# ---- block 1 ----
==> src/rtl/dma_xfer_sequencer_if.sv <==
// ============================================================================
// dma_xfer_sequencer_if : descriptor, bus-arbitration and DMA address bundle
// Revision 1.0
// ============================================================================
`default_nettype none

interface dma_xfer_sequencer_if;
   logic        instr_valid;
   logic        instr_ready;
   logic [25:0] instruction;
   logic        bus_req;
   logic        bus_ack;
   logic        grant;
   logic [7:0]  next_source;
   logic [7:0]  next_destination;
   logic [7:0]  firstempty;
   logic        IOIP1;
   logic        IOIP2;
   logic        D_IOAck1;
   logic        D_IOAck2;
   logic        done;
   logic        err;
   logic        ip_wrap;

   modport master (
      input  instr_valid, instruction, bus_ack, IOIP1, IOIP2, D_IOAck1, D_IOAck2,
      output instr_ready, bus_req, grant, next_source, next_destination,
             firstempty, done, err, ip_wrap
   );

   modport slave (
      output instr_valid, instruction, bus_ack, IOIP1, IOIP2, D_IOAck1, D_IOAck2,
      input  instr_ready, bus_req, grant, next_source, next_destination,
             firstempty, done, err, ip_wrap
   );
endinterface

`default_nettype wire

==> src/rtl/dma_xfer_sequencer.sv <==
// ============================================================================
// dma_xfer_sequencer : accepts DMA descriptors, arbitrates for the system bus
// and feeds one address pair per granted cycle; also holds the bus for I/O
// interrupt service while walking the IP-buffer pointer.
// Revision 1.0
// ============================================================================
`default_nettype none

module dma_xfer_sequencer #(
   parameter logic [7:0] IO_BASE  = 8'd192,
   parameter logic [7:0] IP_BASE  = 8'd128,
   parameter logic [7:0] IP_LIMIT = 8'd191
) (
   input  wire logic             clock,
   input  wire logic             reset,
   dma_xfer_sequencer_if.master  bus_if
);

   typedef enum logic [2:0] {
      IDLE    = 3'd0,
      REQ     = 3'd1,
      XFER    = 3'd2,
      SVC     = 3'd3,
      RELEASE = 3'd4
   } state_t;

   state_t      state_q;
   logic        ready_q, bus_req_q, grant_q, done_q, err_q, wrap_q, desc_q;
   logic [7:0]  src_q, dst_q, fe_q;
   logic [5:0]  remaining_q;

   logic [7:0]  src_d, dst_d, fe_d;
   logic [3:0]  optype;
   logic        legal, io_pend, io_ack;

   // I/O ports never advance; the last memory word rolls over to address 0.
   function automatic logic [7:0] step_addr(input logic [7:0] a);
      if (a >= IO_BASE)
         return a;
      else if (a == IO_BASE - 8'd1)
         return 8'd0;
      else
         return a + 8'd1;
   endfunction

   assign src_d   = step_addr(src_q);
   assign dst_d   = step_addr(dst_q);
   assign fe_d    = (fe_q == IP_LIMIT) ? IP_BASE : fe_q + 8'd1;
   assign optype  = bus_if.instruction[25:22];
   assign legal   = (optype == 4'b0101) || (optype == 4'b0001) || (optype == 4'b0110);
   assign io_pend = bus_if.IOIP1 | bus_if.IOIP2;
   assign io_ack  = bus_if.D_IOAck1 | bus_if.D_IOAck2;

   always_ff @(posedge clock) begin
      if (reset) begin
         state_q     <= IDLE;
         ready_q     <= 1'b0;
         bus_req_q   <= 1'b0;
         grant_q     <= 1'b0;
         done_q      <= 1'b0;
         err_q       <= 1'b0;
         wrap_q      <= 1'b0;
         desc_q      <= 1'b0;
         src_q       <= 8'd0;
         dst_q       <= 8'd0;
         fe_q        <= IP_BASE;
         remaining_q <= 6'd0;
      end else begin
         done_q <= 1'b0;
         err_q  <= 1'b0;
         wrap_q <= 1'b0;
         case (state_q)
            IDLE: begin
               ready_q <= 1'b1;
               if (bus_if.instr_valid && ready_q) begin
                  ready_q <= 1'b0;
                  if (!legal) begin
                     err_q <= 1'b1;
                  end else begin
                     src_q       <= bus_if.instruction[21:14];
                     dst_q       <= bus_if.instruction[13:6];
                     remaining_q <= bus_if.instruction[5:0];
                     if (bus_if.instruction[5:0] == 6'd0) begin
                        done_q <= 1'b1;
                     end else begin
                        desc_q    <= 1'b1;
                        bus_req_q <= 1'b1;
                        state_q   <= REQ;
                     end
                  end
               end else if (io_pend) begin
                  ready_q   <= 1'b0;
                  bus_req_q <= 1'b1;
                  state_q   <= REQ;
               end
            end
            REQ: begin
               if (bus_if.bus_ack) begin
                  grant_q <= 1'b1;
                  state_q <= desc_q ? XFER : SVC;
               end
            end
            XFER: begin
               src_q       <= src_d;
               dst_q       <= dst_d;
               remaining_q <= remaining_q - 6'd1;
               if (remaining_q == 6'd1) begin
                  grant_q   <= 1'b0;
                  bus_req_q <= 1'b0;
                  done_q    <= 1'b1;
                  desc_q    <= 1'b0;
                  state_q   <= RELEASE;
               end else if (!bus_if.bus_ack) begin
                  grant_q <= 1'b0;
                  state_q <= REQ;
               end
            end
            SVC: begin
               if (io_ack) begin
                  fe_q   <= fe_d;
                  wrap_q <= (fe_q == IP_LIMIT);
               end
               if (!io_pend) begin
                  grant_q   <= 1'b0;
                  bus_req_q <= 1'b0;
                  state_q   <= RELEASE;
               end else if (!bus_if.bus_ack) begin
                  grant_q <= 1'b0;
                  state_q <= REQ;
               end
            end
            RELEASE: begin
               ready_q <= 1'b1;
               state_q <= IDLE;
            end
            default: state_q <= IDLE;
         endcase
      end
   end

   assign bus_if.instr_ready      = ready_q;
   assign bus_if.bus_req          = bus_req_q;
   assign bus_if.grant            = grant_q;
   assign bus_if.next_source      = src_q;
   assign bus_if.next_destination = dst_q;
   assign bus_if.firstempty       = fe_q;
   assign bus_if.done             = done_q;
   assign bus_if.err              = err_q;
   assign bus_if.ip_wrap          = wrap_q;

endmodule

`default_nettype wire

==> src/flat_wrapper.sv <==
// flat-port wrapper written by rule: the top's interface ports become plain ports
module dma_xfer_sequencer_flat 
#(
   parameter logic [7:0] IO_BASE  = 8'd192,
   parameter logic [7:0] IP_BASE  = 8'd128,
   parameter logic [7:0] IP_LIMIT = 8'd191
)
  (clock, reset, bus_if_instr_valid, bus_if_instruction, bus_if_bus_ack, bus_if_IOIP1, bus_if_IOIP2, bus_if_D_IOAck1, bus_if_D_IOAck2, bus_if_instr_ready, bus_if_bus_req, bus_if_grant, bus_if_next_source, bus_if_next_destination, bus_if_firstempty, bus_if_done, bus_if_err, bus_if_ip_wrap);
  dma_xfer_sequencer_if bus_if_i ();
  input  wire logic clock;
  input  wire logic reset;
  input wire logic [$bits(bus_if_i.instr_valid)-1:0] bus_if_instr_valid;
  input wire logic [$bits(bus_if_i.instruction)-1:0] bus_if_instruction;
  input wire logic [$bits(bus_if_i.bus_ack)-1:0] bus_if_bus_ack;
  input wire logic [$bits(bus_if_i.IOIP1)-1:0] bus_if_IOIP1;
  input wire logic [$bits(bus_if_i.IOIP2)-1:0] bus_if_IOIP2;
  input wire logic [$bits(bus_if_i.D_IOAck1)-1:0] bus_if_D_IOAck1;
  input wire logic [$bits(bus_if_i.D_IOAck2)-1:0] bus_if_D_IOAck2;
  output wire logic [$bits(bus_if_i.instr_ready)-1:0] bus_if_instr_ready;
  output wire logic [$bits(bus_if_i.bus_req)-1:0] bus_if_bus_req;
  output wire logic [$bits(bus_if_i.grant)-1:0] bus_if_grant;
  output wire logic [$bits(bus_if_i.next_source)-1:0] bus_if_next_source;
  output wire logic [$bits(bus_if_i.next_destination)-1:0] bus_if_next_destination;
  output wire logic [$bits(bus_if_i.firstempty)-1:0] bus_if_firstempty;
  output wire logic [$bits(bus_if_i.done)-1:0] bus_if_done;
  output wire logic [$bits(bus_if_i.err)-1:0] bus_if_err;
  output wire logic [$bits(bus_if_i.ip_wrap)-1:0] bus_if_ip_wrap;
  assign bus_if_i.instr_valid = bus_if_instr_valid;
  assign bus_if_i.instruction = bus_if_instruction;
  assign bus_if_i.bus_ack = bus_if_bus_ack;
  assign bus_if_i.IOIP1 = bus_if_IOIP1;
  assign bus_if_i.IOIP2 = bus_if_IOIP2;
  assign bus_if_i.D_IOAck1 = bus_if_D_IOAck1;
  assign bus_if_i.D_IOAck2 = bus_if_D_IOAck2;
  assign bus_if_instr_ready = bus_if_i.instr_ready;
  assign bus_if_bus_req = bus_if_i.bus_req;
  assign bus_if_grant = bus_if_i.grant;
  assign bus_if_next_source = bus_if_i.next_source;
  assign bus_if_next_destination = bus_if_i.next_destination;
  assign bus_if_firstempty = bus_if_i.firstempty;
  assign bus_if_done = bus_if_i.done;
  assign bus_if_err = bus_if_i.err;
  assign bus_if_ip_wrap = bus_if_i.ip_wrap;
  dma_xfer_sequencer #(.IO_BASE(IO_BASE), .IP_BASE(IP_BASE), .IP_LIMIT(IP_LIMIT)) u_core (.clock(clock), .reset(reset), .bus_if(bus_if_i));
endmodule
==> config.mk <==
export PLATFORM = sky130hd
export DESIGN_NAME = dma_xfer_sequencer_flat
export DESIGN_NICKNAME = d
export VERILOG_FILES = /design/src/rtl/dma_xfer_sequencer_if.sv /design/src/rtl/dma_xfer_sequencer.sv /design/src/flat_wrapper.sv
export SDC_FILE = /design/constraint.sdc
export NUM_CORES = 1
export LEC_CHECK = 0
export CORE_UTILIZATION = 40
export DETAILED_ROUTE_END_ITERATION = 6
export GPL_TIMING_DRIVEN = 0
export PLACE_DENSITY = 0.7
export SKIP_LAST_GASP = 1
export SYNTH_ARGS = -nofsm -noshare
export SYNTH_HDL_FRONTEND = slang
export SYNTH_SLANG_ARGS = --single-unit
export TNS_END_PERCENT = 50
==> constraint.sdc <==
create_clock -name clock -period 3.3 [get_ports clock]
set_input_delay 0.66 -clock clock [delete_from_list [all_inputs] [get_ports clock]]
set_output_delay 0.66 -clock clock [all_outputs]
set_load 0.05 [all_outputs]
# ---- block 2 ----
### src/rtl/dht11_pkg.sv
// Shared definitions for the DHT11 result processor: FSM encoding,
// millisecond prescaler derivation and BCD saturation limits.
package dht11_pkg;

    typedef enum logic [2:0] {
        IDLE,
        TRIG,
        WAIT_DONE,
        CONVERT,
        HOLD
    } state_t;

    localparam logic [7:0] BCD_INT_MAX  = 8'd99;
    localparam logic [7:0] BCD_FRAC_MAX = 8'd9;

    // Clock cycles per 1 ms tick; never below one cycle.
    function automatic int ms_tick_div(input int clk_freq);
        return (clk_freq >= 2000) ? clk_freq / 1000 : 1;
    endfunction

    function automatic logic [7:0] clamp8(input logic [7:0] v, input logic [7:0] max_v);
        return (v > max_v) ? max_v : v;
    endfunction

endpackage

### src/rtl/bin2bcd_seq.sv
// Sequential shift-add-3 converter: 8-bit binary (0..99) to two BCD digits,
// one bit per cycle, busy for exactly 8 cycles, result and done land together.
module bin2bcd_seq (
    input  logic       clk,
    input  logic       rst,
    input  logic       start,
    input  logic [7:0] bin,
    output logic       busy,
    output logic       done,
    output logic [7:0] bcd
);
    logic [7:0] shift_reg, work_reg, bcd_reg;
    logic [7:0] adj, step;
    logic       step_unused;
    logic [2:0] cnt_reg;
    logic       busy_reg, done_reg;

    genvar gi;
    generate
        for (gi = 0; gi < 2; gi++) begin : g_digit
            assign adj[gi*4 +: 4] = (work_reg[gi*4 +: 4] >= 4'd5) ? work_reg[gi*4 +: 4] + 4'd3
                                                                  : work_reg[gi*4 +: 4];
        end
    endgenerate

    // Inputs are clamped to 99 upstream, so the bit shifted out of the tens digit is always 0.
    assign {step_unused, step} = {adj, shift_reg[7]};

    always_ff @(posedge clk) begin
        if (!rst) begin
            shift_reg <= '0;
            work_reg  <= '0;
            bcd_reg   <= '0;
            cnt_reg   <= '0;
            busy_reg  <= 1'b0;
            done_reg  <= 1'b0;
        end else begin
            done_reg <= 1'b0;
            if (busy_reg) begin
                work_reg  <= step;
                shift_reg <= {shift_reg[6:0], 1'b0};
                cnt_reg   <= cnt_reg + 3'd1;
                if (cnt_reg == 3'd7) begin
                    busy_reg <= 1'b0;
                    done_reg <= 1'b1;
                    bcd_reg  <= step;
                end
            end else if (start) begin
                shift_reg <= bin;
                work_reg  <= '0;
                cnt_reg   <= '0;
                busy_reg  <= 1'b1;
            end
        end
    end

    assign busy = busy_reg;
    assign done = done_reg;
    assign bcd  = bcd_reg;

endmodule

### src/rtl/dht11_result_proc.sv
// Periodic DHT11 measurement sequencer with saturating capture and BCD conversion.
// Define DHT11_ERRCNT_EN to add the saturating err_cnt failure counter output.
module dht11_result_proc #(
    parameter int CLK_FREQ   = 100_000_000,
    parameter int PERIOD_MS  = 2000,
    parameter int TIMEOUT_MS = 50
) (
    input  logic        clk,
    input  logic        rst,
    input  logic        enable,
    input  logic [15:0] humidity,
    input  logic [15:0] temperature,
    input  logic        dht11_done,
    input  logic        dht11_valid,
    output logic        start,
    output logic [7:0]  hum_bcd,
    output logic [7:0]  temp_bcd,
    output logic [3:0]  temp_frac,
    output logic        data_ready,
`ifdef DHT11_ERRCNT_EN
    output logic [7:0]  err_cnt,
`endif
    output logic        stale
);
    import dht11_pkg::*;

    localparam int DIV    = ms_tick_div(CLK_FREQ);
    localparam int PW     = (DIV > 1) ? $clog2(DIV) : 1;
    localparam int MS_MAX = (PERIOD_MS > TIMEOUT_MS) ? PERIOD_MS : TIMEOUT_MS;
    localparam int MW     = $clog2(MS_MAX + 1);

    state_t        state_reg, state_next;
    logic [PW-1:0] presc_reg, presc_eff;
    logic [MW-1:0] ms_cnt_reg, ms_eff;
    logic          tick, timed_out, period_done;
    logic          capture, fail, finish;
    logic [2:0]    conv_cnt_reg;
    logic [3:0]    frac_sat, frac_cap_reg, temp_frac_reg;
    logic          stale_reg;
    logic [1:0]    conv_busy, conv_done;
    logic [7:0]    conv_bin [2];
    logic [7:0]    conv_bcd [2];
    logic          hum_frac_unused;

    assign hum_frac_unused = ^humidity[7:0];

    // TRIG restarts the ms timebase so period and timeout are measured from the start pulse.
    always_comb begin
        presc_eff   = (state_reg == TRIG) ? '0 : presc_reg;
        ms_eff      = (state_reg == TRIG) ? '0 : ms_cnt_reg;
        tick        = (presc_eff == PW'(DIV - 1));
        timed_out   = (tick && ms_eff == MW'(TIMEOUT_MS - 1)) || (ms_eff >= MW'(TIMEOUT_MS));
        period_done = (tick && ms_eff == MW'(PERIOD_MS - 1)) || (ms_eff >= MW'(PERIOD_MS));
        frac_sat    = (temperature[7:0] > BCD_FRAC_MAX) ? 4'(BCD_FRAC_MAX) : temperature[3:0];
    end

    always_comb begin
        state_next = state_reg;
        capture    = 1'b0;
        fail       = 1'b0;
        finish     = 1'b0;
        unique case (state_reg)
            IDLE:      if (enable) state_next = TRIG;
            TRIG:      state_next = WAIT_DONE;
            WAIT_DONE: begin
                if (dht11_done && dht11_valid) begin
                    capture    = 1'b1;
                    state_next = CONVERT;
                end else if (dht11_done || timed_out) begin
                    fail       = 1'b1;
                    state_next = HOLD;
                end
            end
            CONVERT: begin
                if (conv_cnt_reg == 3'd7) begin
                    finish     = 1'b1;
                    state_next = HOLD;
                end
            end
            HOLD:      if (period_done) state_next = enable ? TRIG : IDLE;
            default:   state_next = IDLE;
        endcase
    end

    always_ff @(posedge clk) begin
        if (!rst) begin
            state_reg     <= IDLE;
            presc_reg     <= '0;
            ms_cnt_reg    <= '0;
            conv_cnt_reg  <= '0;
            frac_cap_reg  <= '0;
            temp_frac_reg <= '0;
            stale_reg     <= 1'b0;
        end else begin
            state_reg <= state_next;
            if (state_reg == IDLE) begin
                presc_reg  <= '0;
                ms_cnt_reg <= '0;
            end else begin
                presc_reg  <= tick ? '0 : presc_eff + 1'b1;
                ms_cnt_reg <= (tick && ms_eff != MW'(MS_MAX)) ? ms_eff + 1'b1 : ms_eff;
            end
            if (capture) begin
                conv_cnt_reg <= '0;
                frac_cap_reg <= frac_sat;
            end else if (state_reg == CONVERT && |conv_busy) begin
                conv_cnt_reg <= conv_cnt_reg + 3'd1;
            end
            if (fail) begin
                stale_reg <= 1'b1;
            end else if (finish) begin
                stale_reg     <= 1'b0;
                temp_frac_reg <= frac_cap_reg;
            end
        end
    end

    assign conv_bin[0] = clamp8(humidity[15:8], BCD_INT_MAX);
    assign conv_bin[1] = clamp8(temperature[15:8], BCD_INT_MAX);

    genvar gi;
    generate
        for (gi = 0; gi < 2; gi++) begin : g_conv
            bin2bcd_seq u_bin2bcd (
                .clk   (clk),
                .rst   (rst),
                .start (capture),
                .bin   (conv_bin[gi]),
                .busy  (conv_busy[gi]),
                .done  (conv_done[gi]),
                .bcd   (conv_bcd[gi])
            );
        end
    endgenerate

`ifdef DHT11_ERRCNT_EN
    logic [7:0] err_cnt_reg;

    always_ff @(posedge clk) begin
        if (!rst) begin
            err_cnt_reg <= '0;
        end else if (fail && err_cnt_reg != 8'hFF) begin
            err_cnt_reg <= err_cnt_reg + 8'd1;
        end
    end

    assign err_cnt = err_cnt_reg;
`endif

    assign start      = (state_reg == TRIG);
    assign hum_bcd    = conv_bcd[0];
    assign temp_bcd   = conv_bcd[1];
    assign temp_frac  = temp_frac_reg;
    assign data_ready = &conv_done;
    assign stale      = stale_reg;

endmodule

### config.mk
export PLATFORM = sky130hd
export DESIGN_NAME = dht11_result_proc
export DESIGN_NICKNAME = d
export VERILOG_FILES = /design/src/rtl/dht11_pkg.sv /design/src/rtl/bin2bcd_seq.sv /design/src/rtl/dht11_result_proc.sv
export SDC_FILE = /design/constraint.sdc
export NUM_CORES = 1
export LEC_CHECK = 0
export CAP_MARGIN = 20
export CORE_MARGIN = 2
export CORE_UTILIZATION = 50
export DETAILED_ROUTE_END_ITERATION = 7
export PLACE_DENSITY = 0.83
export SLEW_MARGIN = 10
export SYNTH_ARGS = -nofsm -noshare
export SYNTH_HDL_FRONTEND = slang
export SYNTH_HIERARCHICAL = 1
export SYNTH_SLANG_ARGS = --single-unit
export TNS_END_PERCENT = 100
### constraint.sdc
create_clock -name clk -period 7.95 [get_ports clk]
set_input_delay 2.385 -clock clk [delete_from_list [all_inputs] [get_ports clk]]
set_output_delay 2.385 -clock clk [all_outputs]
set_load 0.005 [all_outputs]
# ---- block 3 ----
[src/rtl/ysyx_22041207_ifu_pkg.sv]
// Shared definitions for the instruction fetch unit: state encoding,
// reset PC, kill NOP and PC helper functions.
package ysyx_22041207_ifu_pkg;

  localparam logic [63:0] RESET_PC = 64'h0000_0000_8000_0000;
  localparam logic [31:0] NOP_INST = 32'h0000_0013;

  localparam logic [1:0] ST_REQ  = 2'd0;
  localparam logic [1:0] ST_WAIT = 2'd1;
  localparam logic [1:0] ST_FULL = 2'd2;
  localparam logic [1:0] ST_DROP = 2'd3;

  typedef enum logic [1:0] {
    S_REQ  = ST_REQ,
    S_WAIT = ST_WAIT,
    S_FULL = ST_FULL,
    S_DROP = ST_DROP
  } ifu_state_e;

  // Sequential fetch step; wraps modulo 2^64.
  function automatic logic [63:0] pc_incr(input logic [63:0] p);
    return p + 64'd4;
  endfunction

  // Force word alignment by clearing the two low bits.
  function automatic logic [63:0] pc_align(input logic [63:0] p);
    return p & ~64'd3;
  endfunction

endpackage

[src/rtl/ysyx_22041207_ifu_skid.sv]
// One-entry inst/pc holding buffer for a response that arrives while the
// IF/ID slot is stalled. Clear wins over load, load wins over drain.
import ysyx_22041207_ifu_pkg::*;

module ysyx_22041207_ifu_skid (
  input  logic        clk,
  input  logic        rst,
  input  logic        load,
  input  logic        drain,
  input  logic        clear,
  input  logic [31:0] load_inst,
  input  logic [63:0] load_pc,
  output logic        valid,
  output logic [31:0] inst,
  output logic [63:0] pc
);

  logic        valid_r;
  logic [31:0] inst_r;
  logic [63:0] pc_r;

  // Buffer contents and occupancy.
  always_ff @(posedge clk or posedge rst) begin
    if (rst) begin
      valid_r <= 1'b0;
      inst_r  <= NOP_INST;
      pc_r    <= RESET_PC;
    end else if (clear) begin
      valid_r <= 1'b0;
      inst_r  <= NOP_INST;
      pc_r    <= pc_r;
    end else if (load) begin
      valid_r <= 1'b1;
      inst_r  <= load_inst;
      pc_r    <= load_pc;
    end else if (drain) begin
      valid_r <= 1'b0;
      inst_r  <= inst_r;
      pc_r    <= pc_r;
    end else begin
      valid_r <= valid_r;
      inst_r  <= inst_r;
      pc_r    <= pc_r;
    end
  end

  assign valid = valid_r;
  assign inst  = inst_r;
  assign pc    = pc_r;

endmodule

[src/rtl/ysyx_22041207_ifu.sv]
// Instruction fetch unit: owns fetch_pc, keeps one request outstanding to
// instruction memory and drives the IF/ID slot, with a one-entry skid.
import ysyx_22041207_ifu_pkg::*;

module ysyx_22041207_ifu (
  input  logic        clk,
  input  logic        rst,
  input  logic        bubble,
  input  logic        redirect,
  input  logic [63:0] redirect_pc,
  output logic        req_valid,
  input  logic        req_ready,
  output logic [63:0] req_addr,
  input  logic        resp_valid,
  input  logic [31:0] resp_data,
  output logic [31:0] inst,
  output logic [63:0] pc,
  output logic        inst_valid
);

  ifu_state_e  state_r, state_nxt_s;
  logic [63:0] fetch_pc_r, fetch_pc_nxt_s;
  logic [31:0] inst_r, inst_nxt_s;
  logic [63:0] pc_r, pc_nxt_s;
  logic        inst_valid_r, inst_valid_nxt_s;

  logic        consume_s;
  logic        slot_free_s;
  logic        accept_s;
  logic        req_valid_s;

  logic        skid_load_s;
  logic        skid_drain_s;
  logic        skid_clear_s;
  logic        skid_valid_s;
  logic [31:0] skid_inst_s;
  logic [63:0] skid_pc_s;

  assign req_valid_s = (state_r == S_REQ);
  assign consume_s   = inst_valid_r & ~bubble;
  assign slot_free_s = ~inst_valid_r | consume_s;
  assign accept_s    = req_valid_s & req_ready;

  ysyx_22041207_ifu_skid u_skid (
    .clk       (clk),
    .rst       (rst),
    .load      (skid_load_s),
    .drain     (skid_drain_s),
    .clear     (skid_clear_s),
    .load_inst (resp_data),
    .load_pc   (fetch_pc_r),
    .valid     (skid_valid_s),
    .inst      (skid_inst_s),
    .pc        (skid_pc_s)
  );

  // Next-state, slot update and skid control; redirect overrides everything.
  always_comb begin
    state_nxt_s      = state_r;
    fetch_pc_nxt_s   = fetch_pc_r;
    inst_nxt_s       = inst_r;
    pc_nxt_s         = pc_r;
    inst_valid_nxt_s = consume_s ? 1'b0 : inst_valid_r;
    skid_load_s      = 1'b0;
    skid_drain_s     = 1'b0;
    skid_clear_s     = 1'b0;

    if (redirect) begin
      inst_valid_nxt_s = 1'b0;
      inst_nxt_s       = NOP_INST;
      skid_clear_s     = 1'b1;
      fetch_pc_nxt_s   = pc_align(redirect_pc);
      // Land in DROP only if a request is still in flight after this edge.
      case (state_r)
        S_REQ:   state_nxt_s = accept_s   ? S_DROP : S_REQ;
        S_WAIT:  state_nxt_s = resp_valid ? S_REQ  : S_DROP;
        S_FULL:  state_nxt_s = S_REQ;
        S_DROP:  state_nxt_s = resp_valid ? S_REQ  : S_DROP;
        default: state_nxt_s = S_REQ;
      endcase
    end else begin
      case (state_r)
        S_REQ: begin
          if (accept_s) begin
            state_nxt_s = S_WAIT;
          end else begin
            state_nxt_s = S_REQ;
          end
        end
        S_WAIT: begin
          if (resp_valid && slot_free_s) begin
            inst_nxt_s       = resp_data;
            pc_nxt_s         = fetch_pc_r;
            inst_valid_nxt_s = 1'b1;
            fetch_pc_nxt_s   = pc_incr(fetch_pc_r);
            state_nxt_s      = S_REQ;
          end else if (resp_valid) begin
            skid_load_s    = 1'b1;
            fetch_pc_nxt_s = pc_incr(fetch_pc_r);
            state_nxt_s    = S_FULL;
          end else begin
            state_nxt_s = S_WAIT;
          end
        end
        S_FULL: begin
          if (slot_free_s && skid_valid_s) begin
            inst_nxt_s       = skid_inst_s;
            pc_nxt_s         = skid_pc_s;
            inst_valid_nxt_s = 1'b1;
            skid_drain_s     = 1'b1;
            state_nxt_s      = S_REQ;
          end else if (slot_free_s) begin
            state_nxt_s = S_REQ;
          end else begin
            state_nxt_s = S_FULL;
          end
        end
        S_DROP: begin
          if (resp_valid) begin
            state_nxt_s = S_REQ;
          end else begin
            state_nxt_s = S_DROP;
          end
        end
        default: begin
          state_nxt_s = S_REQ;
        end
      endcase
    end
  end

  // State, fetch PC and the registered IF/ID slot.
  always_ff @(posedge clk or posedge rst) begin
    if (rst) begin
      state_r      <= S_REQ;
      fetch_pc_r   <= RESET_PC;
      inst_r       <= NOP_INST;
      pc_r         <= RESET_PC;
      inst_valid_r <= 1'b0;
    end else begin
      state_r      <= state_nxt_s;
      fetch_pc_r   <= fetch_pc_nxt_s;
      inst_r       <= inst_nxt_s;
      pc_r         <= pc_nxt_s;
      inst_valid_r <= inst_valid_nxt_s;
    end
  end

  assign req_valid  = req_valid_s;
  assign req_addr   = fetch_pc_r;
  assign inst       = inst_r;
  assign pc         = pc_r;
  assign inst_valid = inst_valid_r;

endmodule

[config.mk]
export PLATFORM = sky130hd
export DESIGN_NAME = ysyx_22041207_ifu
export DESIGN_NICKNAME = d
export VERILOG_FILES = /design/src/rtl/ysyx_22041207_ifu_pkg.sv /design/src/rtl/ysyx_22041207_ifu_skid.sv /design/src/rtl/ysyx_22041207_ifu.sv
export SDC_FILE = /design/constraint.sdc
export NUM_CORES = 1
export LEC_CHECK = 0
export CAP_MARGIN = 30
export CORE_UTILIZATION = 30
export CTS_BUF_LIST = sky130_fd_sc_hd__clkbuf_2 sky130_fd_sc_hd__clkbuf_4 sky130_fd_sc_hd__clkbuf_8
export DETAILED_ROUTE_END_ITERATION = 10
export SETUP_SLACK_MARGIN = 0.15
export SYNTH_ARGS = -nofsm -noshare
export SYNTH_HDL_FRONTEND = slang
export SYNTH_SLANG_ARGS = --single-unit
[constraint.sdc]
create_clock -name clk -period 18.9 [get_ports clk]
set_clock_uncertainty 0.05 [all_clocks]
set_input_delay 5.67 -clock clk [delete_from_list [all_inputs] [get_ports clk]]
set_output_delay 5.67 -clock clk [all_outputs]
set_load 0.02 [all_outputs]

==> layout pictures side by side <==
The metal 2 layer.
shot_01.png
Scale bar: 50 microns.
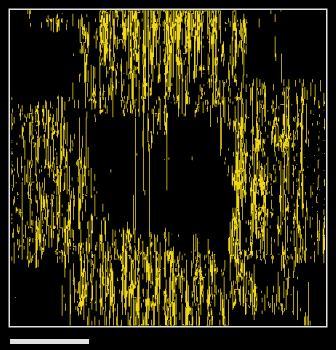
shot_02.png
Scale bar: 20 microns.
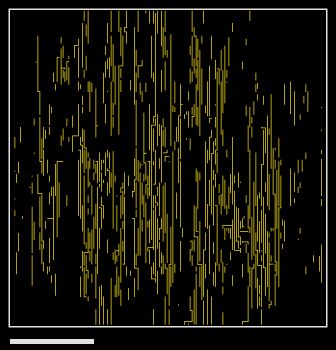
shot_03.png
Scale bar: 20 microns.
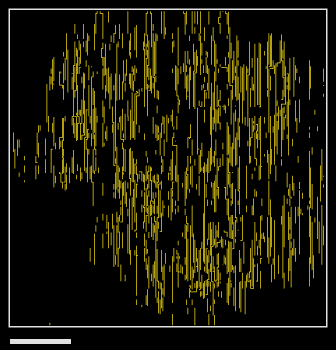
For block 3, see shot_01.png.
For block 2, see shot_03.png.
For block 1, see shot_02.png.

Key to shot_03.png:
wire length on this layer = 5010 microns
main direction = vertical
nets with wire on the layer = 563

**Block 3: where the registers sit**

Scale bar: 50 microns.
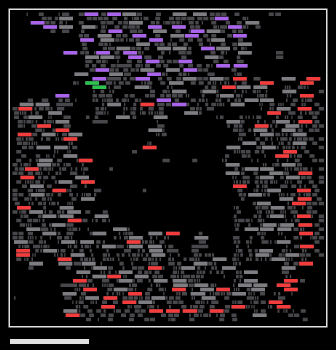
green -> `state_r`  # sequential cells 2
purple -> `u_skid.inst`  # sequential cells 32
red -> `pc`  # sequential cells 62, where all over the die
not coloured = 158
sequential cell area share: 40.07%
Final Util: 41.12%

==> results.cfg, block 3 <==
; implementation run metrics
[outcome]
run_status = finished clean

[global_routing]
grt_pass1_vias = 9529
met3_usage_pct = 4.234
grt_max_degree = 124
grtUsageMet2_pct = 27.16

[setup_path]
critPathMaxFanout = 13
path_cells = clkdlybuf4s50_1 > and4_1 > and3_1 > buf_4 > nand4_1 > or3_1 > a31oi_1
crit_end = req_addr[59]$_DFFE_PP0N_

[die]
die_h_microns = 199.8
die_area_sq_um = 39920

[timing]
rsz0062_at_grt = false
hold_viol = 0
setup-violations-final = 0

[synth]
synthFlopType = dfrtp_1
edf_count = 0
compound_area_share_pct = 12.14
top_cells_by_count = dfrtp_1 (245), nand2_1 (243), nor2_1 (132), mux2i_1 (95), a21oi_1 (65)

[detailed_routing]
met2_length_mm = 16.16
met1_length_mm = 16.27
drtIter0Drc = 546

[hold_path]
hold_depth = 2

[placed_design]
dpl_worst_slack_ns = 10.41
hpwl_mm = 23.12

[pwr]
switching_share_pct = 34.97
power_leakage_nw = 6.592
p_seq_w = 0.000796
p_int_w = 0.001382

[clocking]
hold_buffers = 0
path_clk_slew_ns = 0.06
clkSinkCount = 254
clk_latency_ns = 0.58
numCtsBuffers = 47
cts_buffer_depth = 3

[finish]
lay_top_count = clkdlybuf4s50_1
fin_cells = 2010
**Block 2: signal wires on met3**

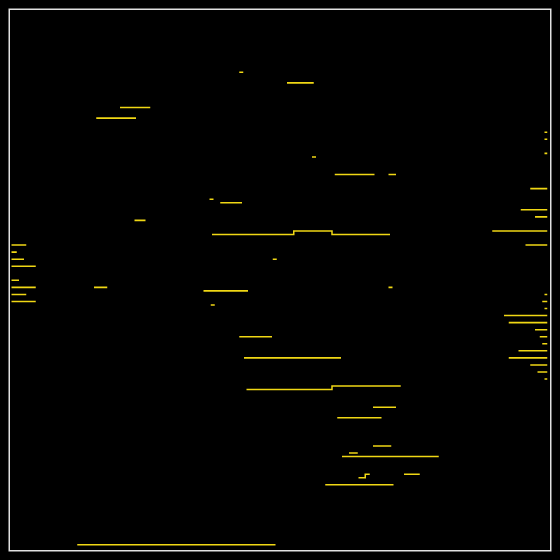
wire length on this layer = 310 microns
main direction = horizontal
nets with wire on the layer = 49

**Block 2: where the registers sit**

Scale bar: 20 microns.
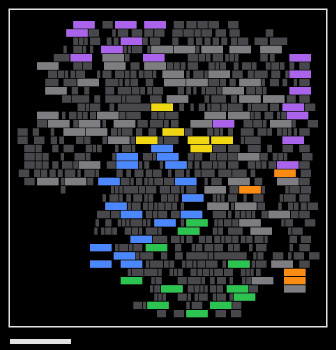
green -> `ms_cnt_reg`  # sequential cells 11, where bottom middle
yellow -> `g_conv.u_bin2bcd/cnt_reg`  # sequential cells 6, where middle
purple -> `g_conv.u_bin2bcd/bcd`  # sequential cells 16
orange -> `temp_frac`  # sequential cells 4
blue -> `presc_reg`  # sequential cells 17
Seq. pwr: 0.000550 W
sequential cell area share: 34.80%

==> results.cfg, block 2 <==
; implementation run metrics
[outcome]
run_status = finished clean

[synth]
yosys.area.top_type = dfxtp_1
area_leaders = dfxtp_1 (40%), mux2i_1 (5.2%), ha_1 (4.5%), nand2_1 (4.0%), nor2_1 (4.0%)
avgSynthCellArea_sq_um = 8.800
synthXorXnorAreaFrac_pct = 5.064

[hold_path]
hold_start = g_conv[1].u_bin2bcd/bcd[1]$_SDFFE_PN0P_

[setup_path]
endpoint_kind = output port
critPathMaxFanout = 24
r2r_end = state_reg[2]$_SDFFE_PN0P_
cp.required_ns = 5.57
crit_cells = 3

[detailed_routing]
wl_met3_microns = 309
drc_errors = 0

[pwr]
p_int_w = 0.0007731

[die]
fp_util_pct = 51.32
die_h_microns = 104.2
rows = 36

[finish]
comb_area_share_pct = 47.91

[placed_design]
port_buffers = 51
**Block 1: where the registers sit**

Scale bar: 20 microns.
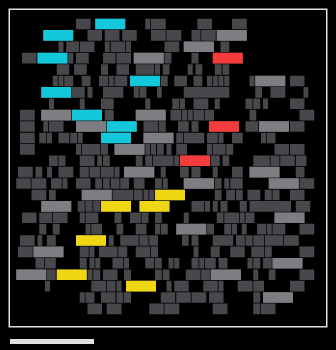
yellow -> `u_core.remaining_q`  # sequential cells 6
cyan -> `u_core.bus_if.firstempty`  # sequential cells 8, where top left
red -> `u_core.state_q`  # sequential cells 3

**Block 1: track usage over the die**

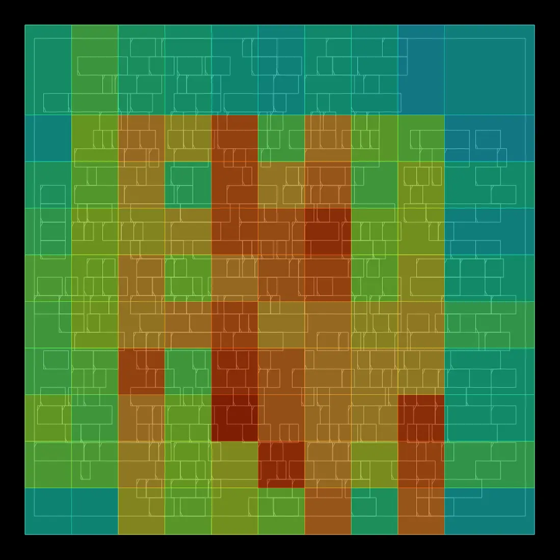
Final Util: 57.81%
Tot GR Track Use: 22.25%
routing usage on met1: 29.51%
met2 usage: 35.91%

==> results.cfg, block 1 <==
; implementation run metrics
[synth]
synthArstFlopShare_pct = 0
area_leaders = dfxtp_1 (37%), a21oi_1 (6.5%), nand2_1 (5.7%), nor2_1 (4.5%), o21ai_0 (3.9%)
synthFlopType = dfxtp_1
top_area_share_pct = 37.14
top_cells_by_count = dfxtp_1 (40), nand2_1 (33), a21oi_1 (28), nor2_1 (26), o21ai_0 (17)
yosys.area.top_type = dfxtp_1
ys_ff = 40

[pwr]
clkPwrFrac_pct = 35.4
power_leakage_nw = 1.037
power_frac_comb_pct = 19.1
p_int_w = 0.0008221
pwr-share-seq_pct = 45.5
peakVddDrop_mv = 0.1697

[placed_design]
hpwl_mm = 4.365
gp_congestion = 0.8256

[detailed_routing]
highest_layer = met4
ant_nets = 0
drc_errors = 0

[die]
die_area_sq_um = 5687

[timing]
fmax_mhz = 417.1
finalClockPeriodUsage_pct = 72.66

[finish]
fin_cells = 415
drive_gt1_share_pct = 4.058
register_area_sq_um = 800.8
lay_top_count = clkdlybuf4s50_1
nonClkBufAreaFrac_pct = 22.86
clkCellAreaFrac_pct = 3.621

[clocking]
path_clk_slew_ns = 0.08
numCtsBuffers = 5
clk_latency_ns = 0.30

[hold_path]
hold_depth = 2

[outcome]
run_status = finished clean

# ---- block 4 ----
File: src/rtl/systolic_pkg.sv
// Shared types and constants for the systolic NOR-grid truth-table scanner.
// grid_out() is a behavioural reference for the grid, usable at any size up to 32x32.
package systolic_pkg;

  typedef enum logic [1:0] {
    StIdle,
    StEval,
    StEmit
  } state_e;

  localparam int unsigned ROW_DEF    = 4;
  localparam int unsigned COLUMN_DEF = 10;
  localparam int unsigned IDX_W      = ROW_DEF + COLUMN_DEF;
  localparam logic [IDX_W-1:0] LAST_IDX = '1;

  function automatic logic grid_out(input int unsigned rows, input int unsigned cols,
                                    input logic [31:0] in_row, input logic [31:0] in_col);
    logic [31:0] prev;
    logic [31:0] cur;
    logic        carry;
    prev = in_col;
    for (int unsigned i = 0; i < rows; i++) begin
      cur   = '0;
      carry = in_row[i];
      for (int unsigned j = 0; j < cols; j++) begin
        cur[j] = ~(carry | prev[j]);
        carry  = cur[j];
      end
      prev = cur;
    end
    return prev[cols-1];
  endfunction

endpackage

File: src/rtl/systolic_tt_scan_if.sv
// Valid/ready stream carrying one truth-table bit and its input combination index.
interface systolic_tt_scan_if #(
  parameter int unsigned IdxW = systolic_pkg::IDX_W
) ();
  logic            tt_valid;
  logic            tt_ready;
  logic            tt_bit;
  logic [IdxW-1:0] tt_index;

  modport master (output tt_valid, output tt_bit, output tt_index, input tt_ready);
  modport slave  (input tt_valid, input tt_bit, input tt_index, output tt_ready);
endinterface

File: src/rtl/systolic_row_eval.sv
// One row of the NOR grid: ripples the left boundary bit across COLUMN cells.
module systolic_row_eval #(
  parameter int unsigned COLUMN = 10
) (
  input  logic              left,
  input  logic [COLUMN-1:0] above,
  output logic [COLUMN-1:0] row
);

  always_comb begin
    logic w_carry;
    row     = '0;
    w_carry = left;
    for (int unsigned j = 0; j < COLUMN; j++) begin
      row[j]  = ~(w_carry | above[j]);
      w_carry = row[j];
    end
  end

endmodule

File: src/rtl/systolic_tt_scan.sv
// Walks every (inRow, inColumn) combination, evaluates the NOR grid one row per cycle and
// streams each output bit. Define SYSTOLIC_TT_ONES_COUNT_EN to add the ones_count port.
module systolic_tt_scan
  import systolic_pkg::*;
#(
  parameter int unsigned ROW    = ROW_DEF,
  parameter int unsigned COLUMN = COLUMN_DEF
) (
  input  logic clk,
  input  logic rst_n,
  input  logic start,
  output logic busy,
  output logic done,
`ifdef SYSTOLIC_TT_ONES_COUNT_EN
  output logic [ROW+COLUMN:0] ones_count,
`endif
  systolic_tt_scan_if.master tt
);

  localparam int unsigned IdxW = ROW + COLUMN;
  localparam int unsigned CntW = $clog2(ROW + 1);

  state_e            r_state, w_state;
  logic [IdxW-1:0]   r_idx, w_idx, w_idx_inc;
  logic [COLUMN-1:0] r_row, w_row, w_eval_row;
  logic [CntW-1:0]   r_row_cnt, w_row_cnt;
  logic              r_bit, w_bit;
  logic              r_done, w_done;
  logic              w_left;

  assign w_idx_inc = r_idx + IdxW'(1);

  // Left boundary of the row being evaluated: inRow[row_cnt-1].
  always_comb begin
    w_left = 1'b0;
    for (int unsigned i = 0; i < ROW; i++) begin
      if (r_row_cnt == CntW'(i + 1)) w_left = r_idx[i];
    end
  end

  systolic_row_eval #(
    .COLUMN (COLUMN)
  ) u_row_eval (
    .left  (w_left),
    .above (r_row),
    .row   (w_eval_row)
  );

  always_comb begin
    w_state   = r_state;
    w_idx     = r_idx;
    w_row     = r_row;
    w_row_cnt = r_row_cnt;
    w_bit     = r_bit;
    w_done    = 1'b0;
    unique case (r_state)
      StIdle: begin
        if (start) begin
          w_idx     = '0;
          w_row     = '0;
          w_row_cnt = CntW'(1);
          w_state   = StEval;
        end
      end
      StEval: begin
        w_row = w_eval_row;
        if (r_row_cnt == CntW'(ROW)) begin
          w_bit   = w_eval_row[COLUMN-1];
          w_state = StEmit;
        end else begin
          w_row_cnt = r_row_cnt + CntW'(1);
        end
      end
      StEmit: begin
        if (tt.tt_ready) begin
          if (&r_idx) begin
            // Leave IDLE with every stream output low.
            w_idx     = '0;
            w_bit     = 1'b0;
            w_row     = '0;
            w_row_cnt = '0;
            w_done    = 1'b1;
            w_state   = StIdle;
          end else begin
            w_idx     = w_idx_inc;
            w_row     = w_idx_inc[IdxW-1:ROW];
            w_row_cnt = CntW'(1);
            w_state   = StEval;
          end
        end
      end
      default: w_state = StIdle;
    endcase
  end

  always_ff @(posedge clk) begin
    if (!rst_n) begin
      r_state   <= StIdle;
      r_idx     <= '0;
      r_row     <= '0;
      r_row_cnt <= '0;
      r_bit     <= 1'b0;
      r_done    <= 1'b0;
    end else begin
      r_state   <= w_state;
      r_idx     <= w_idx;
      r_row     <= w_row;
      r_row_cnt <= w_row_cnt;
      r_bit     <= w_bit;
      r_done    <= w_done;
    end
  end

  assign busy        = (r_state != StIdle);
  assign done        = r_done;
  assign tt.tt_valid = (r_state == StEmit);
  assign tt.tt_bit   = r_bit;
  assign tt.tt_index = r_idx;

`ifdef SYSTOLIC_TT_ONES_COUNT_EN
  localparam int unsigned OnesW = IdxW + 1;
  logic [OnesW-1:0] r_ones;

  always_ff @(posedge clk) begin
    if (!rst_n) begin
      r_ones <= '0;
    end else if ((r_state == StIdle) && start) begin
      r_ones <= '0;
    end else if ((r_state == StEmit) && tt.tt_ready && r_bit) begin
      r_ones <= r_ones + OnesW'(1);
    end
  end

  assign ones_count = r_ones;
`endif

endmodule

File: src/flat_wrapper.sv
// flat-port wrapper written by rule: the top's interface ports become plain ports
module systolic_tt_scan_flat import systolic_pkg::*;
#(
  parameter int unsigned ROW    = ROW_DEF,
  parameter int unsigned COLUMN = COLUMN_DEF
)
  (clk, rst_n, start, busy, done, tt_tt_valid, tt_tt_bit, tt_tt_index, tt_tt_ready);
  systolic_tt_scan_if #(.IdxW(14)) tt_i ();
  input  logic clk;
  input  logic rst_n;
  input  logic start;
  output logic busy;
  output logic done;
  output wire logic [$bits(tt_i.tt_valid)-1:0] tt_tt_valid;
  output wire logic [$bits(tt_i.tt_bit)-1:0] tt_tt_bit;
  output wire logic [$bits(tt_i.tt_index)-1:0] tt_tt_index;
  input wire logic [$bits(tt_i.tt_ready)-1:0] tt_tt_ready;
  assign tt_tt_valid = tt_i.tt_valid;
  assign tt_tt_bit = tt_i.tt_bit;
  assign tt_tt_index = tt_i.tt_index;
  assign tt_i.tt_ready = tt_tt_ready;
  systolic_tt_scan #(.ROW(ROW), .COLUMN(COLUMN)) u_core (.clk(clk), .rst_n(rst_n), .start(start), .busy(busy), .done(done), .tt(tt_i));
endmodule
File: config.mk
export PLATFORM = sky130hd
export DESIGN_NAME = systolic_tt_scan_flat
export DESIGN_NICKNAME = d
export VERILOG_FILES = /design/src/rtl/systolic_pkg.sv /design/src/rtl/systolic_tt_scan_if.sv /design/src/rtl/systolic_row_eval.sv /design/src/rtl/systolic_tt_scan.sv /design/src/flat_wrapper.sv
export SDC_FILE = /design/constraint.sdc
export NUM_CORES = 1
export LEC_CHECK = 0
export ABC_AREA = 1
export CAP_MARGIN = 20
export CORE_ASPECT_RATIO = 0.75
export CORE_MARGIN = 2
export CORE_UTILIZATION = 25
export DETAILED_ROUTE_END_ITERATION = 16
export DONT_BUFFER_PORTS = 1
export SLEW_MARGIN = 30
export SYNTH_ARGS = -nofsm -noshare
export SYNTH_HDL_FRONTEND = slang
export SYNTH_SLANG_ARGS = --single-unit
File: constraint.sdc
create_clock -name clk -period 5.1 [get_ports clk]
set_clock_uncertainty 0.15 [all_clocks]
set_input_delay 1.02 -clock clk [delete_from_list [all_inputs] [get_ports clk]]
set_output_delay 1.02 -clock clk [all_outputs]
set_load 0.005 [all_outputs]
# ---- block 5 ----
===== config.mk =====
export PLATFORM = sky130hd
export DESIGN_NAME = multicore_launch_ctrl
export DESIGN_NICKNAME = d
export VERILOG_FILES = /design/src/rtl/multicore_launch_ctrl.sv
export SDC_FILE = /design/constraint.sdc
export NUM_CORES = 1
export LEC_CHECK = 0
export CORE_MARGIN = 5
export CORE_UTILIZATION = 45
export DETAILED_ROUTE_END_ITERATION = 16
export MAX_ROUTING_LAYER = met4
export PLACE_DENSITY = 0.78
export REMOVE_ABC_BUFFERS = 1
export SLEW_MARGIN = 20
export SYNTH_ARGS = -nofsm -noshare
export SYNTH_HDL_FRONTEND = slang
export SYNTH_SLANG_ARGS = --single-unit
export TNS_END_PERCENT = 30

===== constraint.sdc =====
create_clock -name clock -period 1.9 [get_ports clock]
set_input_delay 0.38 -clock clock [delete_from_list [all_inputs] [get_ports clock]]
set_output_delay 0.38 -clock clock [all_outputs]
set_load 0.05 [all_outputs]

===== src/rtl/multicore_launch_ctrl.sv =====
// -----------------------------------------------------------------------------
// multicore_launch_ctrl
//   Launch/completion controller for an N-core matrix machine.
//   A start request opens a core reset window of RESET_HOLD cycles. The enabled
//   cores are then released, and each core's end_process is recorded as a sticky
//   done bit. DONE is reported once every enabled core has finished.
//   All outputs are registered. Reset is asynchronous and active-low.
//
//   Optional feature macro: MCL_WATCHDOG_EN
//     defined   : the RUN phase is bounded by TIMEOUT run cycles. Expiry ends the
//                 job in DONE with timeout=1, and done_mask keeps the partial result.
//     undefined : there is no watchdog, timeout is tied low, and RUN waits
//                 indefinitely.
// -----------------------------------------------------------------------------
module multicore_launch_ctrl #(
    parameter int NUM_CORES  = 4,
    parameter int RESET_HOLD = 10,
    parameter int CNT_W      = 16,
    parameter int TIMEOUT    = 32'h0000_FFF0
) (
    input  logic                 clock,
    input  logic                 rst_n,
    input  logic                 start_process,
    input  logic [NUM_CORES-1:0] core_enable,
    input  logic [NUM_CORES-1:0] end_process,
    output logic [NUM_CORES-1:0] core_rst,
    output logic                 begin_process,
    output logic [1:0]           status,
    output logic [NUM_CORES-1:0] done_mask,
    output logic [CNT_W-1:0]     run_cycles,
    output logic                 timeout
);

    // The state encoding doubles as the status output code.
    typedef enum logic [1:0] {
        ST_IDLE  = 2'b00,
        ST_RESET = 2'b01,
        ST_RUN   = 2'b10,
        ST_DONE  = 2'b11
    } state_t;

    // The hold counter only has to reach RESET_HOLD-1.
    localparam int                HOLD_W    = (RESET_HOLD > 1) ? $clog2(RESET_HOLD) : 1;
    localparam logic [HOLD_W-1:0] HOLD_LAST = HOLD_W'(RESET_HOLD - 1);

    // Elaboration-time guard against unsupported parameter values.
    if (NUM_CORES < 1 || NUM_CORES > 16 || RESET_HOLD < 1 || CNT_W < 2 ||
        TIMEOUT < 2 || (CNT_W < 31 && TIMEOUT > ((1 << CNT_W) - 1))) begin : g_param_check
        $error("multicore_launch_ctrl: parameter out of supported range");
    end

    state_t                 r_state;
    state_t                 w_state_nxt;
    logic [NUM_CORES-1:0]   r_en_lat;
    logic [NUM_CORES-1:0]   w_en_lat_nxt;
    logic [HOLD_W-1:0]      r_hold_cnt;
    logic [HOLD_W-1:0]      w_hold_nxt;
    logic [NUM_CORES-1:0]   r_core_rst;
    logic [NUM_CORES-1:0]   w_core_rst_nxt;
    logic                   r_begin;
    logic                   w_begin_nxt;
    logic [NUM_CORES-1:0]   r_done_mask;
    logic [NUM_CORES-1:0]   w_done_mask_nxt;
    logic [CNT_W-1:0]       r_run_cycles;
    logic [CNT_W-1:0]       w_run_cycles_nxt;

    logic [NUM_CORES-1:0]   w_new_mask;
    logic                   w_all_done;
    logic [CNT_W-1:0]       w_run_inc;

`ifdef MCL_WATCHDOG_EN
    // The last run-cycle value that is still inside the watchdog window.
    localparam logic [CNT_W-1:0] TO_LAST = CNT_W'(TIMEOUT - 1);

    logic                   r_timeout;
    logic                   w_timeout_nxt;
`endif

    // Finished cores including this cycle's flags. Disabled cores are masked out.
    assign w_new_mask = r_done_mask | (end_process & r_en_lat);
    assign w_all_done = ((w_new_mask & r_en_lat) == r_en_lat);
    assign w_run_inc  = (r_run_cycles == {CNT_W{1'b1}}) ? r_run_cycles
                                                       : r_run_cycles + CNT_W'(1);

    // State register.
    always_ff @(posedge clock or negedge rst_n) begin
        if (!rst_n) begin
            r_state <= ST_IDLE;
        end else begin
            r_state <= w_state_nxt;
        end
    end

    // Next-state logic, plus the next values of the job registers and outputs.
    always_comb begin
        w_state_nxt      = r_state;
        w_en_lat_nxt     = r_en_lat;
        w_hold_nxt       = r_hold_cnt;
        w_done_mask_nxt  = r_done_mask;
        w_run_cycles_nxt = r_run_cycles;
`ifdef MCL_WATCHDOG_EN
        w_timeout_nxt    = r_timeout;
`endif

        case (r_state)
            ST_IDLE: begin
                if (start_process) begin
                    // A new job latches the core set and clears the last job's results.
                    w_state_nxt      = ST_RESET;
                    w_hold_nxt       = '0;
                    w_en_lat_nxt     = core_enable;
                    w_done_mask_nxt  = '0;
                    w_run_cycles_nxt = '0;
`ifdef MCL_WATCHDOG_EN
                    w_timeout_nxt    = 1'b0;
`endif
                end
            end

            ST_RESET: begin
                if (!start_process) begin
                    w_state_nxt = ST_IDLE;
                end else if (r_hold_cnt == HOLD_LAST) begin
                    w_state_nxt = ST_RUN;
                end else begin
                    w_hold_nxt = r_hold_cnt + HOLD_W'(1);
                end
            end

            ST_RUN: begin
                if (!start_process) begin
                    // On abort, the partial results stay visible and are not updated.
                    w_state_nxt = ST_IDLE;
                end else begin
                    w_done_mask_nxt  = w_new_mask;
                    w_run_cycles_nxt = w_run_inc;
                    if (w_all_done) begin
                        w_state_nxt = ST_DONE;
                    end
`ifdef MCL_WATCHDOG_EN
                    else if (r_run_cycles == TO_LAST) begin
                        w_state_nxt   = ST_DONE;
                        w_timeout_nxt = 1'b1;
                    end
`endif
                end
            end

            ST_DONE: begin
                if (!start_process) begin
                    w_state_nxt = ST_IDLE;
                end
            end

            default: begin
                w_state_nxt = ST_IDLE;
            end
        endcase

        // Outputs are derived from the next state so that they are registered
        // together with the state register.
        w_begin_nxt = (w_state_nxt == ST_RUN);
        if (w_state_nxt == ST_RUN || w_state_nxt == ST_DONE) begin
            // Enabled cores stay out of reset through DONE so their results remain readable.
            w_core_rst_nxt = ~w_en_lat_nxt;
        end else begin
            w_core_rst_nxt = {NUM_CORES{1'b1}};
        end
    end

    // Job registers and registered outputs.
    always_ff @(posedge clock or negedge rst_n) begin
        if (!rst_n) begin
            r_en_lat     <= '0;
            r_hold_cnt   <= '0;
            r_core_rst   <= {NUM_CORES{1'b1}};
            r_begin      <= 1'b0;
            r_done_mask  <= '0;
            r_run_cycles <= '0;
        end else begin
            r_en_lat     <= w_en_lat_nxt;
            r_hold_cnt   <= w_hold_nxt;
            r_core_rst   <= w_core_rst_nxt;
            r_begin      <= w_begin_nxt;
            r_done_mask  <= w_done_mask_nxt;
            r_run_cycles <= w_run_cycles_nxt;
        end
    end

`ifdef MCL_WATCHDOG_EN
    // Watchdog expiry flag. It is cleared only when the next job is launched.
    always_ff @(posedge clock or negedge rst_n) begin
        if (!rst_n) begin
            r_timeout <= 1'b0;
        end else begin
            r_timeout <= w_timeout_nxt;
        end
    end

    assign timeout = r_timeout;
`else
    assign timeout = 1'b0;
`endif

    assign status        = r_state;
    assign core_rst      = r_core_rst;
    assign begin_process = r_begin;
    assign done_mask     = r_done_mask;
    assign run_cycles    = r_run_cycles;

endmodule

# ---- block 6 ----
## src/rtl/contador_bcd_varredura.sv

```systemverilog
// contador_bcd_varredura: multi-digit BCD up/down counter with a scanned
// output for a time-multiplexed 7-segment display.
//   clk          system clock, rising edge
//   rst          asynchronous reset, active-high
//   habilita     count enable; gates the count prescaler
//   sentido      1 = up, 0 = down
//   zera         synchronous clear of count and count prescaler
//   carrega      synchronous parallel load (digits above 9 saturate to 9)
//   valor_carga  load value, digit k at [4k+3:4k]
//   contagem     registered count, same packing as valor_carga
//   bcd          digit currently selected by the scan (combinational)
//   digito_sel   one-hot digit enable, bit k selects digit k
//   estouro      one-cycle pulse after a wrap (overflow or underflow)
module contador_bcd_varredura #(
  parameter int unsigned DIGITOS   = 4,
  parameter int unsigned DIV_CONTA = 50_000_000,
  parameter int unsigned DIV_VARRE = 50_000
) (
  input  logic                   clk,
  input  logic                   rst,
  input  logic                   habilita,
  input  logic                   sentido,
  input  logic                   zera,
  input  logic                   carrega,
  input  logic [4*DIGITOS-1:0]   valor_carga,
  output logic [4*DIGITOS-1:0]   contagem,
  output logic [3:0]             bcd,
  output logic [DIGITOS-1:0]     digito_sel,
  output logic                   estouro
);

  localparam int unsigned LARG = 4 * DIGITOS;
  localparam int unsigned PC_W = (DIV_CONTA > 1) ? $clog2(DIV_CONTA) : 1;
  localparam int unsigned PV_W = (DIV_VARRE > 1) ? $clog2(DIV_VARRE) : 1;
  localparam int unsigned IX_W = (DIGITOS > 1) ? $clog2(DIGITOS) : 1;
  localparam logic [PC_W-1:0] PC_FIM = PC_W'(DIV_CONTA - 1);
  localparam logic [PV_W-1:0] PV_FIM = PV_W'(DIV_VARRE - 1);
  localparam logic [IX_W-1:0] IX_FIM = IX_W'(DIGITOS - 1);

  logic [PC_W-1:0]    pre_conta;
  logic [PV_W-1:0]    pre_varre;
  logic [IX_W-1:0]    indice;
  logic [LARG-1:0]    conta_prox;
  logic [LARG-1:0]    carga_sat;
  logic [DIGITOS-1:0] sel_rot;
  logic               vai;
  logic               virada;
  logic               tick;
  logic               passo;

  assign tick  = habilita && (pre_conta == PC_FIM);
  assign passo = (pre_varre == PV_FIM);

  // Ripple carry/borrow through the digits; a carry out of the top digit is a wrap.
  always_comb begin
    conta_prox = contagem;
    vai        = 1'b1;
    for (int k = 0; k < int'(DIGITOS); k++) begin
      if (vai) begin
        if (sentido) begin
          if (contagem[4*k +: 4] >= 4'd9) begin
            conta_prox[4*k +: 4] = 4'd0;
          end else begin
            conta_prox[4*k +: 4] = contagem[4*k +: 4] + 4'd1;
            vai                  = 1'b0;
          end
        end else begin
          if (contagem[4*k +: 4] == 4'd0) begin
            conta_prox[4*k +: 4] = 4'd9;
          end else begin
            conta_prox[4*k +: 4] = contagem[4*k +: 4] - 4'd1;
            vai                  = 1'b0;
          end
        end
      end
    end
    virada = vai;
  end

  // Load value with each digit clamped to 9.
  always_comb begin
    carga_sat = '0;
    for (int k = 0; k < int'(DIGITOS); k++) begin
      carga_sat[4*k +: 4] = (valor_carga[4*k +: 4] > 4'd9) ? 4'd9 : valor_carga[4*k +: 4];
    end
  end

  // Scan mux and left rotation of the digit enable (modulo index keeps DIGITOS=1 legal).
  always_comb begin
    bcd     = 4'd0;
    sel_rot = '0;
    for (int k = 0; k < int'(DIGITOS); k++) begin
      sel_rot[k] = digito_sel[(k + int'(DIGITOS) - 1) % int'(DIGITOS)];
      if (indice == IX_W'(k)) bcd = contagem[4*k +: 4];
    end
  end

  // Count prescaler, count register and wrap pulse.
  always_ff @(posedge clk or posedge rst) begin
    if (rst) begin
      pre_conta <= '0;
      contagem  <= '0;
      estouro   <= 1'b0;
    end else begin
      if (zera) begin
        pre_conta <= '0;
      end else if (habilita) begin
        pre_conta <= tick ? '0 : pre_conta + PC_W'(1);
      end
      estouro <= 1'b0;
      if (zera) begin
        contagem <= '0;
      end else if (carrega) begin
        contagem <= carga_sat;
      end else if (tick) begin
        contagem <= conta_prox;
        estouro  <= virada;
      end
    end
  end

  // Free-running scan prescaler and digit selection.
  always_ff @(posedge clk or posedge rst) begin
    if (rst) begin
      pre_varre  <= '0;
      indice     <= '0;
      digito_sel <= DIGITOS'(1);
    end else begin
      pre_varre <= passo ? '0 : pre_varre + PV_W'(1);
      if (passo) begin
        indice     <= (indice == IX_FIM) ? '0 : indice + IX_W'(1);
        digito_sel <= sel_rot;
      end
    end
  end

endmodule

```

## config.mk

```make
export PLATFORM = sky130hd
export DESIGN_NAME = contador_bcd_varredura
export DESIGN_NICKNAME = d
export VERILOG_FILES = /design/src/rtl/contador_bcd_varredura.sv
export SDC_FILE = /design/constraint.sdc
export NUM_CORES = 1
export LEC_CHECK = 0
export CAP_MARGIN = 40
export CORE_MARGIN = 4
export CORE_UTILIZATION = 35
export CTS_BUF_LIST = sky130_fd_sc_hd__clkbuf_8
export CTS_CLUSTER_SIZE = 20
export DETAILED_ROUTE_END_ITERATION = 10
export GPL_TIMING_DRIVEN = 0
export PLACE_DENSITY_LB_ADDON = 0.1
export SETUP_SLACK_MARGIN = 0.15
export SYNTH_ARGS = -nofsm -noshare
export SYNTH_HDL_FRONTEND = slang
export SYNTH_SLANG_ARGS = --single-unit
```

## constraint.sdc

```tcl
create_clock -name clk -period 3.05 [get_ports clk]
set_clock_uncertainty 0.15 [all_clocks]
set_input_delay 0.61 -clock clk [delete_from_list [all_inputs] [get_ports clk]]
set_output_delay 0.61 -clock clk [all_outputs]
set_load 0.1 [all_outputs]
```

# ---- block 7 ----
===== config.mk =====
export PLATFORM = sky130hd
export DESIGN_NAME = ipm2l_fifo_fwft_rd_v1_0
export DESIGN_NICKNAME = d
export VERILOG_FILES = /design/src/rtl/ipm2l_fifo_fwft_rd_v1_0.sv
export SDC_FILE = /design/constraint.sdc
export NUM_CORES = 1
export LEC_CHECK = 0
export CAP_MARGIN = 0
export CORE_MARGIN = 8
export CORE_UTILIZATION = 46
export CTS_BUF_LIST = sky130_fd_sc_hd__clkbuf_8
export DETAILED_ROUTE_END_ITERATION = 8
export PLACE_DENSITY = 0.84
export SLEW_MARGIN = 5
export SYNTH_ARGS = -nofsm -noshare
export SYNTH_HDL_FRONTEND = slang
export SYNTH_SLANG_ARGS = --single-unit

===== constraint.sdc =====
create_clock -name rd_clk -period 1.8 [get_ports rd_clk]
set_input_delay 0.18 -clock rd_clk [delete_from_list [all_inputs] [get_ports rd_clk]]
set_output_delay 0.18 -clock rd_clk [all_outputs]
set_load 0.05 [all_outputs]

===== src/rtl/ipm2l_fifo_fwft_rd_v1_0.sv =====
// ---------------------------------------------------------------------------
// ipm2l_fifo_fwft_rd_v1_0
//
// First-word-fall-through read adapter for the FIFO core read port. Reads are
// issued to the FIFO only when the skid buffer is guaranteed to have room for
// the returning word, so the fixed RAM read latency is absorbed without ever
// overflowing. The head word is presented as a valid/ready stream and the
// adapter sustains one word per clock under continuous m_ready.
//
// Parameters:
//   c_DATA_WIDTH  data width (equal to the FIFO read data width)
//   c_RD_LATENCY  FIFO read latency in cycles: 1 (no output reg) or 2
//
// Ports:
//   rd_clk        read-side clock
//   rd_rst_n      synchronous active-low reset
//   fifo_rd_en    read enable to FIFO
//   fifo_rd_data  read data from FIFO
//   fifo_rd_empty empty flag from FIFO
//   fifo_rd_oce   output-register clock enable to FIFO (tied to 1)
//   m_data        head word of the stream
//   m_valid       m_data holds a word
//   m_ready       consumer accepts the head word
//   buf_level     words currently held in the skid buffer
//
// Optional feature (macro IPM2L_FWFT_STAT_EN):
//   stat_words    32-bit wrapping count of accepted words
//   stat_stall    32-bit wrapping count of cycles with m_valid & !m_ready
// ---------------------------------------------------------------------------
module ipm2l_fifo_fwft_rd_v1_0 #(
    parameter int c_DATA_WIDTH = 32,
    parameter int c_RD_LATENCY = 1
) (
    input  logic                    rd_clk,
    input  logic                    rd_rst_n,
    output logic                    fifo_rd_en,
    input  logic [c_DATA_WIDTH-1:0] fifo_rd_data,
    input  logic                    fifo_rd_empty,
    output logic                    fifo_rd_oce,
    output logic [c_DATA_WIDTH-1:0] m_data,
    output logic                    m_valid,
    input  logic                    m_ready,
    output logic [1:0]              buf_level
`ifdef IPM2L_FWFT_STAT_EN
    ,
    output logic [31:0]             stat_words,
    output logic [31:0]             stat_stall
`endif
);

    // One slot per read that can be in flight plus one for the word on show.
    localparam int                    c_BUF_DEPTH = c_RD_LATENCY + 1;
    localparam int                    PTR_W       = $clog2(c_BUF_DEPTH);
    localparam logic [PTR_W-1:0]      LAST_PTR    = PTR_W'(c_BUF_DEPTH - 1);
    localparam logic [2:0]            DEPTH3      = 3'(c_BUF_DEPTH);
    localparam logic [1:0]            DEPTH2      = 2'(c_BUF_DEPTH);

    logic [c_DATA_WIDTH-1:0] buf_mem [c_BUF_DEPTH];
    logic [PTR_W-1:0]        wptr;
    logic [PTR_W-1:0]        rptr;
    logic [1:0]              occ;
    logic [1:0]              inflight;
    logic [c_RD_LATENCY-1:0] issue_sr;
    logic                    pop;
    logic                    capture;
    logic [2:0]              demand;

    function automatic logic [PTR_W-1:0] next_ptr(input logic [PTR_W-1:0] p);
        return (p == LAST_PTR) ? '0 : p + PTR_W'(1);
    endfunction

    // Each bit of issue_sr marks one outstanding read; the oldest one sits at
    // the top and means fifo_rd_data is valid in this cycle.
    always_comb begin
        inflight = '0;
        for (int i = 0; i < c_RD_LATENCY; i++) begin
            inflight = inflight + {1'b0, issue_sr[i]};
        end
    end

    // A read may be issued only if every slot is still covered after this
    // cycle's pop. The reset gate keeps the FIFO idle while it is being reset.
    always_comb begin
        capture     = issue_sr[c_RD_LATENCY-1];
        m_valid     = (occ != 2'd0);
        pop         = m_valid & m_ready;
        demand      = {1'b0, occ} + {1'b0, inflight} - {2'b0, pop};
        fifo_rd_en  = rd_rst_n & ~fifo_rd_empty & (demand < DEPTH3);
        fifo_rd_oce = 1'b1;
        m_data      = buf_mem[rptr];
        buf_level   = occ;
    end

    // Clearing issue_sr on reset discards data from reads issued before reset.
    always_ff @(posedge rd_clk) begin
        if (!rd_rst_n) begin
            issue_sr <= '0;
            occ      <= '0;
            wptr     <= '0;
            rptr     <= '0;
            for (int i = 0; i < c_BUF_DEPTH; i++) begin
                buf_mem[i] <= '0;
            end
        end else begin
            issue_sr <= (issue_sr << 1) | c_RD_LATENCY'(fifo_rd_en);
            if (capture) begin
                buf_mem[wptr] <= fifo_rd_data;
                wptr          <= next_ptr(wptr);
            end
            if (pop) begin
                rptr <= next_ptr(rptr);
            end
            occ <= occ + {1'b0, capture} - {1'b0, pop};
        end
    end

    // The issue rule makes this unreachable; a hit means the credit math broke.
    always_ff @(posedge rd_clk) begin
        if (rd_rst_n) begin
            assert (!(capture && !pop && (occ == DEPTH2)));
        end
    end

`ifdef IPM2L_FWFT_STAT_EN
    // Free-running statistics, wrapping naturally at 2^32.
    always_ff @(posedge rd_clk) begin
        if (!rd_rst_n) begin
            stat_words <= '0;
            stat_stall <= '0;
        end else begin
            if (pop) begin
                stat_words <= stat_words + 32'd1;
            end
            if (m_valid && !m_ready) begin
                stat_stall <= stat_stall + 32'd1;
            end
        end
    end
`else
    // Statistics disabled: no counters are built.
`endif

endmodule


**Block 4: signal wires on met3**

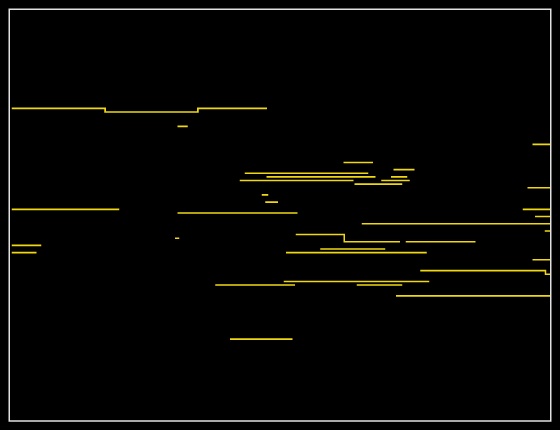
nets with wire on the layer = 28
wire length on this layer = 436 microns
Total Wirelength: 4.497 mm
met3 usage: 4.414%
vias post-DR: 1597

==> results.cfg, block 4 <==
; implementation run metrics
[global_routing]
grtUsageMet2_pct = 16.58
grt_pass1_vias = 1456

[die]
rows = 26
coreArea_sq_um = 6897
fp.dieW_microns = 101.8

[clocking]
hold_buffers = 0
clk_latency_ns = 0.29
postCtsResizedCells = 0

[outcome]
run_status = finished clean

[synth]
synth_area_sq_um = 1794
postSynthCellCount = 252
synthTopLogicFamily = simple AND/OR/NAND/NOR gates
ys_area_sq_um = 1794
synthXorXnorAreaFrac_pct = 2.441
ys_ff = 31

[timing]
fmax_mhz = 412.5
finalClockPeriodUsage_pct = 47.53
worst_slack_ns = 2.676

[finish]
drive_gt1_share_pct = 12.60
final-comb-area_sq_um = 1008

[pwr]
power_w = 0.001034
pwr-share-seq_pct = 38.0
p_int_w = 0.0005579
switching_share_pct = 46.05

[detailed_routing]
drc_errors = 0
met1_length_mm = 2.193
ant_nets = 0
drt_first_pass_iters = 4

[hold_path]
holdPathEnd = u_core.r_row[2]$_SDFFE_PN0P_

[setup_path]
endpoint_kind = flip-flop
arrival_ns = 2.43
crit_buf_inv = 1

[placed_design]
hpwl_mm = 3.429
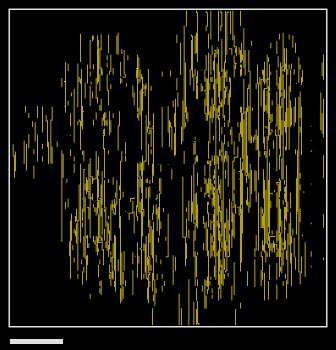
**Above:** block 6 (the metal 2 layer).
Scale bar: 20 microns.
share of all routed wire = 49%
nets with wire on the layer = 477
main direction = vertical
longest straight run = 75.5 microns
met2 usage: 27.96%
vias post-DR: 3813
Total Wirelength: 11.41 mm

==> results.cfg, block 6 <==
; implementation run metrics
[pwr]
top_power_group = registers
pwr-share-seq_pct = 42.5

[synth]
synthXorXnorAreaFrac_pct = 7.112
synthAdderAreaFrac_pct = 5.515
synth_cell_types = 66

[clocking]
cts_tree = done
cts_buffer_depth = 2
htree_levels = 3

[setup_path]
slowest_delay_ns = 0.50
startpoint_type = flip-flop

[detailed_routing]
met2_length_mm = 5.544
highest_layer = met4

[die]
die_h_microns = 119.0
coreArea_sq_um = 12010

[outcome]
run_status = finished clean

[global_routing]
grt_pass1_wl_mm = 19.31
antenna_found_initial = 0

[finish]
largest_class = multi-input combinational cells
buffers = 92
**Block 5: signal wires on met3**

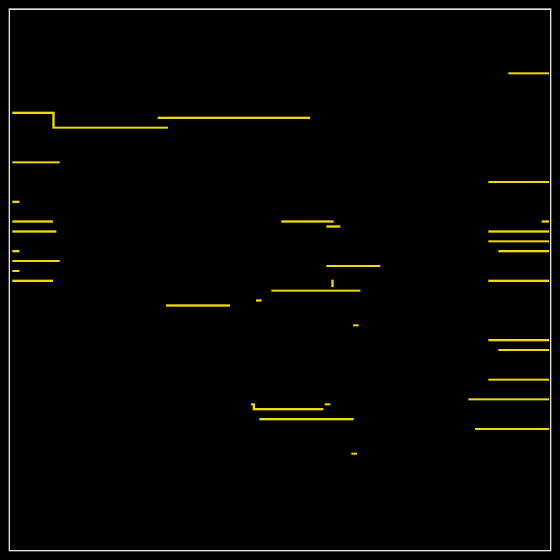
wire length on this layer = 224 microns
nets with wire on the layer = 28
longest straight run = 20.7 microns
share of all routed wire = 5.2%

==> results.cfg, block 5 <==
; implementation run metrics
[finish]
comb_cells = 134
inv_count = 6
fin_util_pct = 61.37
buffers = 58

[setup_path]
r2r_slack_ns = 0.09
cp-startpoint = run_cycles[0]$_DFFE_PN0P_
slowest_delay_ns = 0.58
crit_type = reg2reg
r2r_end = run_cycles[8]$_DFFE_PN0P_

[synth]
yosys.stat.seqShare_pct = 47.28
ys_area_sq_um = 1863
top_area_share_pct = 41.64

[outcome]
run_status = finished clean

[global_routing]
antenna_found_initial = 0
grtUsageMet2_pct = 30.02

[die]
ioPinCount = 39
taps = 50
rows = 23

[pwr]
p_seq_w = 0.000826
top_power_group = registers
clkPwrFrac_pct = 32.8

[timing]
drv_slew = 0

[job]
max-cap-violations = 0

[hold_path]
hp-class = in2async
**Block 7: the metal 2 layer**

Scale bar: 20 microns.
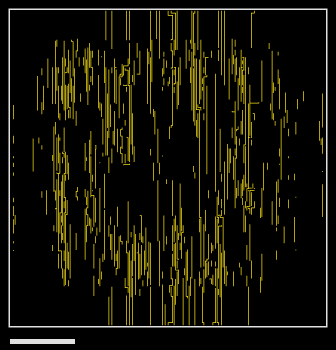
wire length on this layer = 3370 microns
longest straight run = 36.4 microns
share of all routed wire = 53%
main direction = vertical

==> results.cfg, block 7 <==
; implementation run metrics
[finish]
final_area_sq_um = 4159
flops = 70
clkCellAreaFrac_pct = 4.543
inv_count = 4
nClkBuffers = 9
fin_cells = 411
mostFrequentLayoutCells = nor2_1 (64), edfxtp_1 (64), buf_4 (49)

[setup_path]
r2r_slack_ns = -0.25
endpoint_kind = output port

[timing]
worst_slack_ns = -0.7361
hold_viol = 0
setup-violations-final = 3
fmax_mhz = 394.3

[placed_design]
gp_congestion = 0.6948

[pwr]
clkPwrFrac_pct = 18.6
comb_power_w = 0.00305
p_clk_w = 0.00120
peakVddDrop_mv = 1.106
power_frac_comb_pct = 47.2
power_leakage_nw = 1.646

[outcome]
failed_checks = negative setup slack
run_status = finished with violations

[clocking]
numCtsBuffers = 9

[synth]
synthXorXnorAreaFrac_pct = 0.2842
yosys.area.top_type = edfxtp_1
mux_share_pct = 12.83

[hold_path]
hold_start = rptr$_SDFFE_PN0P_

[global_routing]
met3_usage_pct = 4.836

==> layout pictures side by side <==
Selected gate families.
image #1
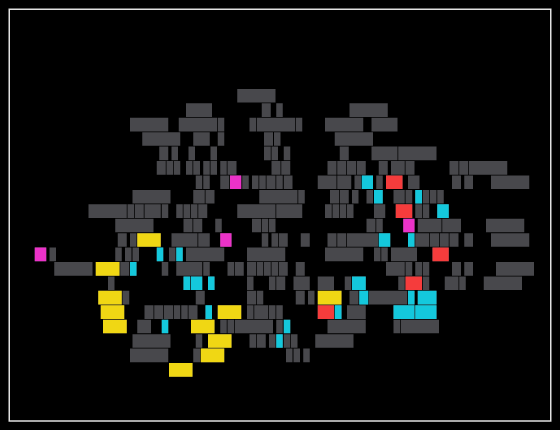
image #2
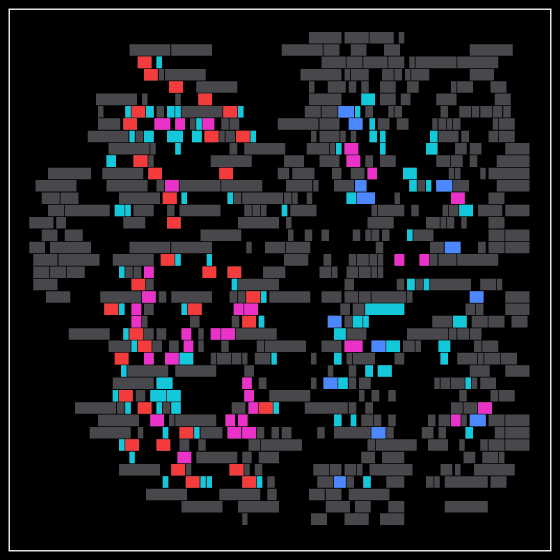
image #3
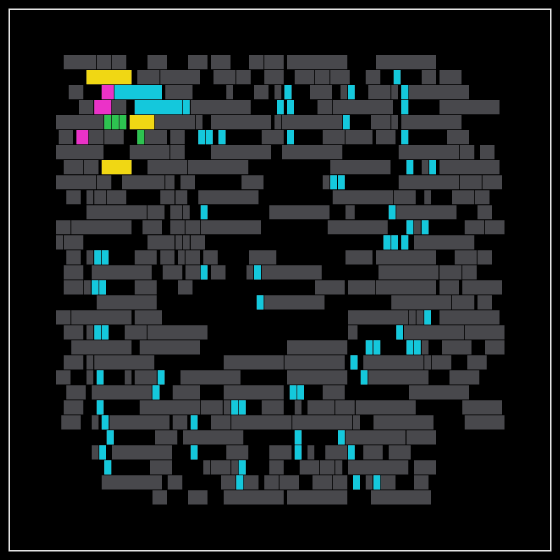
image #4
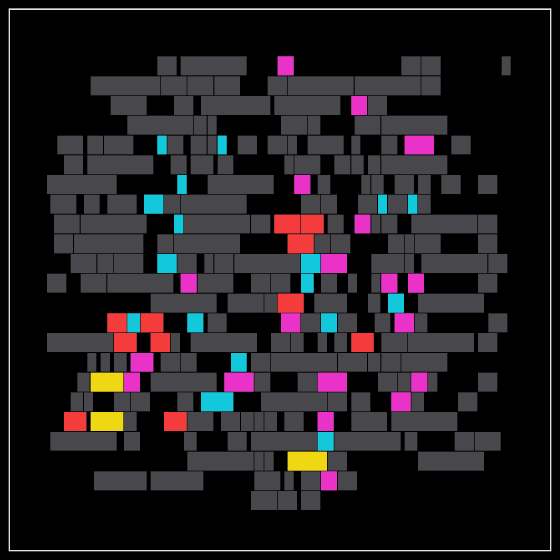
Block 7 is image #3.
Block 4 is image #1.
Block 5 is image #4.
Block 6 is image #2.
- fewest cells: image #4

Key to image #2:
red -> xor and xnor cells  # cells 35, most used xor2_1
cyan -> nor cells  # cells 82, most used nor2_1
blue -> non-inverting ao/oa cells  # cells 13, most used a211o_1
magenta -> and/or cells  # cells 34, most used and4_1



==> notes/layouts.md <==
Pictures saved along the way, in no particular order.

Track usage over the die.
(a)
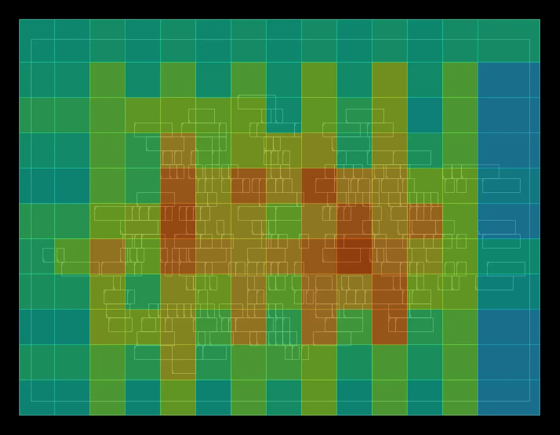
(b)
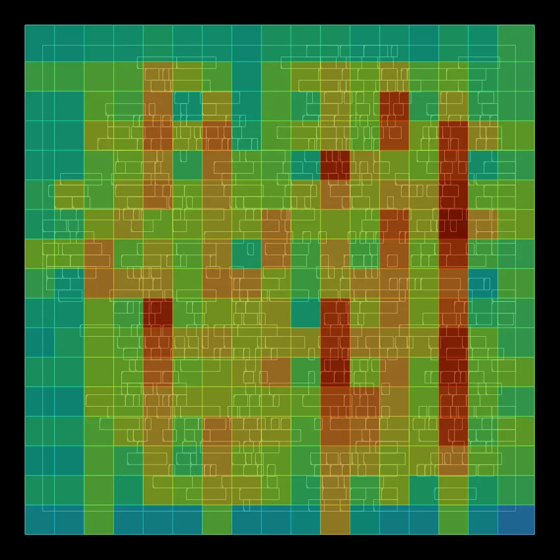
(c)
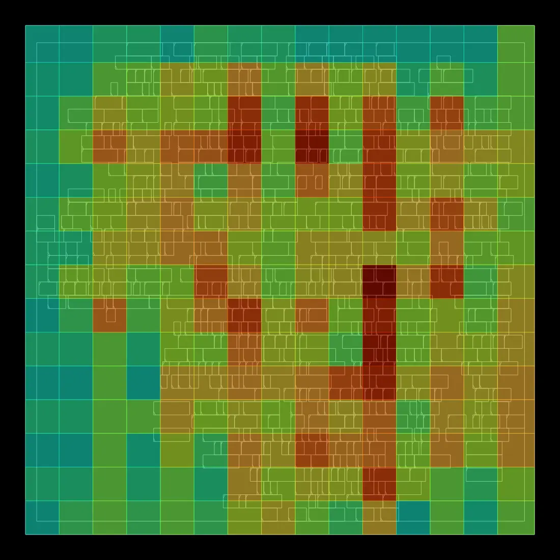
(d)
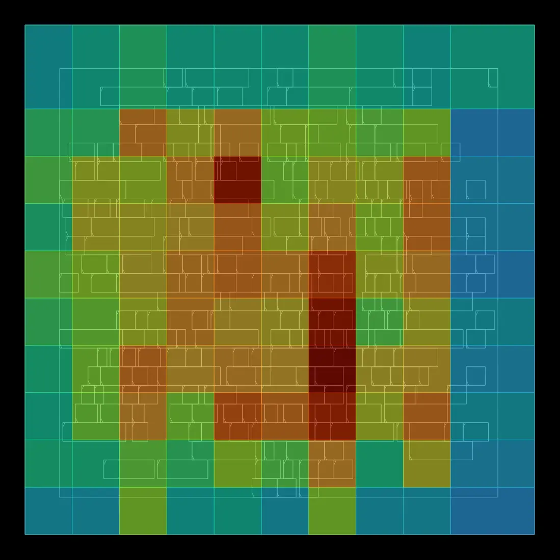
(e)
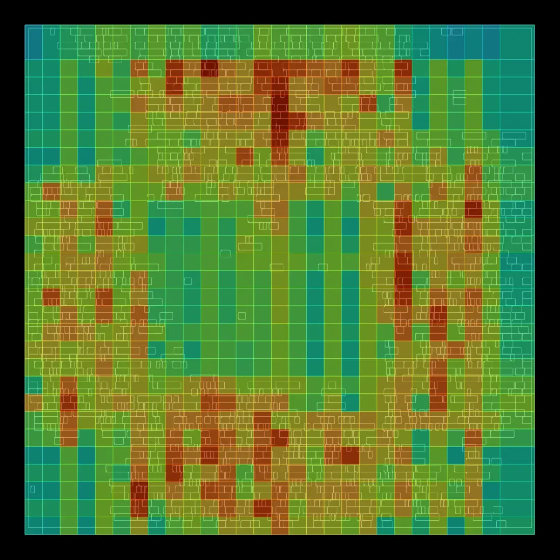
(f)
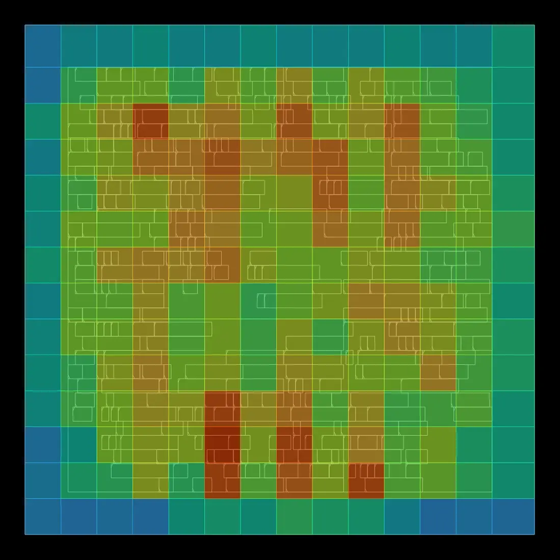
Of these, lowest utilization: (a)
- (a) = block 4
- (d) = block 5
- (b) = block 6
- (e) = block 3
- (f) = block 7
- (c) = block 2


==> screenshots <==
Where the registers sit.
Scale bar: 20 microns.
panel A
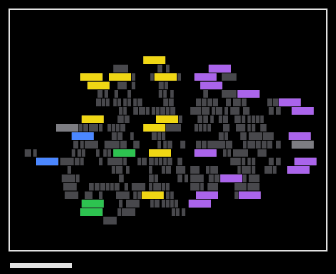
panel B
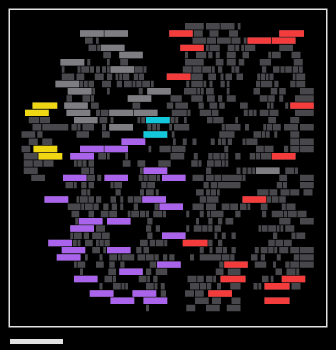
panel C
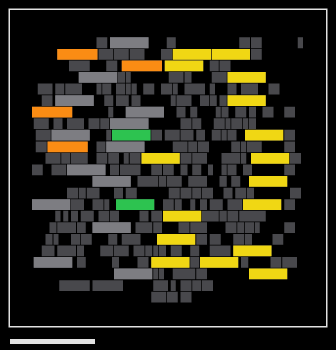
panel D
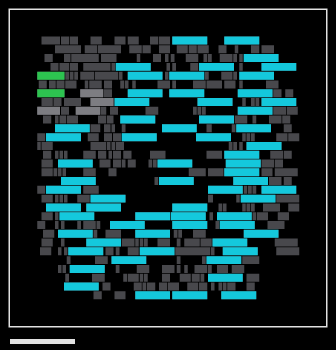
Panel B is block 6.
Panel A is block 4.
Panel C is block 5.
Panel D is block 7.
Of these, smallest die: panel C

Key to panel A:
yellow -> `u_core.r_row`  # sequential cells 10
purple -> `u_core.tt.tt_index`  # sequential cells 14
green -> `u_core.r_row_cnt`  # sequential cells 3
blue -> `u_core.r_state`  # sequential cells 2

No activity file was given, so power comes from the tool's default toggle rates.
